######## block 1 ########
block_1/metal_stack.png
Scale bar: 50 um. Only two layers are drawn.
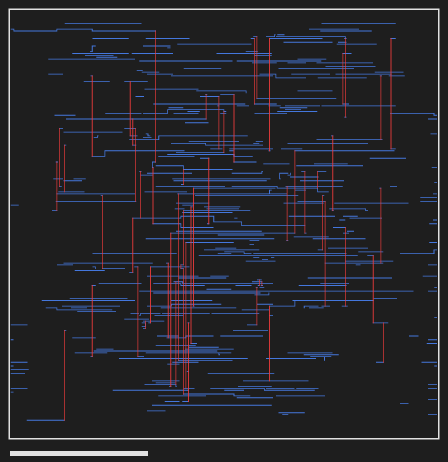

## src/rtl/tt_sweep_capture.sv

```systemverilog
// Purpose: sweeps minterms 0..255 into an 8-input netlist and captures y0 into a 256-bit truth table.
// Latency: 256+LAT cycles from accepted start to done; rd_data is one cycle after rd_addr.
// Backpressure: none; start is ignored while a sweep or drain is in flight.
//
// Ports:
//   clk, rst         single clock, synchronous active-high reset
//   start            sweep request, accepted only in IDLE or DONE
//   busy, done       busy in SWEEP/DRAIN, done held in DONE
//   x_out            minterm driven to the netlist under test
//   y_in             netlist output, sampled LAT+1 edges after its minterm was driven
//   onset_cnt        number of captured minterms with y0=1
//   rd_addr, rd_data registered 32-bit word read of the truth table
module tt_sweep_capture #(
    parameter int LAT = 0
) (
    input  logic        clk,
    input  logic        rst,
    input  logic        start,
    output logic        busy,
    output logic        done,
    output logic [7:0]  x_out,
    input  logic        y_in,
    output logic [8:0]  onset_cnt,
    input  logic [2:0]  rd_addr,
    output logic [31:0] rd_data
);

    typedef enum logic [1:0] {
        S_IDLE,
        S_SWEEP,
        S_DRAIN,
        S_DONE
    } state_t;

    state_t         state_q, state_d;
    logic [7:0]     x_q, x_d;
    logic [7:0]     smp_q, smp_d;
    logic [8:0]     onset_q, onset_d;
    logic [255:0]   tt_q, tt_d;
    logic [LAT:0]   vld_q, vld_d;
    logic [2:0]     drain_q, drain_d;
    logic [31:0]    rd_q, rd_d;
    logic           go;
    logic           smp_vld;

    always_comb begin
        state_d = state_q;
        x_d     = x_q;
        smp_d   = smp_q;
        onset_d = onset_q;
        tt_d    = tt_q;
        drain_d = drain_q;
        go      = start && ((state_q == S_IDLE) || (state_q == S_DONE));
        // Bit k of the delay line is set when the minterm driven k cycles
        // ago was live; the top bit marks the sample landing on this edge.
        smp_vld = vld_q[LAT];
        // Read uses the pre-update table: no write-to-read bypass.
        rd_d    = tt_q[{rd_addr, 5'b00000} +: 32];

        if (smp_vld) begin
            tt_d[smp_q] = y_in;
            onset_d     = onset_q + {8'd0, y_in};
            smp_d       = smp_q + 8'd1;
        end

        case (state_q)
            S_IDLE, S_DONE: begin
                if (go) begin
                    state_d = S_SWEEP;
                    x_d     = 8'd0;
                    smp_d   = 8'd0;
                    onset_d = 9'd0;
                    tt_d    = '0;
                end
            end
            S_SWEEP: begin
                if (x_q == 8'hFF) begin
                    state_d = (LAT == 0) ? S_DONE : S_DRAIN;
                    drain_d = 3'd0;
                end else begin
                    x_d = x_q + 8'd1;
                end
            end
            S_DRAIN: begin
                // Exactly LAT cycles so the last in-flight samples land.
                if (drain_q == 3'(LAT - 1)) begin
                    state_d = S_DONE;
                end else begin
                    drain_d = drain_q + 3'd1;
                end
            end
            default: state_d = S_IDLE;
        endcase

        // A cycle carries a live minterm exactly when the FSM is in SWEEP.
        vld_d = (vld_q << 1) | (LAT + 1)'(state_d == S_SWEEP);
    end

    always_ff @(posedge clk) begin
        if (rst) begin
            state_q <= S_IDLE;
            x_q     <= 8'd0;
            smp_q   <= 8'd0;
            onset_q <= 9'd0;
            tt_q    <= '0;
            vld_q   <= '0;
            drain_q <= 3'd0;
            rd_q    <= 32'd0;
        end else begin
            state_q <= state_d;
            x_q     <= x_d;
            smp_q   <= smp_d;
            onset_q <= onset_d;
            tt_q    <= tt_d;
            vld_q   <= vld_d;
            drain_q <= drain_d;
            rd_q    <= rd_d;
        end
    end

    assign busy      = (state_q == S_SWEEP) || (state_q == S_DRAIN);
    assign done      = (state_q == S_DONE);
    assign x_out     = x_q;
    assign onset_cnt = onset_q;
    assign rd_data   = rd_q;

endmodule
```

## config.mk

```make
export PLATFORM = sky130hd
export DESIGN_NAME = tt_sweep_capture
export DESIGN_NICKNAME = d
export VERILOG_FILES = /design/src/rtl/tt_sweep_capture.sv
export SDC_FILE = /design/constraint.sdc
export NUM_CORES = 1
export LEC_CHECK = 0
export ABC_CLOCK_PERIOD_IN_PS = 4100
export CORE_UTILIZATION = 61
export CTS_CLUSTER_SIZE = 28
export DETAILED_ROUTE_END_ITERATION = 12
export HOLD_SLACK_MARGIN = 0.08
export MAX_ROUTING_LAYER = met4
export PLACE_DENSITY_LB_ADDON = 0.15
export SKIP_CTS_REPAIR_TIMING = 1
export SLEW_MARGIN = 20
export SYNTH_ARGS = -nofsm -noshare
export SYNTH_HDL_FRONTEND = slang
export SYNTH_SLANG_ARGS = --single-unit
```

## constraint.sdc

```tcl
create_clock -name clk -period 4.1 [get_ports clk]
set_clock_uncertainty 0.15 [all_clocks]
set_input_delay 0.615 -clock clk [delete_from_list [all_inputs] [get_ports clk]]
set_output_delay 0.615 -clock clk [all_outputs]
set_load 0.05 [all_outputs]
```

######## block 2 ########
==> src/rtl/md5_display_ctrl.sv <==
// Board-level sequencer for the MD5 demo: conditions buttons, launches the core,
// guards completion with a timeout and drives the digest viewer's controls.
module md5_display_ctrl #(
  parameter int HOLD_CYCLES   = 16,
  parameter int REPEAT_CYCLES = 4,
  parameter int TIMEOUT       = 1024
) (
  input  logic         clk,
  input  logic         rst,
  input  logic         btn_run,
  input  logic         btn_left,
  input  logic         btn_right,
  input  logic         btn_clear,
  input  logic         md5_done,
  input  logic [127:0] md5_digest,
  output logic         md5_go,
  output logic [127:0] digest_out,
  output logic         start,
  output logic         left_shift,
  output logic         right_shift,
  output logic         disp_rst,
  output logic [1:0]   state,
  output logic         err
);

  localparam int HW = (HOLD_CYCLES   > 1) ? $clog2(HOLD_CYCLES)   : 1;
  localparam int RW = (REPEAT_CYCLES > 1) ? $clog2(REPEAT_CYCLES) : 1;
  localparam int TW = (TIMEOUT       > 1) ? $clog2(TIMEOUT)       : 1;

  typedef enum logic [1:0] {
    ST_ENTRY = 2'b00,
    ST_RUN   = 2'b01,
    ST_SHOW  = 2'b10,
    ST_ERR   = 2'b11
  } state_t;

  // Button bit order: 0 run, 1 left, 2 right, 3 clear.
  logic [3:0] btn_raw;
  logic [3:0] sync1_q, sync1_d;
  logic [3:0] sync2_q, sync2_d;
  logic [3:0] prev_q,  prev_d;
  logic [3:0] edge_q,  edge_d;

  assign btn_raw = {btn_clear, btn_right, btn_left, btn_run};

  always_comb begin
    sync1_d = btn_raw;
    sync2_d = sync1_q;
    prev_d  = sync2_q;
    edge_d  = sync2_q & ~prev_q;
  end

  always_ff @(posedge clk or posedge rst) begin
    if (rst) begin
      sync1_q <= '0;
      sync2_q <= '0;
      prev_q  <= '0;
      edge_q  <= '0;
    end else begin
      sync1_q <= sync1_d;
      sync2_q <= sync2_d;
      prev_q  <= prev_d;
      edge_q  <= edge_d;
    end
  end

  logic run_e, left_e, right_e, clear_e;
  logic both_held;
  logic [1:0] rep_fire;

  assign run_e     = edge_q[0];
  assign left_e    = edge_q[1];
  assign right_e   = edge_q[2];
  assign clear_e   = edge_q[3];
  assign both_held = sync2_q[1] & sync2_q[2];

  // Auto-repeat per shift direction; the fire flop lines repeats up with edge_q.
  generate
    for (genvar gi = 0; gi < 2; gi++) begin : g_repeat
      logic [HW-1:0] hold_cnt_q, hold_cnt_d;
      logic [RW-1:0] rep_cnt_q,  rep_cnt_d;
      logic          fire_q,     fire_d;

      always_comb begin
        hold_cnt_d = '0;
        rep_cnt_d  = '0;
        fire_d     = 1'b0;
        if (sync2_q[gi+1]) begin
          if (hold_cnt_q != HW'(HOLD_CYCLES - 1)) begin
            hold_cnt_d = hold_cnt_q + 1'b1;
          end else begin
            hold_cnt_d = hold_cnt_q;
            fire_d     = (rep_cnt_q == '0) && !both_held;
            rep_cnt_d  = (rep_cnt_q == RW'(REPEAT_CYCLES - 1)) ? '0 : rep_cnt_q + 1'b1;
          end
        end
      end

      always_ff @(posedge clk or posedge rst) begin
        if (rst) begin
          hold_cnt_q <= '0;
          rep_cnt_q  <= '0;
          fire_q     <= 1'b0;
        end else begin
          hold_cnt_q <= hold_cnt_d;
          rep_cnt_q  <= rep_cnt_d;
          fire_q     <= fire_d;
        end
      end

      assign rep_fire[gi] = fire_q;
    end
  endgenerate

  state_t         state_q, state_d;
  logic [127:0]   digest_q, digest_d;
  logic [TW-1:0]  tmo_q, tmo_d;
  logic           go_q, go_d;
  logic           left_q, left_d;
  logic           right_q, right_d;
  logic           disp_rst_q, disp_rst_d;

  always_ff @(posedge clk or posedge rst) begin
    if (rst) begin
      state_q    <= ST_ENTRY;
      digest_q   <= '0;
      tmo_q      <= '0;
      go_q       <= 1'b0;
      left_q     <= 1'b0;
      right_q    <= 1'b0;
      disp_rst_q <= 1'b0;
    end else begin
      state_q    <= state_d;
      digest_q   <= digest_d;
      tmo_q      <= tmo_d;
      go_q       <= go_d;
      left_q     <= left_d;
      right_q    <= right_d;
      disp_rst_q <= disp_rst_d;
    end
  end

  always_comb begin
    state_d    = state_q;
    digest_d   = digest_q;
    tmo_d      = '0;
    go_d       = 1'b0;
    left_d     = 1'b0;
    right_d    = 1'b0;
    disp_rst_d = 1'b0;
    case (state_q)
      ST_ENTRY: begin
        if (run_e) begin
          state_d = ST_RUN;
          go_d    = 1'b1;
        end
      end
      ST_RUN: begin
        if (md5_done) begin
          digest_d   = md5_digest;
          state_d    = ST_SHOW;
          disp_rst_d = 1'b1;
        end else if (tmo_q == TW'(TIMEOUT - 1)) begin
          state_d = ST_ERR;
        end
      end
      ST_SHOW: begin
        if (clear_e) begin
          state_d = ST_ENTRY;
        end else if (run_e) begin
          state_d = ST_RUN;
          go_d    = 1'b1;
        end else if (!disp_rst_q) begin
          left_d  = ((left_e & ~right_e) | rep_fire[0]) && ((REPEAT_CYCLES == 1) || !left_q);
          right_d = ((right_e & ~left_e) | rep_fire[1]) && ((REPEAT_CYCLES == 1) || !right_q);
        end
      end
      ST_ERR: begin
        if (clear_e) begin
          state_d = ST_ENTRY;
        end
      end
      default: state_d = ST_ENTRY;
    endcase
    // Count only while staying in RUN so every fresh entry starts from zero.
    if (state_q == ST_RUN && state_d == ST_RUN && tmo_q != TW'(TIMEOUT - 1)) begin
      tmo_d = tmo_q + 1'b1;
    end else if (state_q == ST_RUN && state_d == ST_RUN) begin
      tmo_d = tmo_q;
    end
  end

  always_comb begin
    state       = state_q;
    start       = (state_q == ST_SHOW);
    err         = (state_q == ST_ERR);
    md5_go      = go_q;
    left_shift  = left_q;
    right_shift = right_q;
    disp_rst    = disp_rst_q;
    digest_out  = digest_q;
  end

endmodule

==> config.mk <==
export PLATFORM = sky130hd
export DESIGN_NAME = md5_display_ctrl
export DESIGN_NICKNAME = d
export VERILOG_FILES = /design/src/rtl/md5_display_ctrl.sv
export SDC_FILE = /design/constraint.sdc
export NUM_CORES = 1
export LEC_CHECK = 0
export ABC_CLOCK_PERIOD_IN_PS = 5700
export CAP_MARGIN = 20
export CORE_ASPECT_RATIO = 2
export CORE_UTILIZATION = 40
export CTS_CLUSTER_DIAMETER = 150
export DETAILED_ROUTE_END_ITERATION = 16
export GPL_ROUTABILITY_DRIVEN = 0
export PLACE_DENSITY_LB_ADDON = 0.3
export SYNTH_ARGS = -nofsm -noshare
export SYNTH_HDL_FRONTEND = slang
export SYNTH_SLANG_ARGS = --single-unit
==> constraint.sdc <==
create_clock -name clk -period 5.7 [get_ports clk]
set_input_delay 1.14 -clock clk [delete_from_list [all_inputs] [get_ports clk]]
set_output_delay 1.14 -clock clk [all_outputs]
set_load 0.1 [all_outputs]
######## block 3 ########
[config.mk]
export PLATFORM = sky130hd
export DESIGN_NAME = mem_arbiter
export DESIGN_NICKNAME = d
export VERILOG_FILES = /design/src/rtl/mem_arbiter.sv
export SDC_FILE = /design/constraint.sdc
export NUM_CORES = 1
export LEC_CHECK = 0
export ABC_AREA = 1
export CAP_MARGIN = 20
export CORE_ASPECT_RATIO = 0.7
export CORE_UTILIZATION = 30
export CTS_CLUSTER_DIAMETER = 30
export CTS_CLUSTER_SIZE = 40
export DETAILED_ROUTE_END_ITERATION = 16
export GPL_TIMING_DRIVEN = 1
export PLACE_DENSITY = 0.78
export SLEW_MARGIN = 10
export SYNTH_ARGS = -nofsm -noshare
export SYNTH_HDL_FRONTEND = slang
export SYNTH_SLANG_ARGS = --single-unit
[constraint.sdc]
create_clock -name clk -period 2.5 [get_ports clk]
set_input_delay 0.5 -clock clk [delete_from_list [all_inputs] [get_ports clk]]
set_output_delay 0.5 -clock clk [all_outputs]
set_load 0.02 [all_outputs]
[src/rtl/mem_arbiter.sv]
// mem_arbiter: N-master to single-slave memory arbiter, one outstanding transaction.
// Define MEM_ARB_RR_EN for round-robin arbitration; otherwise fixed priority (lowest index wins).
module mem_arbiter #(
  parameter int NUM_MASTERS = 2,
  parameter int ADDR_WIDTH  = 32,
  parameter int DATA_WIDTH  = 32,
  localparam int ID_W = (NUM_MASTERS > 1) ? $clog2(NUM_MASTERS) : 1
) (
  input  logic                              clk,
  input  logic                              rst,
  input  logic [NUM_MASTERS-1:0]            m_req_valid,
  output logic [NUM_MASTERS-1:0]            m_req_ready,
  input  logic [NUM_MASTERS*ADDR_WIDTH-1:0] m_addr,
  input  logic [NUM_MASTERS-1:0]            m_wen,
  input  logic [NUM_MASTERS*DATA_WIDTH-1:0] m_wdata,
  input  logic [NUM_MASTERS*DATA_WIDTH/8-1:0] m_wmask,
  output logic [NUM_MASTERS-1:0]            m_resp_valid,
  output logic [DATA_WIDTH-1:0]             m_rdata,
  output logic                              s_req_valid,
  input  logic                              s_req_ready,
  output logic [ADDR_WIDTH-1:0]             s_addr,
  output logic                              s_wen,
  output logic [DATA_WIDTH-1:0]             s_wdata,
  output logic [DATA_WIDTH/8-1:0]           s_wmask,
  input  logic                              s_resp_valid,
  input  logic [DATA_WIDTH-1:0]             s_rdata,
  output logic [ID_W-1:0]                   grant_id,
  output logic                              busy
);
  localparam int MW = DATA_WIDTH / 8;
  typedef enum logic [1:0] {IDLE, REQ, RESP} state_t;
  state_t state, state_n;
  logic [ID_W-1:0] winner;
  logic any;
  logic grant;
  logic done;
`ifdef MEM_ARB_RR_EN
  logic [ID_W-1:0] last_grant;
  // search begins just after the previous winner and wraps
  always_comb begin
    winner = '0;
    any = 1'b0;
    for (int k = 1; k <= NUM_MASTERS; k++) begin
      if (!any && m_req_valid[(int'(last_grant) + k) % NUM_MASTERS]) begin
        any = 1'b1;
        winner = ID_W'((int'(last_grant) + k) % NUM_MASTERS);
      end
    end
  end
  always_ff @(posedge clk) begin
    if (rst) last_grant <= ID_W'(NUM_MASTERS - 1);
    else if (grant) last_grant <= winner;
  end
`else
  always_comb begin
    winner = '0;
    any = 1'b0;
    for (int k = NUM_MASTERS - 1; k >= 0; k--) begin
      if (m_req_valid[k]) begin
        any = 1'b1;
        winner = ID_W'(k);
      end
    end
  end
`endif
  always_comb begin
    grant = (state == IDLE) && any;
    done = (state == RESP) && s_resp_valid;
    state_n = grant ? REQ : (state == REQ && s_req_ready) ? RESP : done ? IDLE : state;
    m_req_ready = grant ? NUM_MASTERS'(1) << winner : '0;
    s_req_valid = state == REQ;
    busy = state != IDLE;
  end
  always_ff @(posedge clk) begin
    if (rst) begin
      state <= IDLE;
      grant_id <= '0;
      s_addr <= '0;
      s_wen <= 1'b0;
      s_wdata <= '0;
      s_wmask <= '0;
      m_rdata <= '0;
      m_resp_valid <= '0;
    end else begin
      state <= state_n;
      m_resp_valid <= done ? NUM_MASTERS'(1) << grant_id : '0;
      if (done) m_rdata <= s_rdata;
      if (grant) begin
        grant_id <= winner;
        s_addr <= m_addr[int'(winner)*ADDR_WIDTH +: ADDR_WIDTH];
        s_wen <= m_wen[winner];
        s_wdata <= m_wdata[int'(winner)*DATA_WIDTH +: DATA_WIDTH];
        s_wmask <= m_wmask[int'(winner)*MW +: MW];
      end
    end
  end
endmodule


==> layout pictures side by side <==
Routing congestion map.
panel A
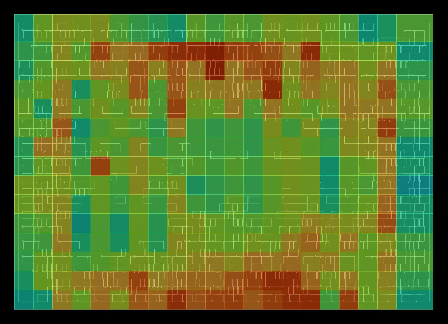
panel B
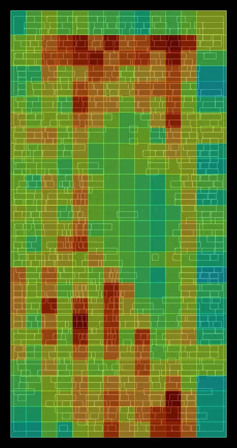
panel C
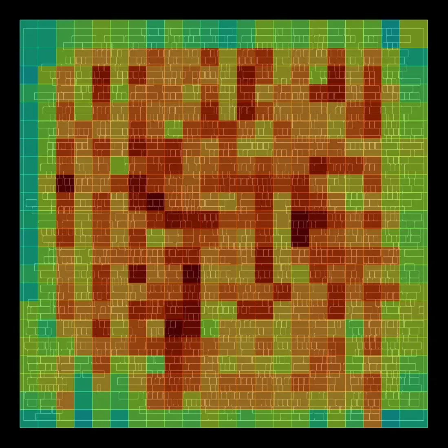
Panel B is block 2.
Panel C is block 1.
Panel A is block 3.
Of these, lowest utilization: panel A

block_1/cell_classes.png
Scale bar: 50 um.
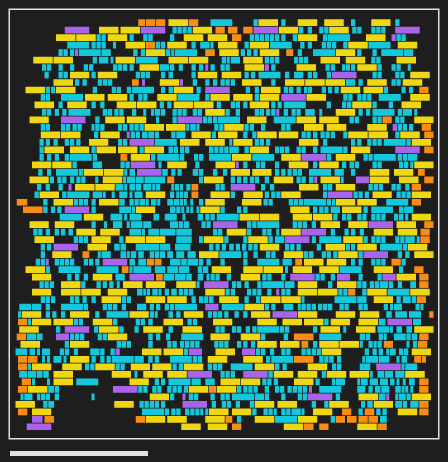
color	class	cells	share of their area
purple	clock drivers and dummy loads	63	7.1%
orange	other buffers and delay cells	77	4.8%
cyan	all other logic	1120	47%
yellow	flip-flops	319	41%

About block_1/metal_stack.png:
color	layer	wire length
blue	met3	4290 um
red	met4	1400 um

==> run notes, block 1 <==
The synthesis and PnR run went through. Synthesized-area fraction occupied by adder cells landed at under 10%. Proportion of layout cells with a drive suffix above 1 landed at about a tenth. In the final layout, the fill cell count is 1816. Count of nets after finishing landed at 1573. Register area share after synthesis landed at 44.4%. Relative slew slack landed at 16.0%.

Highest cell delay on the worst timing path landed at roughly 800 ps. Final count of negative-setup-slack endpoints landed at 0. Maximum achievable frequency landed at 333 MHz. For reference, the top cells by count after synthesis are sky130_fd_sc_hd__dfxtp_1 (319), sky130_fd_sc_hd__nand3_1 (267), sky130_fd_sc_hd__a21oi_1 (266). Count of yosys warnings during synthesis landed at 0.

The portion of synthesized area spent on multiplexers is about an eighth. The report shows a maximum critical-path fanout of 6. Mean routed wirelength per cell landed at around 22 um. Hold is met by 323 ps.

The run finished with clean final reports. Routability-driven placement finished with a final weighted congestion of approximately 0.84. In the layout the commonest cells are sky130_fd_sc_hd__dfxtp_1 (319), sky130_fd_sc_hd__nand3_1 (267), sky130_fd_sc_hd__a21oi_1 (266). Number of standard cells in the layout, taps in and fillers out landed at ~1900. Slew at the pin closest to its max-slew limit landed at 1260 ps.

Tracing the worst setup path back leads to its startpoint at state_q[0]. Initial antenna violation count landed at 0.
-- block 1: worst paths after layout --
| kind | end | depth (start not counted) |
|---|---|---|
| setup / recovery | busy | 4 |
| hold / removal | tt_q[16] | 2 |
| setup reg to reg | tt_q[176] | 4 |
| hold reg to reg | tt_q[16] | 2 |
-- block 1: registers in the layout, indices dropped and copies added (netlist names) --
name       cells
drain_q        3
onset_cnt      9
rd_data       32
smp_q          8
smp_vld        1
state_q        2
tt_q         256
x_out          8
-- block 1: layer usage --
| layer | global-route usage [%] | share of wire (%) | wire, um |
|---|---|---|---|
| met5 | - | 0 | 0 |
| met2 | 55.1 | 47 | 19600 |
| met1 | 47.9 | 40 | 16700 |
| met4 | 14.9 | 3.3 | 1400 |
| met3 | 6.25 | 10 | 4290 |
-- block 1: layout make-up --
cell class / instances / area share [%]
sequential: 319 / 40.3
clock buffer: 58 / 6.77
timing repair buffer: 77 / 4.69
multi-input combinational: 1113 / 45.4
clock inverter: 5 / 0.197
tap: 313 / 2.47
inverter: 7 / 0.166
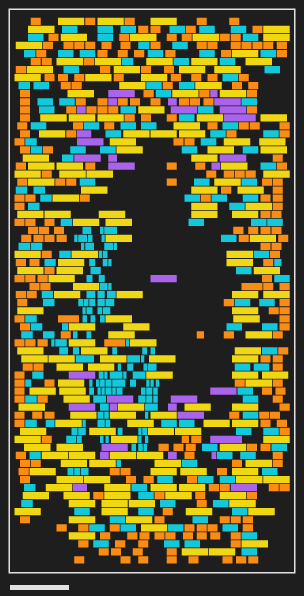
block_2/cell_classes.png
Scale bar: 20 um.
color	class	cells	share of their area
purple	clock drivers and dummy loads	32	5.9%
orange	other buffers and delay cells	275	27%
yellow	flip-flops	174	43%
cyan	all other logic	238	24%

==> run notes, block 2 <==
The synthesis and PnR run went through. The post-route netlist has about a quarter of its cells at a drive strength greater than 1. TritonCTS built the clock tree. For the final routed database, the setup TNS stands at 0 ps. Pin count of the biggest net entering global routing landed at between 100 and 150. The most frequently used library cell after synthesis is sky130_fd_sc_hd__dfrtp_1. Final count of negative-setup-slack endpoints landed at 0.

Fraction of the cycle the final worst path needs landed at 60.2%. Mean routed wirelength per cell landed at roughly 19 um. STA reports the tightest min-delay check as being of type reg2reg. Relative slew slack landed at 28.6%.

Mean area per synthesized cell landed at ~17 um^2. Arrival time at the worst endpoint landed at around 2300 ps. For this configuration, the core starts out at a cell density of 41.0%.

Post-synthesis sequential element count landed at roughly 170. Buffers inserted during clock tree synthesis total 17. The post-route utilization of the core is recorded as about three fifths. The flow ran to the end, and the final reports show no timing, DRC or antenna violations. Count of tool warnings landed at 30. In the synthesis report, Yosys lists the chip area as a little over 0.007 mm^2.
## block 2: final cells by class
class | count | area (um^2)
timing repair buffer | 275 | 2780
sequential | 174 | 4350
antenna | 1 | 2.50
fill | 1308 | 6780
inverter | 14 | 56.3
multi-input combinational | 224 | 2440
tap | 210 | 263
clock inverter | 13 | 150
clock buffer | 19 | 453
## block 2: per-layer routing
layer	global-route usage [%]	share of wire [%]	vias to the layer above
li1	-	-	2055
met4	13.1	5.4	0
met2	35.5	56	188
met1	20.1	34	2305
met3	4.72	5.2	59
met5	0	0	-
## block 2: worst max path at each step
stage | start | to | cells after the start
floorplan | rst | digest_out[0] | 1
global placement | md5_done | digest_out[95] | 5
detailed placement | md5_done | digest_out[98] | 5
CTS | state[1] | start | 2
global route | state[1] | start | 2
finish | state[1] | start | 2
## block 2: critical path, cell delays in order (launching register included)
cell	delay, ps
sky130_fd_sc_hd__dfrtp_1	490
sky130_fd_sc_hd__nor2b_2	210
sky130_fd_sc_hd__clkdlybuf4s50_1	1170
block_3/cell_classes.png
Scale bar: 50 um.
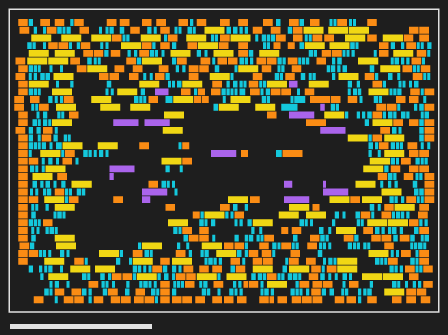
color	class	cells	share of their area
purple	clock drivers and dummy loads	16	3.7%
yellow	flip-flops	106	28%
cyan	all other logic	536	30%
orange	other buffers and delay cells	296	39%

==> run notes, block 3 <==
The synthesis and PnR run went through. The synthesis run shows the most used standard cells to be sky130_fd_sc_hd__nand2_1 (281), sky130_fd_sc_hd__dfxtp_1 (106), sky130_fd_sc_hd__nand3_1 (76). Measured along the y axis, the die boundary spans 106 um. The smallest clock period supported by the final layout is computed as 2380 ps.

The routed design shows a wire length per standard cell of ~14 um. Flop count landed at around 110. Remaining antenna violation count landed at 0. Routed wire length landed at 16.6 mm. Per the final report, the share of cell area in non-clock buffers is 37.6%. Layout-stage area growth over the synthesis result landed at 68.3%. The flow ran to the end, and the final reports show no timing, DRC or antenna violations.

Post-synthesis mux area share landed at 0%. Number of hold-slack violations in the final timing report landed at 0. The largest individual stage delay along the critical path comes from the cell sky130_fd_sc_hd__clkdlybuf4s50_1. Count of instantiated cells in the yosys netlist landed at 695. Setup TNS landed at 0 ps.

The multi-input combinational cells in the finished layout cover a total of roughly 0.0022 mm^2. Max-slew violation total from the final report landed at 0.
-- block 3: metrics by stage --
step	std cells	util [%]	instance area [um^2]
final	1149	52.6	7870
after floorplan	695	-	4670
after global placement	1133	50.7	7590
after CTS	1149	52.6	7870
after detailed placement	1133	50.7	7590
after global routing	1149	52.6	7870
-- block 3: final timing paths --
path	from	endpoint	cells after the start
worst min register to register	s_wdata[25]	s_wdata[25]	2
worst max register to register	state[0]	s_addr[0]	7
worst max-delay path	m_req_valid[0]	m_req_ready[1]	5
worst min-delay path	s_wdata[25]	s_wdata[25]	2
-- block 3: metal layers --
layer	track usage (%)	wire, um	vias up
met4	4.21	213	0
met3	5.06	1230	15
met2	34.8	7820	175
li1	-	-	2726
met5	0	0	-
met1	25.5	7370	2395
-- block 3: critical path: cells and delay by family --
family,cells,cell delay [ps]
buf+inv,4,1250
simple gates,1,130
-- block 3: placed cells by master (no fill, tap or decap), drive strengths merged --
cell,instances
a21oi,67
buf,15
clkbuf,11
clkdlybuf4s50,281
clkinv,4
dfxtp,106
inv,8
nand2,282
nand3,76
nor2,69
nor3,1
nor3b,1
o21ai,33

######## block 4 ########
block_4/final_congestion.png
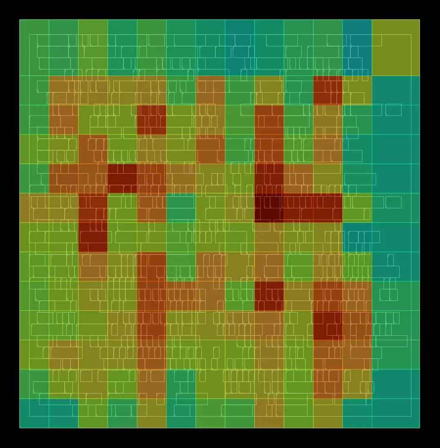

**src/rtl/pll_lock_monitor.sv**
```systemverilog
// Digital phase/lock monitor: measures the signed delay between reference and PLL
// feedback rising edges in clk cycles and qualifies lock over consecutive comparisons.
module pll_lock_monitor #(
  parameter int CNT_W        = 16,
  parameter int TOL          = 2,
  parameter int LOCK_COUNT   = 8,
  parameter int UNLOCK_COUNT = 2
) (
  input  logic             clk,
  input  logic             rst,
  input  logic             enable,
  input  logic             ref_in,
  input  logic             fb_in,
  output logic [CNT_W-1:0] phase_err,
  output logic             err_valid,
  output logic [CNT_W-1:0] ref_period,
  output logic             locked,
  output logic             miss
);

  typedef enum logic [1:0] {IDLE, REF_FIRST, FB_FIRST} state_t;

  localparam int GOOD_W = $clog2(LOCK_COUNT + 1);
  localparam int BAD_W  = $clog2(UNLOCK_COUNT + 1);

  localparam logic [CNT_W-1:0]  CNT_MAX     = '1;
  localparam logic [CNT_W-1:0]  TOL_VAL     = CNT_W'(TOL);
  localparam logic [GOOD_W-1:0] GOOD_TARGET = GOOD_W'(LOCK_COUNT);
  localparam logic [BAD_W-1:0]  BAD_TARGET  = BAD_W'(UNLOCK_COUNT);

  logic [1:0]        ref_sync;
  logic [1:0]        fb_sync;
  logic              ref_prev;
  logic              fb_prev;
  logic              ref_rise;
  logic              fb_rise;

  state_t            state;
  state_t            next_state;
  logic [CNT_W-1:0]  cnt;
  logic [CNT_W-1:0]  cnt_next;
  logic [CNT_W-1:0]  cnt_inc;
  logic              timeout;

  logic              report;
  logic              report_neg;
  logic [CNT_W-1:0]  report_mag;
  logic              miss_now;
  logic              err_good;

  logic [CNT_W-1:0]  period_cnt;
  logic              period_valid;

  logic [GOOD_W-1:0] good_cnt;
  logic [GOOD_W-1:0] good_cnt_inc;
  logic [BAD_W-1:0]  bad_cnt;
  logic [BAD_W-1:0]  bad_cnt_inc;

  // Synchronizers stay live while disabled so a level held across enable is not seen as an edge.
  always_ff @(posedge clk) begin
    if (rst) begin
      ref_sync <= '0;
      fb_sync  <= '0;
      ref_prev <= 1'b0;
      fb_prev  <= 1'b0;
    end else begin
      ref_sync <= {ref_sync[0], ref_in};
      fb_sync  <= {fb_sync[0], fb_in};
      ref_prev <= ref_sync[1];
      fb_prev  <= fb_sync[1];
    end
  end

  assign ref_rise = ref_sync[1] & ~ref_prev;
  assign fb_rise  = fb_sync[1] & ~fb_prev;

  // cnt_inc is the edge-to-edge distance if the second edge lands this cycle.
  assign cnt_inc = (cnt == CNT_MAX) ? cnt : cnt + CNT_W'(1);
  assign timeout = (cnt_inc == CNT_MAX);

  always_ff @(posedge clk) begin
    if (rst) begin
      state <= IDLE;
      cnt   <= '0;
    end else begin
      state <= next_state;
      cnt   <= cnt_next;
    end
  end

  always_comb begin
    next_state = state;
    cnt_next   = '0;
    if (!enable) begin
      next_state = IDLE;
    end else begin
      case (state)
        IDLE: begin
          if (ref_rise && !fb_rise)      next_state = REF_FIRST;
          else if (fb_rise && !ref_rise) next_state = FB_FIRST;
        end
        REF_FIRST: begin
          if (ref_rise)                  next_state = REF_FIRST;
          else if (fb_rise || timeout)   next_state = IDLE;
          else                           cnt_next   = cnt_inc;
        end
        FB_FIRST: begin
          if (fb_rise)                   next_state = FB_FIRST;
          else if (ref_rise || timeout)  next_state = IDLE;
          else                           cnt_next   = cnt_inc;
        end
        default: next_state = IDLE;
      endcase
    end
  end

  // A completing edge wins over a timeout landing in the same cycle.
  always_comb begin
    report     = 1'b0;
    report_neg = 1'b0;
    report_mag = '0;
    miss_now   = 1'b0;
    if (enable) begin
      case (state)
        IDLE: begin
          report = ref_rise & fb_rise;
        end
        REF_FIRST: begin
          if (fb_rise) begin
            report     = 1'b1;
            report_mag = cnt_inc;
          end else if (ref_rise || timeout) begin
            miss_now = 1'b1;
          end
        end
        FB_FIRST: begin
          if (ref_rise) begin
            report     = 1'b1;
            report_neg = 1'b1;
            report_mag = cnt_inc;
          end else if (fb_rise || timeout) begin
            miss_now = 1'b1;
          end
        end
        default: ;
      endcase
    end
  end

  always_ff @(posedge clk) begin
    if (rst) begin
      phase_err <= '0;
      err_valid <= 1'b0;
      miss      <= 1'b0;
      err_good  <= 1'b0;
    end else begin
      err_valid <= report;
      miss      <= miss_now;
      if (report) begin
        phase_err <= report_neg ? ('0 - report_mag) : report_mag;
        err_good  <= (report_mag <= TOL_VAL);
      end
    end
  end

  // The first reference edge after reset or enable only arms the period measurement.
  always_ff @(posedge clk) begin
    if (rst) begin
      period_cnt   <= '0;
      period_valid <= 1'b0;
      ref_period   <= '0;
    end else begin
      if (ref_rise)                  period_cnt <= CNT_W'(1);
      else if (period_cnt != CNT_MAX) period_cnt <= period_cnt + CNT_W'(1);
      if (!enable) begin
        period_valid <= 1'b0;
      end else if (ref_rise) begin
        period_valid <= 1'b1;
        if (period_valid) ref_period <= period_cnt;
      end
    end
  end

  assign good_cnt_inc = (good_cnt == GOOD_TARGET) ? good_cnt : good_cnt + GOOD_W'(1);
  assign bad_cnt_inc  = bad_cnt + BAD_W'(1);

  // Lock qualification acts on the registered result pulses, so locked trails them by one cycle.
  always_ff @(posedge clk) begin
    if (rst || !enable) begin
      good_cnt <= '0;
      bad_cnt  <= '0;
      locked   <= 1'b0;
    end else if (err_valid && err_good) begin
      good_cnt <= good_cnt_inc;
      bad_cnt  <= '0;
      if (good_cnt_inc == GOOD_TARGET) locked <= 1'b1;
    end else if (miss || err_valid) begin
      good_cnt <= '0;
      if (locked) begin
        if (bad_cnt_inc == BAD_TARGET) begin
          locked  <= 1'b0;
          bad_cnt <= '0;
        end else begin
          bad_cnt <= bad_cnt_inc;
        end
      end
    end
  end

endmodule
```
**config.mk**
```make
export PLATFORM = sky130hd
export DESIGN_NAME = pll_lock_monitor
export DESIGN_NICKNAME = d
export VERILOG_FILES = /design/src/rtl/pll_lock_monitor.sv
export SDC_FILE = /design/constraint.sdc
export NUM_CORES = 1
export LEC_CHECK = 0
export ABC_AREA = 1
export ABC_CLOCK_PERIOD_IN_PS = 6800
export CAP_MARGIN = 5
export CORE_AREA = 2 2 92 94
export DETAILED_ROUTE_END_ITERATION = 12
export DIE_AREA = 0 0 94 96
export GPL_TIMING_DRIVEN = 0
export PLACE_DENSITY = 0.72
export SYNTH_ARGS = -nofsm -noshare
export SYNTH_HDL_FRONTEND = slang
export SYNTH_SLANG_ARGS = --single-unit
```
**constraint.sdc**
```tcl
create_clock -name clk -period 6.8 [get_ports clk]
set_input_delay 1.36 -clock clk [delete_from_list [all_inputs] [get_ports clk]]
set_output_delay 1.36 -clock clk [all_outputs]
set_load 0.02 [all_outputs]
```
######## block 5 ########
===== src/rtl/dfe_coeff_pkg.sv =====
// dfe_coeff_pkg: shared types and depth constants for the DFE coefficient load scheduler.
package dfe_coeff_pkg;
    localparam int DEF_COEFF_WIDTH = 20;
    localparam int DEF_IDX_WIDTH   = 7;
    localparam int DEPTH_FRAC      = 72;
    localparam int DEPTH_IIR       = 5;

    typedef enum logic [1:0] {TGT_FRAC, TGT_IIR1, TGT_IIR2, TGT_IIR24} tgt_e;
    typedef enum logic [1:0] {ERR_NONE, ERR_IDX, ERR_CNT, ERR_ILV} err_e;
    typedef enum logic [1:0] {ST_IDLE, ST_LOAD, ST_PEND} bank_st_e;
endpackage


===== src/rtl/dfe_coeff_bank.sv =====
// dfe_coeff_bank: per-target shadow coefficient bank with word counter and IDLE/LOAD/PEND FSM.
module dfe_coeff_bank
    import dfe_coeff_pkg::*;
#(
    parameter int DEPTH = DEPTH_IIR,
    parameter int CW    = DEF_COEFF_WIDTH,
    parameter int IW    = DEF_IDX_WIDTH
) (
    input  logic                      clk,
    input  logic                      rst_n,
    input  logic                      take,
    input  logic                      last,
    input  logic                      abort,
    input  logic                      commit,
    input  logic [IW-1:0]             idx,
    input  logic [CW-1:0]             data,
    output logic [DEPTH-1:0][CW-1:0]  coeff,
    output logic                      pend,
    output logic                      busy,
    output logic                      cnt_err
);
    bank_st_e    st, st_n;
    logic [IW:0] cnt, cnt_n;
    logic        done, full;

    // Count including the word being accepted now; a fresh load starts at one.
    assign cnt_n = (st == ST_LOAD) ? cnt + (IW+1)'(1) : (IW+1)'(1);
    assign done  = take && last;
    assign full  = cnt_n == (IW+1)'(DEPTH);

    always_ff @(posedge clk or negedge rst_n) begin
        if (!rst_n) st <= ST_IDLE;
        else        st <= st_n;
    end

    always_comb begin
        st_n = (st == ST_PEND) ? (commit ? ST_IDLE : ST_PEND) :
               abort           ? ST_IDLE :
               done            ? (full ? ST_PEND : ST_IDLE) :
               take            ? ST_LOAD : st;
    end

    always_comb begin
        pend    = st == ST_PEND;
        busy    = st == ST_LOAD;
        cnt_err = done && !full;
    end

    always_ff @(posedge clk or negedge rst_n) begin
        if (!rst_n) begin
            cnt   <= '0;
            coeff <= '0;
        end else begin
            cnt <= (st_n != ST_LOAD) ? '0 : take ? cnt_n : cnt;
            for (int i = 0; i < DEPTH; i++)
                if (take && idx == IW'(i)) coeff[i] <= data;
        end
    end
endmodule


===== src/rtl/dfe_coeff_sched.sv =====
// dfe_coeff_sched: coefficient load scheduler for the frac decimator and three IIR notches;
// owns load arbitration, the sticky error register and the fixed-priority commit arbiter.
module dfe_coeff_sched
    import dfe_coeff_pkg::*;
#(
    parameter int COEFF_WIDTH = DEF_COEFF_WIDTH,
    parameter int N_TAP       = DEPTH_FRAC,
    parameter int NUM_DENUM   = DEPTH_IIR,
    parameter int IDX_WIDTH   = DEF_IDX_WIDTH
) (
    input  logic                                  clk,
    input  logic                                  rst_n,
    input  logic                                  cfg_valid,
    output logic                                  cfg_ready,
    input  logic [1:0]                            cfg_target,
    input  logic [IDX_WIDTH-1:0]                  cfg_index,
    input  logic [COEFF_WIDTH-1:0]                cfg_data,
    input  logic                                  cfg_last,
    input  logic                                  sample_valid,
    output logic                                  frac_wr_en,
    output logic [N_TAP-1:0][COEFF_WIDTH-1:0]     frac_coeff,
    output logic                                  iir1_wr_en,
    output logic                                  iir2_wr_en,
    output logic                                  iir24_wr_en,
    output logic [NUM_DENUM-1:0][COEFF_WIDTH-1:0] iir1_coeff,
    output logic [NUM_DENUM-1:0][COEFF_WIDTH-1:0] iir2_coeff,
    output logic [NUM_DENUM-1:0][COEFF_WIDTH-1:0] iir24_coeff,
    output logic [3:0]                            pending,
    output logic                                  loading,
    output logic                                  err,
    output logic [1:0]                            err_code,
    input  logic                                  err_clr
);
    logic             acc, idx_bad;
    logic [IDX_WIDTH:0] depth;
    logic [3:0]       take, abort, commit, busy, cnt_err;
    err_e             err_new;

    assign cfg_ready = !pending[cfg_target];
    assign acc       = cfg_valid && cfg_ready;
    assign depth     = (cfg_target == TGT_FRAC) ? (IDX_WIDTH+1)'(N_TAP) : (IDX_WIDTH+1)'(NUM_DENUM);
    assign idx_bad   = {1'b0, cfg_index} >= depth;
    assign loading   = |busy;

    // An out-of-range word is dropped but still counts as a foreign word for ownership.
    always_comb begin
        take  = '0;
        abort = '0;
        for (int i = 0; i < 4; i++) begin
            take[i]  = acc && !idx_bad && cfg_target == 2'(i);
            abort[i] = acc && cfg_target != 2'(i);
        end
    end

    // Lowest set pending bit wins: frac > iir1 > iir2 > iir24.
    assign commit = sample_valid ? 4'b0 : pending & (~pending + 4'd1);
    assign {iir24_wr_en, iir2_wr_en, iir1_wr_en, frac_wr_en} = commit;

    assign err_new = |(abort & busy)   ? ERR_ILV :
                     |cnt_err          ? ERR_CNT :
                     (acc && idx_bad)  ? ERR_IDX : ERR_NONE;

    always_ff @(posedge clk or negedge rst_n) begin
        if (!rst_n) begin
            err      <= 1'b0;
            err_code <= 2'd0;
        end else if (err_new != ERR_NONE) begin
            err      <= 1'b1;
            err_code <= err_new;
        end else if (err_clr) begin
            err      <= 1'b0;
            err_code <= 2'd0;
        end
    end

    dfe_coeff_bank #(.DEPTH(N_TAP), .CW(COEFF_WIDTH), .IW(IDX_WIDTH)) u_frac (
        .clk(clk), .rst_n(rst_n), .take(take[0]), .last(cfg_last), .abort(abort[0]),
        .commit(commit[0]), .idx(cfg_index), .data(cfg_data), .coeff(frac_coeff),
        .pend(pending[0]), .busy(busy[0]), .cnt_err(cnt_err[0]));

    dfe_coeff_bank #(.DEPTH(NUM_DENUM), .CW(COEFF_WIDTH), .IW(IDX_WIDTH)) u_iir1 (
        .clk(clk), .rst_n(rst_n), .take(take[1]), .last(cfg_last), .abort(abort[1]),
        .commit(commit[1]), .idx(cfg_index), .data(cfg_data), .coeff(iir1_coeff),
        .pend(pending[1]), .busy(busy[1]), .cnt_err(cnt_err[1]));

    dfe_coeff_bank #(.DEPTH(NUM_DENUM), .CW(COEFF_WIDTH), .IW(IDX_WIDTH)) u_iir2 (
        .clk(clk), .rst_n(rst_n), .take(take[2]), .last(cfg_last), .abort(abort[2]),
        .commit(commit[2]), .idx(cfg_index), .data(cfg_data), .coeff(iir2_coeff),
        .pend(pending[2]), .busy(busy[2]), .cnt_err(cnt_err[2]));

    dfe_coeff_bank #(.DEPTH(NUM_DENUM), .CW(COEFF_WIDTH), .IW(IDX_WIDTH)) u_iir24 (
        .clk(clk), .rst_n(rst_n), .take(take[3]), .last(cfg_last), .abort(abort[3]),
        .commit(commit[3]), .idx(cfg_index), .data(cfg_data), .coeff(iir24_coeff),
        .pend(pending[3]), .busy(busy[3]), .cnt_err(cnt_err[3]));
endmodule

===== config.mk =====
export PLATFORM = sky130hd
export DESIGN_NAME = dfe_coeff_sched
export DESIGN_NICKNAME = d
export VERILOG_FILES = /design/src/rtl/dfe_coeff_pkg.sv /design/src/rtl/dfe_coeff_bank.sv /design/src/rtl/dfe_coeff_sched.sv
export SDC_FILE = /design/constraint.sdc
export NUM_CORES = 2
export LEC_CHECK = 0
export CORE_AREA = 8 8 697 699
export CTS_BUF_LIST = sky130_fd_sc_hd__clkbuf_8
export DETAILED_ROUTE_END_ITERATION = 8
export DIE_AREA = 0 0 705 707
export HOLD_SLACK_MARGIN = 0.05
export PLACE_DENSITY = 0.3
export RECOVER_POWER = 100
export SETUP_SLACK_MARGIN = 0.3
export SLEW_MARGIN = 20
export SYNTH_ARGS = -nofsm -noshare
export SYNTH_HDL_FRONTEND = slang
export SYNTH_SLANG_ARGS = --single-unit

===== constraint.sdc =====
create_clock -name clk -period 2.8 [get_ports clk]
set_clock_uncertainty 0.05 [all_clocks]
set_input_delay 0.7 -clock clk [delete_from_list [all_inputs] [get_ports clk]]
set_output_delay 0.7 -clock clk [all_outputs]
set_load 0.01 [all_outputs]

######## block 6 ########
**config.mk**
```make
export PLATFORM = sky130hd
export DESIGN_NAME = uart_tx_frame_flat
export DESIGN_NICKNAME = d
export VERILOG_FILES = /design/src/rtl/uart_tx_frame_if.sv /design/src/rtl/uart_tx_frame.sv /design/src/flat_wrapper.sv
export SDC_FILE = /design/constraint.sdc
export NUM_CORES = 1
export LEC_CHECK = 0
export CAP_MARGIN = 20
export CORE_MARGIN = 5
export CORE_UTILIZATION = 55
export DETAILED_ROUTE_END_ITERATION = 10
export HOLD_SLACK_MARGIN = 0.1
export PLACE_DENSITY = 0.9
export SLEW_MARGIN = 25
export SYNTH_ARGS = -nofsm -noshare
export SYNTH_HDL_FRONTEND = slang
export SYNTH_SLANG_ARGS = --single-unit
```
**constraint.sdc**
```tcl
create_clock -name clk -period 5.3 [get_ports clk]
set_input_delay 1.06 -clock clk [delete_from_list [all_inputs] [get_ports clk]]
set_output_delay 1.06 -clock clk [all_outputs]
set_load 0.02 [all_outputs]
```
**src/rtl/uart_tx_frame_if.sv**
```systemverilog
// Client-side handshake and serial line bundle for uart_tx_frame.
// The client uses the master view; the transmitter uses the slave view.
interface uart_tx_frame_if #(
  parameter int DATA_W = 8
);
  logic              in_valid;
  logic              in_ready;
  logic [DATA_W-1:0] in_data;
  logic              tx;
  logic              busy;

  modport master (
    output in_valid,
    output in_data,
    input  in_ready,
    input  tx,
    input  busy
  );

  modport slave (
    input  in_valid,
    input  in_data,
    output in_ready,
    output tx,
    output busy
  );
endinterface

```
**src/rtl/uart_tx_frame.sv**
```systemverilog
// Parametrised UART transmitter: start, DATA_W data bits LSB first, optional
// parity, 1 or 2 stop bits, each bit held for CLKS_PER_BIT clocks.
//
// state   | meaning
// --------+---------------------------------------------------------
// S_IDLE  | line high, waiting for a word
// S_START | start bit (line low)
// S_DATA  | data bits, LSB first, taken from shift_q[0]
// S_PAR   | parity bit (only when PARITY != 0)
// S_STOP  | stop bit(s), line high; last cycle may accept the next word
module uart_tx_frame #(
  parameter int DATA_W       = 8,
  parameter int CLKS_PER_BIT = 16,
  parameter int PARITY       = 0,
  parameter int STOP_BITS    = 1
) (
  input  logic           clk,
  input  logic           rst,
  uart_tx_frame_if.slave bus
);

  if (DATA_W < 5 || DATA_W > 9) begin : g_bad_data_w
    $error("uart_tx_frame: DATA_W must be 5..9");
  end
  if (CLKS_PER_BIT < 2) begin : g_bad_cpb
    $error("uart_tx_frame: CLKS_PER_BIT must be >= 2");
  end
  if (PARITY < 0 || PARITY > 2) begin : g_bad_parity
    $error("uart_tx_frame: PARITY must be 0, 1 or 2");
  end
  if (STOP_BITS < 1 || STOP_BITS > 2) begin : g_bad_stop
    $error("uart_tx_frame: STOP_BITS must be 1 or 2");
  end

  localparam int BAUD_W = $clog2(CLKS_PER_BIT);
  localparam int BIT_W  = $clog2(DATA_W);

  localparam logic [BAUD_W-1:0] BAUD_LAST = BAUD_W'(CLKS_PER_BIT - 1);
  localparam logic [BIT_W-1:0]  DATA_LAST = BIT_W'(DATA_W - 1);
  localparam logic [BIT_W-1:0]  STOP_LAST = BIT_W'(STOP_BITS - 1);

  typedef enum logic [2:0] {
    S_IDLE,
    S_START,
    S_DATA,
    S_PAR,
    S_STOP
  } state_t;

  state_t              state_q;
  logic [BAUD_W-1:0]   baud_q;
  logic [BIT_W-1:0]    bit_q;
  logic [DATA_W-1:0]   shift_q;
  logic                par_q;
  logic                tx_q;
  logic                busy_q;

  logic baud_last;
  logic stop_done;
  logic xfer;
  logic par_in;

  assign baud_last = (baud_q == BAUD_LAST);
  assign stop_done = (state_q == S_STOP) && baud_last && (bit_q == STOP_LAST);

  // Ready is combinational so the final stop cycle can accept the next word
  // and the following start bit leaves no idle gap on the line.
  assign bus.in_ready = rst && ((state_q == S_IDLE) || stop_done);
  assign xfer         = bus.in_valid && bus.in_ready;
  assign par_in       = (PARITY == 2) ? ~(^bus.in_data) : (^bus.in_data);

  always_ff @(posedge clk) begin
    if (!rst) begin
      state_q <= S_IDLE;
      baud_q  <= '0;
      bit_q   <= '0;
      shift_q <= '0;
      par_q   <= 1'b0;
      tx_q    <= 1'b1;
      busy_q  <= 1'b0;
    end else if (xfer) begin
      state_q <= S_START;
      baud_q  <= '0;
      bit_q   <= '0;
      shift_q <= bus.in_data;
      par_q   <= par_in;
      tx_q    <= 1'b0;
      busy_q  <= 1'b1;
    end else begin
      case (state_q)
        S_IDLE: begin
          tx_q   <= 1'b1;
          busy_q <= 1'b0;
        end
        S_START: begin
          if (baud_last) begin
            baud_q  <= '0;
            bit_q   <= '0;
            state_q <= S_DATA;
            tx_q    <= shift_q[0];
          end else begin
            baud_q <= baud_q + 1'b1;
          end
        end
        S_DATA: begin
          if (baud_last) begin
            baud_q <= '0;
            if (bit_q == DATA_LAST) begin
              bit_q <= '0;
              if (PARITY != 0) begin
                state_q <= S_PAR;
                tx_q    <= par_q;
              end else begin
                state_q <= S_STOP;
                tx_q    <= 1'b1;
              end
            end else begin
              bit_q   <= bit_q + 1'b1;
              shift_q <= shift_q >> 1;
              tx_q    <= shift_q[1];
            end
          end else begin
            baud_q <= baud_q + 1'b1;
          end
        end
        S_PAR: begin
          if (baud_last) begin
            baud_q  <= '0;
            bit_q   <= '0;
            state_q <= S_STOP;
            tx_q    <= 1'b1;
          end else begin
            baud_q <= baud_q + 1'b1;
          end
        end
        S_STOP: begin
          if (baud_last) begin
            baud_q <= '0;
            if (bit_q == STOP_LAST) begin
              bit_q   <= '0;
              state_q <= S_IDLE;
              tx_q    <= 1'b1;
              busy_q  <= 1'b0;
            end else begin
              bit_q <= bit_q + 1'b1;
            end
          end else begin
            baud_q <= baud_q + 1'b1;
          end
        end
        default: begin
          state_q <= S_IDLE;
          tx_q    <= 1'b1;
          busy_q  <= 1'b0;
        end
      endcase
    end
  end

  assign bus.tx   = tx_q;
  assign bus.busy = busy_q;

endmodule
```
**src/flat_wrapper.sv**
```systemverilog
// flat-port wrapper written by rule: the top's interface ports become plain ports
module uart_tx_frame_flat 
#(
  parameter int DATA_W       = 8,
  parameter int CLKS_PER_BIT = 16,
  parameter int PARITY       = 0,
  parameter int STOP_BITS    = 1
)
  (clk, rst, bus_in_valid, bus_in_data, bus_in_ready, bus_tx, bus_busy);
  uart_tx_frame_if #(.DATA_W(DATA_W)) bus_i ();
  input  logic clk;
  input  logic rst;
  input wire logic [$bits(bus_i.in_valid)-1:0] bus_in_valid;
  input wire logic [$bits(bus_i.in_data)-1:0] bus_in_data;
  output wire logic [$bits(bus_i.in_ready)-1:0] bus_in_ready;
  output wire logic [$bits(bus_i.tx)-1:0] bus_tx;
  output wire logic [$bits(bus_i.busy)-1:0] bus_busy;
  assign bus_i.in_valid = bus_in_valid;
  assign bus_i.in_data = bus_in_data;
  assign bus_in_ready = bus_i.in_ready;
  assign bus_tx = bus_i.tx;
  assign bus_busy = bus_i.busy;
  uart_tx_frame #(.DATA_W(DATA_W), .CLKS_PER_BIT(CLKS_PER_BIT), .PARITY(PARITY), .STOP_BITS(STOP_BITS)) u_core (.clk(clk), .rst(rst), .bus(bus_i));
endmodule
```
######## block 7 ########
### src/rtl/seg7_scan_driver_if.sv
// -----------------------------------------------------------------------------
// seg7_scan_driver_if
//  Write bus between the pattern generators and the 7-segment scan driver.
//  A transfer happens on a rising clock edge when iWR_EN and oWR_RDY are both
//  high. The producer holds iWR_EN/iWR_IDX/iWR_DATA steady while oWR_RDY is low.
//  Signals:
//   iWR_EN    write request
//   iWR_IDX   target digit 0..2 (3 = accepted and dropped)
//   iWR_DATA  segment pattern (or hex digit + dot when decoding is built in)
//   oWR_RDY   driver can accept a write this cycle
//  Modports: master = pattern logic, slave = scan driver.
// -----------------------------------------------------------------------------
interface seg7_scan_driver_if;
  logic       iWR_EN;
  logic [1:0] iWR_IDX;
  logic [7:0] iWR_DATA;
  logic       oWR_RDY;

  modport master (output iWR_EN, iWR_IDX, iWR_DATA, input oWR_RDY);
  modport slave  (input iWR_EN, iWR_IDX, iWR_DATA, output oWR_RDY);
endinterface

### src/rtl/seg7_scan_driver.sv
// -----------------------------------------------------------------------------
// seg7_scan_driver
//  Time-multiplexed driver for a 3-digit 7-segment display. Pattern writes go
//  into a shadow buffer; the whole shadow set is copied into the displayed
//  (active) set in one cycle when the scan wraps from digit 2 to digit 0, so a
//  frame never mixes old and new patterns. Each digit slot starts with a
//  blanking gap (all digits off) to suppress ghosting.
//  Parameters:
//   SCAN_DIV   clocks per digit slot, >= BLANK_CYC+2
//   BLANK_CYC  blanked clocks at the start of each slot, >= 1
//  Ports:
//   iCLK   system clock
//   iRST   asynchronous active-high reset
//   wrBus  write bus (slave side): iWR_EN, iWR_IDX, iWR_DATA, oWR_RDY
//   seg    segment lines, registered
//   baza   digit select, active-low, registered (3'b110 = digit 0)
//  Build option:
//   SEG7_HEX_DECODE_EN  when defined, iWR_DATA[3:0] is decoded to a gfedcba
//                       pattern and iWR_DATA[7] drives the dot; otherwise the
//                       data is stored verbatim.
// -----------------------------------------------------------------------------
module seg7_scan_driver #(
  parameter int SCAN_DIV  = 12000,
  parameter int BLANK_CYC = 64
) (
  input  logic                 iCLK,
  input  logic                 iRST,
  seg7_scan_driver_if.slave    wrBus,
  output logic [7:0]           seg,
  output logic [2:0]           baza
);

  localparam int            CW        = $clog2(SCAN_DIV);
  localparam logic [CW-1:0] LAST_CNT  = CW'(SCAN_DIV - 1);
  localparam logic [CW-1:0] BLANK_END = CW'(BLANK_CYC - 1);

  typedef enum logic {BLANK, DRIVE} scanState_t;

  scanState_t    state;
  logic [CW-1:0] slotCnt;
  logic [1:0]    ptr;
  logic          dirty;
  logic [7:0]    shadowPat [3];
  logic [7:0]    activePat [3];

  logic       slotEnd;
  logic       commit;
  logic       wrFire;
  logic [7:0] wrPat;
  logic [7:0] curPat;

  assign slotEnd = (slotCnt == LAST_CNT);
  // Commit only on the 2->0 wrap with pending writes; writes stall for that
  // single cycle so the shadow copy and a new write never race.
  assign commit  = slotEnd && (ptr == 2'd2) && dirty;
  assign wrBus.oWR_RDY = ~commit;
  assign wrFire  = wrBus.iWR_EN && wrBus.oWR_RDY;

`ifdef SEG7_HEX_DECODE_EN
  logic [6:0] hexSeg;

  always_comb begin
    // NOTE: every always_comb output gets a value on every path (here via the
    // case default) so no latch is inferred.
    unique case (wrBus.iWR_DATA[3:0])
      4'h0:    hexSeg = 7'h3F;
      4'h1:    hexSeg = 7'h06;
      4'h2:    hexSeg = 7'h5B;
      4'h3:    hexSeg = 7'h4F;
      4'h4:    hexSeg = 7'h66;
      4'h5:    hexSeg = 7'h6D;
      4'h6:    hexSeg = 7'h7D;
      4'h7:    hexSeg = 7'h07;
      4'h8:    hexSeg = 7'h7F;
      4'h9:    hexSeg = 7'h6F;
      4'hA:    hexSeg = 7'h77;
      4'hB:    hexSeg = 7'h7C;
      4'hC:    hexSeg = 7'h39;
      4'hD:    hexSeg = 7'h5E;
      4'hE:    hexSeg = 7'h79;
      default: hexSeg = 7'h71;
    endcase
  end

  assign wrPat = {wrBus.iWR_DATA[7], hexSeg};
`else
  assign wrPat = wrBus.iWR_DATA;
`endif

  always_comb begin
    unique case (ptr)
      2'd0:    curPat = activePat[0];
      2'd1:    curPat = activePat[1];
      2'd2:    curPat = activePat[2];
      default: curPat = 8'h00;
    endcase
  end

  // Scan FSM. state always describes the current slotCnt value; seg/baza are
  // registered from it, so the pins lag the counter by exactly one cycle and
  // each slot shows BLANK_CYC blank cycles followed by SCAN_DIV-BLANK_CYC drive.
  always_ff @(posedge iCLK or posedge iRST) begin
    if (iRST) begin
      state   <= BLANK;
      slotCnt <= '0;
      ptr     <= 2'd0;
      dirty   <= 1'b0;
      seg     <= 8'h00;
      baza    <= 3'b111;
      // NOTE: the pattern buffers are small and must start dark, so they are
      // reset explicitly rather than left as uninitialised storage.
      for (int i = 0; i < 3; i++) begin
        shadowPat[i] <= 8'h00;
        activePat[i] <= 8'h00;
      end
    end else begin
      // NOTE: non-blocking assignments throughout, so every right-hand side
      // sees the pre-edge value regardless of statement order.
      if (state == DRIVE) begin
        seg  <= curPat;
        baza <= ~(3'b001 << ptr);
      end else begin
        seg  <= 8'h00;
        baza <= 3'b111;
      end

      if (slotEnd) begin
        slotCnt <= '0;
        ptr     <= (ptr == 2'd2) ? 2'd0 : ptr + 2'd1;
        state   <= BLANK;
      end else begin
        slotCnt <= slotCnt + 1'b1;
        if (slotCnt == BLANK_END) state <= DRIVE;
      end

      if (commit) begin
        for (int i = 0; i < 3; i++) activePat[i] <= shadowPat[i];
        dirty <= 1'b0;
      end else if (wrFire && (wrBus.iWR_IDX != 2'd3)) begin
        shadowPat[wrBus.iWR_IDX] <= wrPat;
        dirty                    <= 1'b1;
      end
    end
  end

endmodule

### src/flat_wrapper.sv
// flat-port wrapper written by rule: the top's interface ports become plain ports
module seg7_scan_driver_flat 
#(
  parameter int SCAN_DIV  = 12000,
  parameter int BLANK_CYC = 64
)
  (iCLK, iRST, seg, baza, wrBus_iWR_EN, wrBus_iWR_IDX, wrBus_iWR_DATA, wrBus_oWR_RDY);
  seg7_scan_driver_if wrBus_i ();
  input  logic iCLK;
  input  logic iRST;
  output logic [7:0] seg;
  output logic [2:0] baza;
  input wire logic [$bits(wrBus_i.iWR_EN)-1:0] wrBus_iWR_EN;
  input wire logic [$bits(wrBus_i.iWR_IDX)-1:0] wrBus_iWR_IDX;
  input wire logic [$bits(wrBus_i.iWR_DATA)-1:0] wrBus_iWR_DATA;
  output wire logic [$bits(wrBus_i.oWR_RDY)-1:0] wrBus_oWR_RDY;
  assign wrBus_i.iWR_EN = wrBus_iWR_EN;
  assign wrBus_i.iWR_IDX = wrBus_iWR_IDX;
  assign wrBus_i.iWR_DATA = wrBus_iWR_DATA;
  assign wrBus_oWR_RDY = wrBus_i.oWR_RDY;
  seg7_scan_driver #(.SCAN_DIV(SCAN_DIV), .BLANK_CYC(BLANK_CYC)) u_core (.iCLK(iCLK), .iRST(iRST), .wrBus(wrBus_i), .seg(seg), .baza(baza));
endmodule
### config.mk
export PLATFORM = sky130hd
export DESIGN_NAME = seg7_scan_driver_flat
export DESIGN_NICKNAME = d
export VERILOG_FILES = /design/src/rtl/seg7_scan_driver_if.sv /design/src/rtl/seg7_scan_driver.sv /design/src/flat_wrapper.sv
export SDC_FILE = /design/constraint.sdc
export NUM_CORES = 1
export LEC_CHECK = 0
export ABC_CLOCK_PERIOD_IN_PS = 2540
export CORE_MARGIN = 3
export CORE_UTILIZATION = 28
export CTS_CLUSTER_DIAMETER = 150
export DETAILED_ROUTE_END_ITERATION = 7
export PLACE_DENSITY = 0.54
export SYNTH_ARGS = -nofsm -noshare
export SYNTH_HDL_FRONTEND = slang
export SYNTH_SLANG_ARGS = --single-unit
### constraint.sdc
create_clock -name iCLK -period 2.54 [get_ports iCLK]
set_clock_uncertainty 0.05 [all_clocks]
set_input_delay 0.254 -clock iCLK [delete_from_list [all_inputs] [get_ports iCLK]]
set_output_delay 0.254 -clock iCLK [all_outputs]
set_load 0.03 [all_outputs]
block_7/gate_families.png
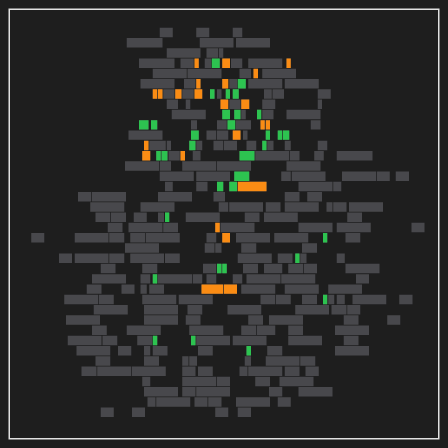
color	family	cells
orange	NOR gates	23
green	NAND gates	33

==> run notes, block 7 <==
The synthesis and PnR run went through. In this run the tools logged warnings totalling 26. The synthesis report names the predominant flop master as sky130_fd_sc_hd__dfrtp_1. Warnings reported by Yosys during synthesis add up to 0. Final design instance area without fill landed at about 0.004 mm^2. After detailed placement, the total cell area comes to about 0.0037 mm^2. Per the summary, power density relative to cell area is approximately 680 mW/mm^2. Xor/xnor cell area share of the yosys netlist landed at under 10%. Mean area per synthesized cell landed at approximately 13 um^2. STA classifies the critical path startpoint as a register. Of the post-synthesis cell area, the part taken by muxes is about a fifth. The main area contributors are sky130_fd_sc_hd__dfrtp_1 (57%), sky130_fd_sc_hd__mux2_2 (11%), sky130_fd_sc_hd__mux2_1 (5.6%). Sum of overflow across all layers after global routing landed at 0.

Global routing usage summed across all routing layers landed at 11.2%. Total via count in the routed design landed at approximately 2000. Register-to-register setup slack landed at between 300 and 400 ps. The number of nets in the synthesized netlist is 264. Power after layout landed at between 2 and 3 mW. The biggest area contributor in the post-synthesis netlist is sky130_fd_sc_hd__dfrtp_1.

Per the OpenROAD power report, leakage power amounts to around 1.7 nW. Number of hold-slack violations in the final timing report landed at 0. The later pin in the worst-skew pair is clocked with a latency of 330 ps. In this run, placement finished with an instance count of ~420. Share of the core filled with cells in the final layout landed at 36.2%. The run finished with clean final reports.
-- block 7: what timing repair did --
item                                    4_1_cts  5_1_grt
setup buffers                                 0        1
resized                                       0        1
endpoints found under the setup margin        0        1
-- block 7: power breakdown --
part	internal, mW	total [mW]	switching (mW)
Combinational	0.0682	0.125	0.0566
Clock	0.724	1.24	0.518
Sequential	1.30	1.33	0.0329
Total	2.09	2.70	0.607
-- block 7: layout make-up --
cell class | instances | area, um^2
Fill cell | 1091 | 7030
Sequential cell | 77 | 1930
Clock inverter | 5 | 41.3
Tap cell | 140 | 175
Timing Repair Buffer | 38 | 343
Inverter | 7 | 26.3
Multi-Input combinational cell | 154 | 1230
Clock buffer | 11 | 253
-- block 7: routing by layer --
| layer | vias to the layer above | track usage, % | share of wire [%] |
|---|---|---|---|
| met1 | 1028 | 15.1 | 47 |
| met5 | - | 0 | 0 |
| met3 | 11 | 2.60 | 3.0 |
| met4 | 0 | 5.45 | 2.1 |
| li1 | 947 | - | - |
| met2 | 32 | 17.2 | 48 |
-- block 7: worst max-delay path: cells and delay by family, from the launching register on --
family,cells,cell delay (ps)
buffers and inverters,2,260
DFF,1,430
and+or+nand+nor,3,1150
block_6/metal_stack.png
Scale bar: 20 um. Only two layers are drawn.
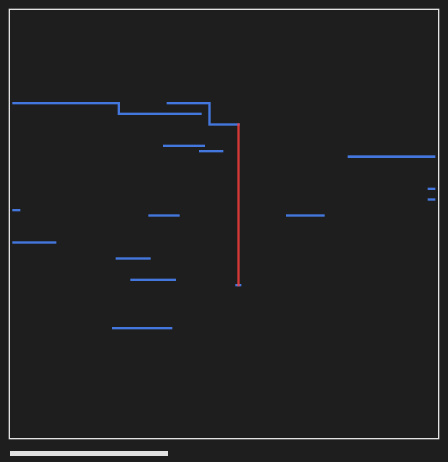
color	layer	wire length
red	met4	20.4 um
blue	met3	88.3 um

==> run notes, block 6 <==
The synthesis and PnR run went through. At the end of routability-driven placement, the weighted congestion stood at between 0.8 and 0.9. The worst setup path is captured at a primary output. The flow ran to the end, and the final reports show no timing, DRC or antenna violations. Cells fill 63.6% of the core in the end. STA classifies the critical path startpoint as a primary input. The timing report gives the clock slew at the launch and capture registers of the worst setup and hold paths as 100 ps. Core utilization at floorplan landed at 56.2%. Endpoints failing hold in the final report were tallied at 0. Die extent in x landed at ~54 um. Warnings reported by Yosys during synthesis add up to 0. According to the floorplan report, the placeable core area is approximately 0.0019 mm^2. Number of antenna cells inserted landed at 0. Arrival time at the worst endpoint landed at roughly 2600 ps.

14 I/O pins were placed. Setup TNS landed at 0 ps. TritonCTS built the clock tree. Site row count landed at 16. Highest net fanout along the worst path landed at 15. For this run, the register share of the synthesized area comes to a little under two fifths. Proportion of layout cells with a drive suffix above 1 landed at ~6.1%.

In the global route stage, met2 resource usage came out at ~30%. Per the layout area report, the combinational gate area comes to around 610 um^2. The critical path in the final layout is reported with a setup slack of 1620 ps.

Area of the die landed at 0.00295 mm^2. Pre-CTS worst setup slack landed at around 1600 ps. Maximum achievable frequency landed at about 270 MHz.
-- block 6: state kept, by name, indices dropped and copies added, names as in the netlist --
| signal | cells |
|---|---|
| u_core.bus.tx | 1 |
| u_core.state_q | 3 |
| u_core.baud_q | 4 |
| u_core.shift_q | 8 |
| u_core.bit_q | 3 |
| u_core.bus.busy | 1 |
-- block 6: worst max-delay path, delay by kind of cell --
kind | cells | cell delay [ps]
buffers and inverters | 2 | 1320
and+or+nand+nor | 1 | 240
-- block 6: area by class of cell --
cell class | instances | area share (%)
Inverter | 4 | 1.23
Multi-Input combinational cell | 91 | 50.2
Timing Repair Buffer | 14 | 11.3
Tap cell | 27 | 2.76
Sequential cell | 20 | 32.8
Clock buffer | 3 | 1.84
-- block 6: kinds of logic after synthesis --
logic type      count (synthesis)  share of synthesized area, %
simple gates                   40                          22.0
compound gates                 37                          21.0
fa+ha+maj                       4                          4.64
mux                             9                          8.34
flops                          20                          37.1
buf+inv                        13                          6.14
xor+xnor                        1                         0.811
-- block 6: report_power, final --
| part | total, mW | switching (mW) | internal (mW) |
|---|---|---|---|
| clock network | 0.0701 | 0.0436 | 0.0265 |
| registers | 0.164 | 0.00589 | 0.158 |
| logic | 0.0430 | 0.0207 | 0.0223 |
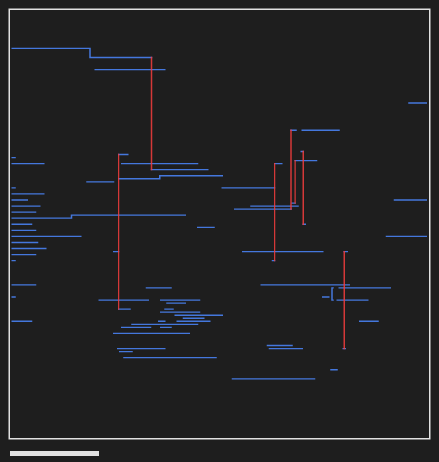
block_4/metal_stack.png
Scale bar: 20 um. Only two layers are drawn.
color	layer	wire length
blue	met3	552 um
red	met4	147 um

block_4/registers.png
Scale bar: 20 um. Other sequential cells in the stronger gray, the rest of the logic in the fainter gray.
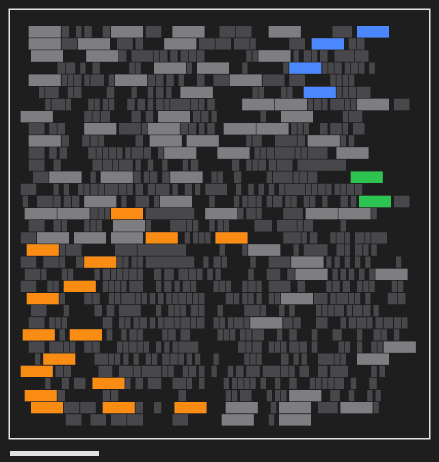
color	name in the netlist	flops
blue	good_cnt	4
orange	phase_err	16
green	state	2
not colored	61

## Picture notes: block_4/final_congestion.png
M3 GR Usage: 3.52%
GRT Max-Usage Layer: met2
met1 GRT Util: 33.9%
global router's overall resource usage: 24.0%

==> run notes, block 4 <==
The synthesis and PnR run went through. The run finished with clean final reports. Nets still carrying antenna violations after routing amount to 0. The netlist uses 36 different library cells. Area of the die landed at ~0.009 mm^2. Per STA, the worst path is made up of clkdlybuf4s50_1 > nand2_1 > nor2_2 > buf_2 > nand2_1 > ha_1 > inv_1 > o21ai_1 > nand2_1 > nor2_1 > xor2_1 > o21ai_1 > inv_1. Site row count landed at 33. The tool flagged a number of max-cap violations equal to 0. Synthesized-area fraction occupied by adder cells landed at 3.48%. Net count of the mapped netlist landed at approximately 660. Post-detailed-placement half-perimeter wirelength landed at 7.70 mm. Layout-stage area growth over the synthesis result landed at 17.9%. Tracing the worst setup path back leads to its startpoint at enable.

Number of buffers added on ports landed at 38. Highest net fanout along the worst path landed at 10. Die extent in x landed at 94 um.

Routed length on met2 landed at between 4 and 5 mm. The global route stage reports its total congestion overflow as 0. AND-OR/OR-AND share of the synthesized area landed at a little under an eighth.

In the synthesized netlist, mux cells make up 0% of the area.
==> block 4: logic make-up after synthesis <==
group           after synthesis
compound gates               98
xor+xnor                     19
fa+ha+maj                    12
buf+inv                     110
flops                        83
simple gates                323
==> block 4: layer usage <==
layer  track usage, %  vias up
met5                0        -
met4             8.82        0
met3             3.52       17
met2             37.5      110
met1             33.9     1873
li1                 -     2147
==> block 4: power by group <==
| part | internal, mW | switching [mW] |
|---|---|---|
| registers | 0.492 | 0.00410 |
| clock network | 0.280 | 0.182 |
| logic | 0.0173 | 0.0291 |
==> block 4: final cells by class <==
| type | instances | area, um^2 | share of cell area [%] |
|---|---|---|---|
| Buffer | 15 | 83.8 | 1.65 |
| Clock inverter | 6 | 136 | 2.68 |
| Timing Repair Buffer | 38 | 380 | 7.47 |
| Clock buffer | 9 | 124 | 2.43 |
| Tap cell | 105 | 131 | 2.58 |
| Inverter | 95 | 357 | 7.00 |
| Multi-Input combinational cell | 452 | 2220 | 43.6 |
| Sequential cell | 83 | 1660 | 32.6 |
block_5/cell_classes.png
Scale bar: 200 um.
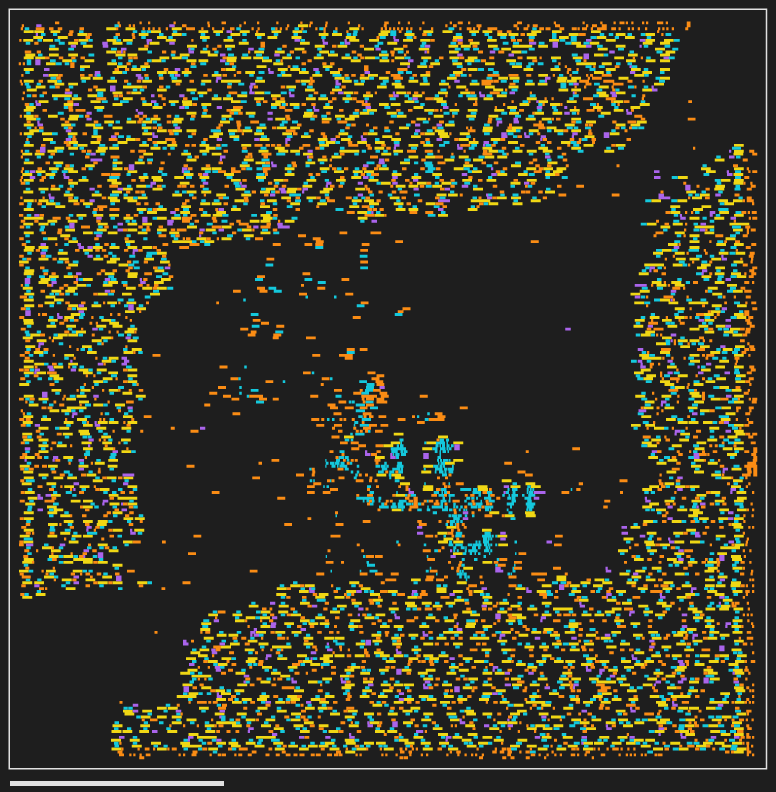
color	class	cells	share of their area
cyan	all other logic	2195	24%
orange	other buffers and delay cells	2478	25%
yellow	flip-flops	1783	43%
purple	clock drivers and dummy loads	618	6.9%

block_5/final_congestion.png
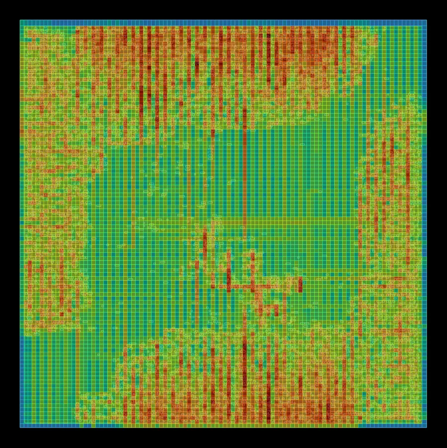
M3 GR Usage: 5.57%
GR Util met2: 28.3%
utilization after layout: 23.3%
global router's overall resource usage: 15.9%
GRT Max-Usage Layer: met2

==> run notes, block 5 <==
The synthesis and PnR run went through. The flow ran to the end, but the final reports show violations. Across the VDD grid, the largest voltage drop is ~0.34 mV. The detailed router finished its first iteration with 2434 violations.

The final reports fail on max-slew violations, negative setup slack. Final count of negative-setup-slack endpoints landed at ~1500. The final timing report gives a worst setup slack of -554 ps.

By area the synthesized netlist is led by sky130_fd_sc_hd__dfrtp_1 (65%), sky130_fd_sc_hd__mux2_2 (20%), sky130_fd_sc_hd__mux2_1 (8.8%). The script logs the ratio of routed vias to standard cells as around 3.6. Looking at the setup timing report, the critical path kind is reg2reg. Synthesized-area fraction occupied by and/or/nand/nor cells landed at around 2.2%. For this design the static power due to leakage is approximately 61 nW. After detailed routing, no signal wire sits above met5. According to the cell report, flip-flops and latches in the layout number approximately 1800. Remaining design rule violation count landed at 0. Relative slew slack landed at -2.49%. The flow reports power dissipated in the clock network as between 20 and 30 mW. For this run, the leading register cell type out of synthesis is sky130_fd_sc_hd__dfrtp_1. Data required time at the worst endpoint landed at around 3600 ps. Per the timing report, the biggest fanout along the worst path comes to 5. Once layout is done, the placed cells without fillers occupy ~0.11 mm^2. The via count of the first global-routing pass is around 51000. Power density of the placed cells landed at 516 mW/mm^2. Clock sink total landed at between 1500 and 2000. Before any placement, the netlist area is recorded as 0.0683 mm^2. Max-slew violation total from the final report landed at 36.
block 5: registers in the layout (all words and copies together) (netlist names), 8 cells and up:
signal	count
u_iir24.coeff	100
u_iir2.coeff	100
u_frac.coeff	1440
u_iir1.cnt	8
u_iir24.cnt	8
u_iir1.coeff	100
u_iir2.cnt	8
u_frac.cnt	8
block 5: critical path, cell delays in order, from the launching register on:
cell and delay (ps):
sky130_fd_sc_hd__dfrtp_1 360, sky130_fd_sc_hd__nand2b_4 170, sky130_fd_sc_hd__buf_6 100, sky130_fd_sc_hd__buf_6 80, sky130_fd_sc_hd__buf_6 80, sky130_fd_sc_hd__buf_6 80
sky130_fd_sc_hd__buf_6 80, sky130_fd_sc_hd__buf_6 100, sky130_fd_sc_hd__nand2_4 50, sky130_fd_sc_hd__or3_4 350, sky130_fd_sc_hd__buf_8 140, sky130_fd_sc_hd__buf_6 110
sky130_fd_sc_hd__buf_8 120, sky130_fd_sc_hd__nor4b_4 300, sky130_fd_sc_hd__buf_12 170, sky130_fd_sc_hd__buf_12 120, sky130_fd_sc_hd__nand2_8 110, sky130_fd_sc_hd__buf_12 200
sky130_fd_sc_hd__mux2_4 310


==> layout pictures side by side <==
Gate families picked out.
(a)
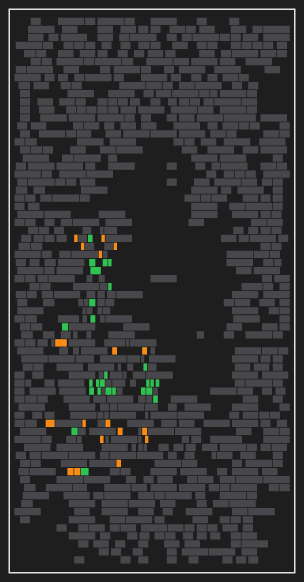
(b)
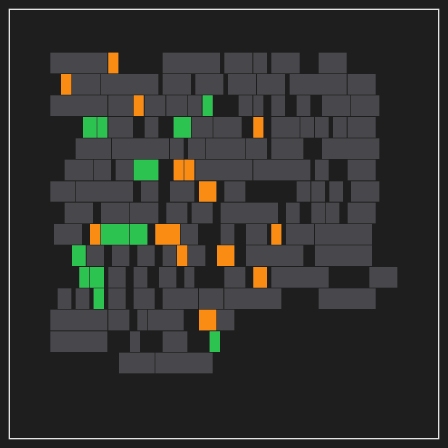
(c)
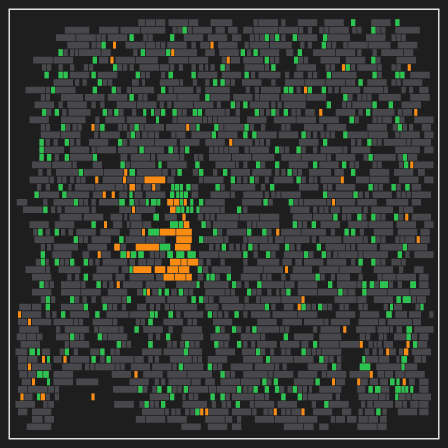
(d)
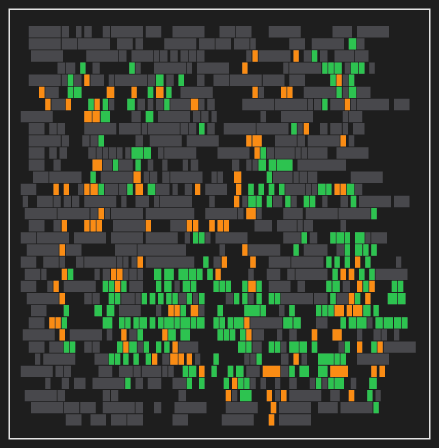
(e)
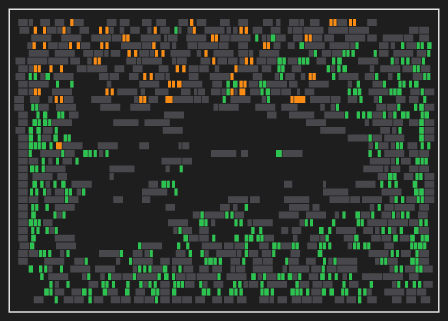
- (b) = block 6
- (a) = block 2
- (e) = block 3
- (c) = block 1
- (d) = block 4
Of these, fewest cells: (b)
Of these, most cells: (c)

Key to (d):
color	family	cells
green	NAND gates	213
orange	NOR gates	105


## Gallery

Placed cells, one color a class.
Scale bar: 20 um.
picture 1
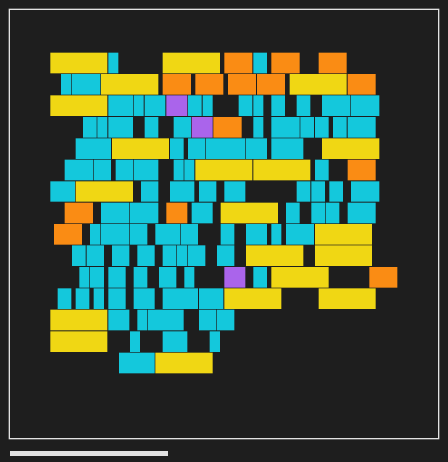
picture 2
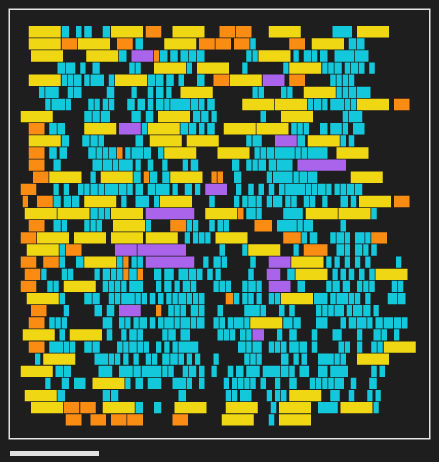
picture 3
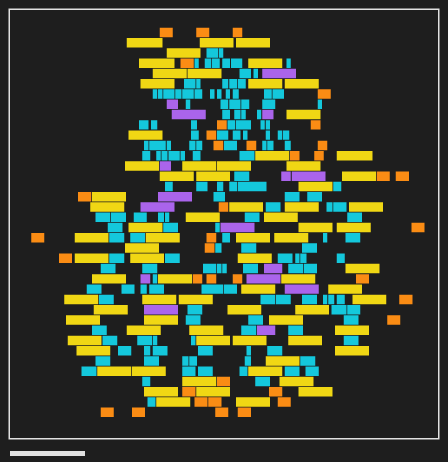
| from | picture |
|---|---|
| block 7 | picture 3 |
| block 4 | picture 2 |
| block 6 | picture 1 |
- most cells: picture 2
- fewest cells: picture 1

Power figures rest on the tool's default switching activity, not on a simulated workload.
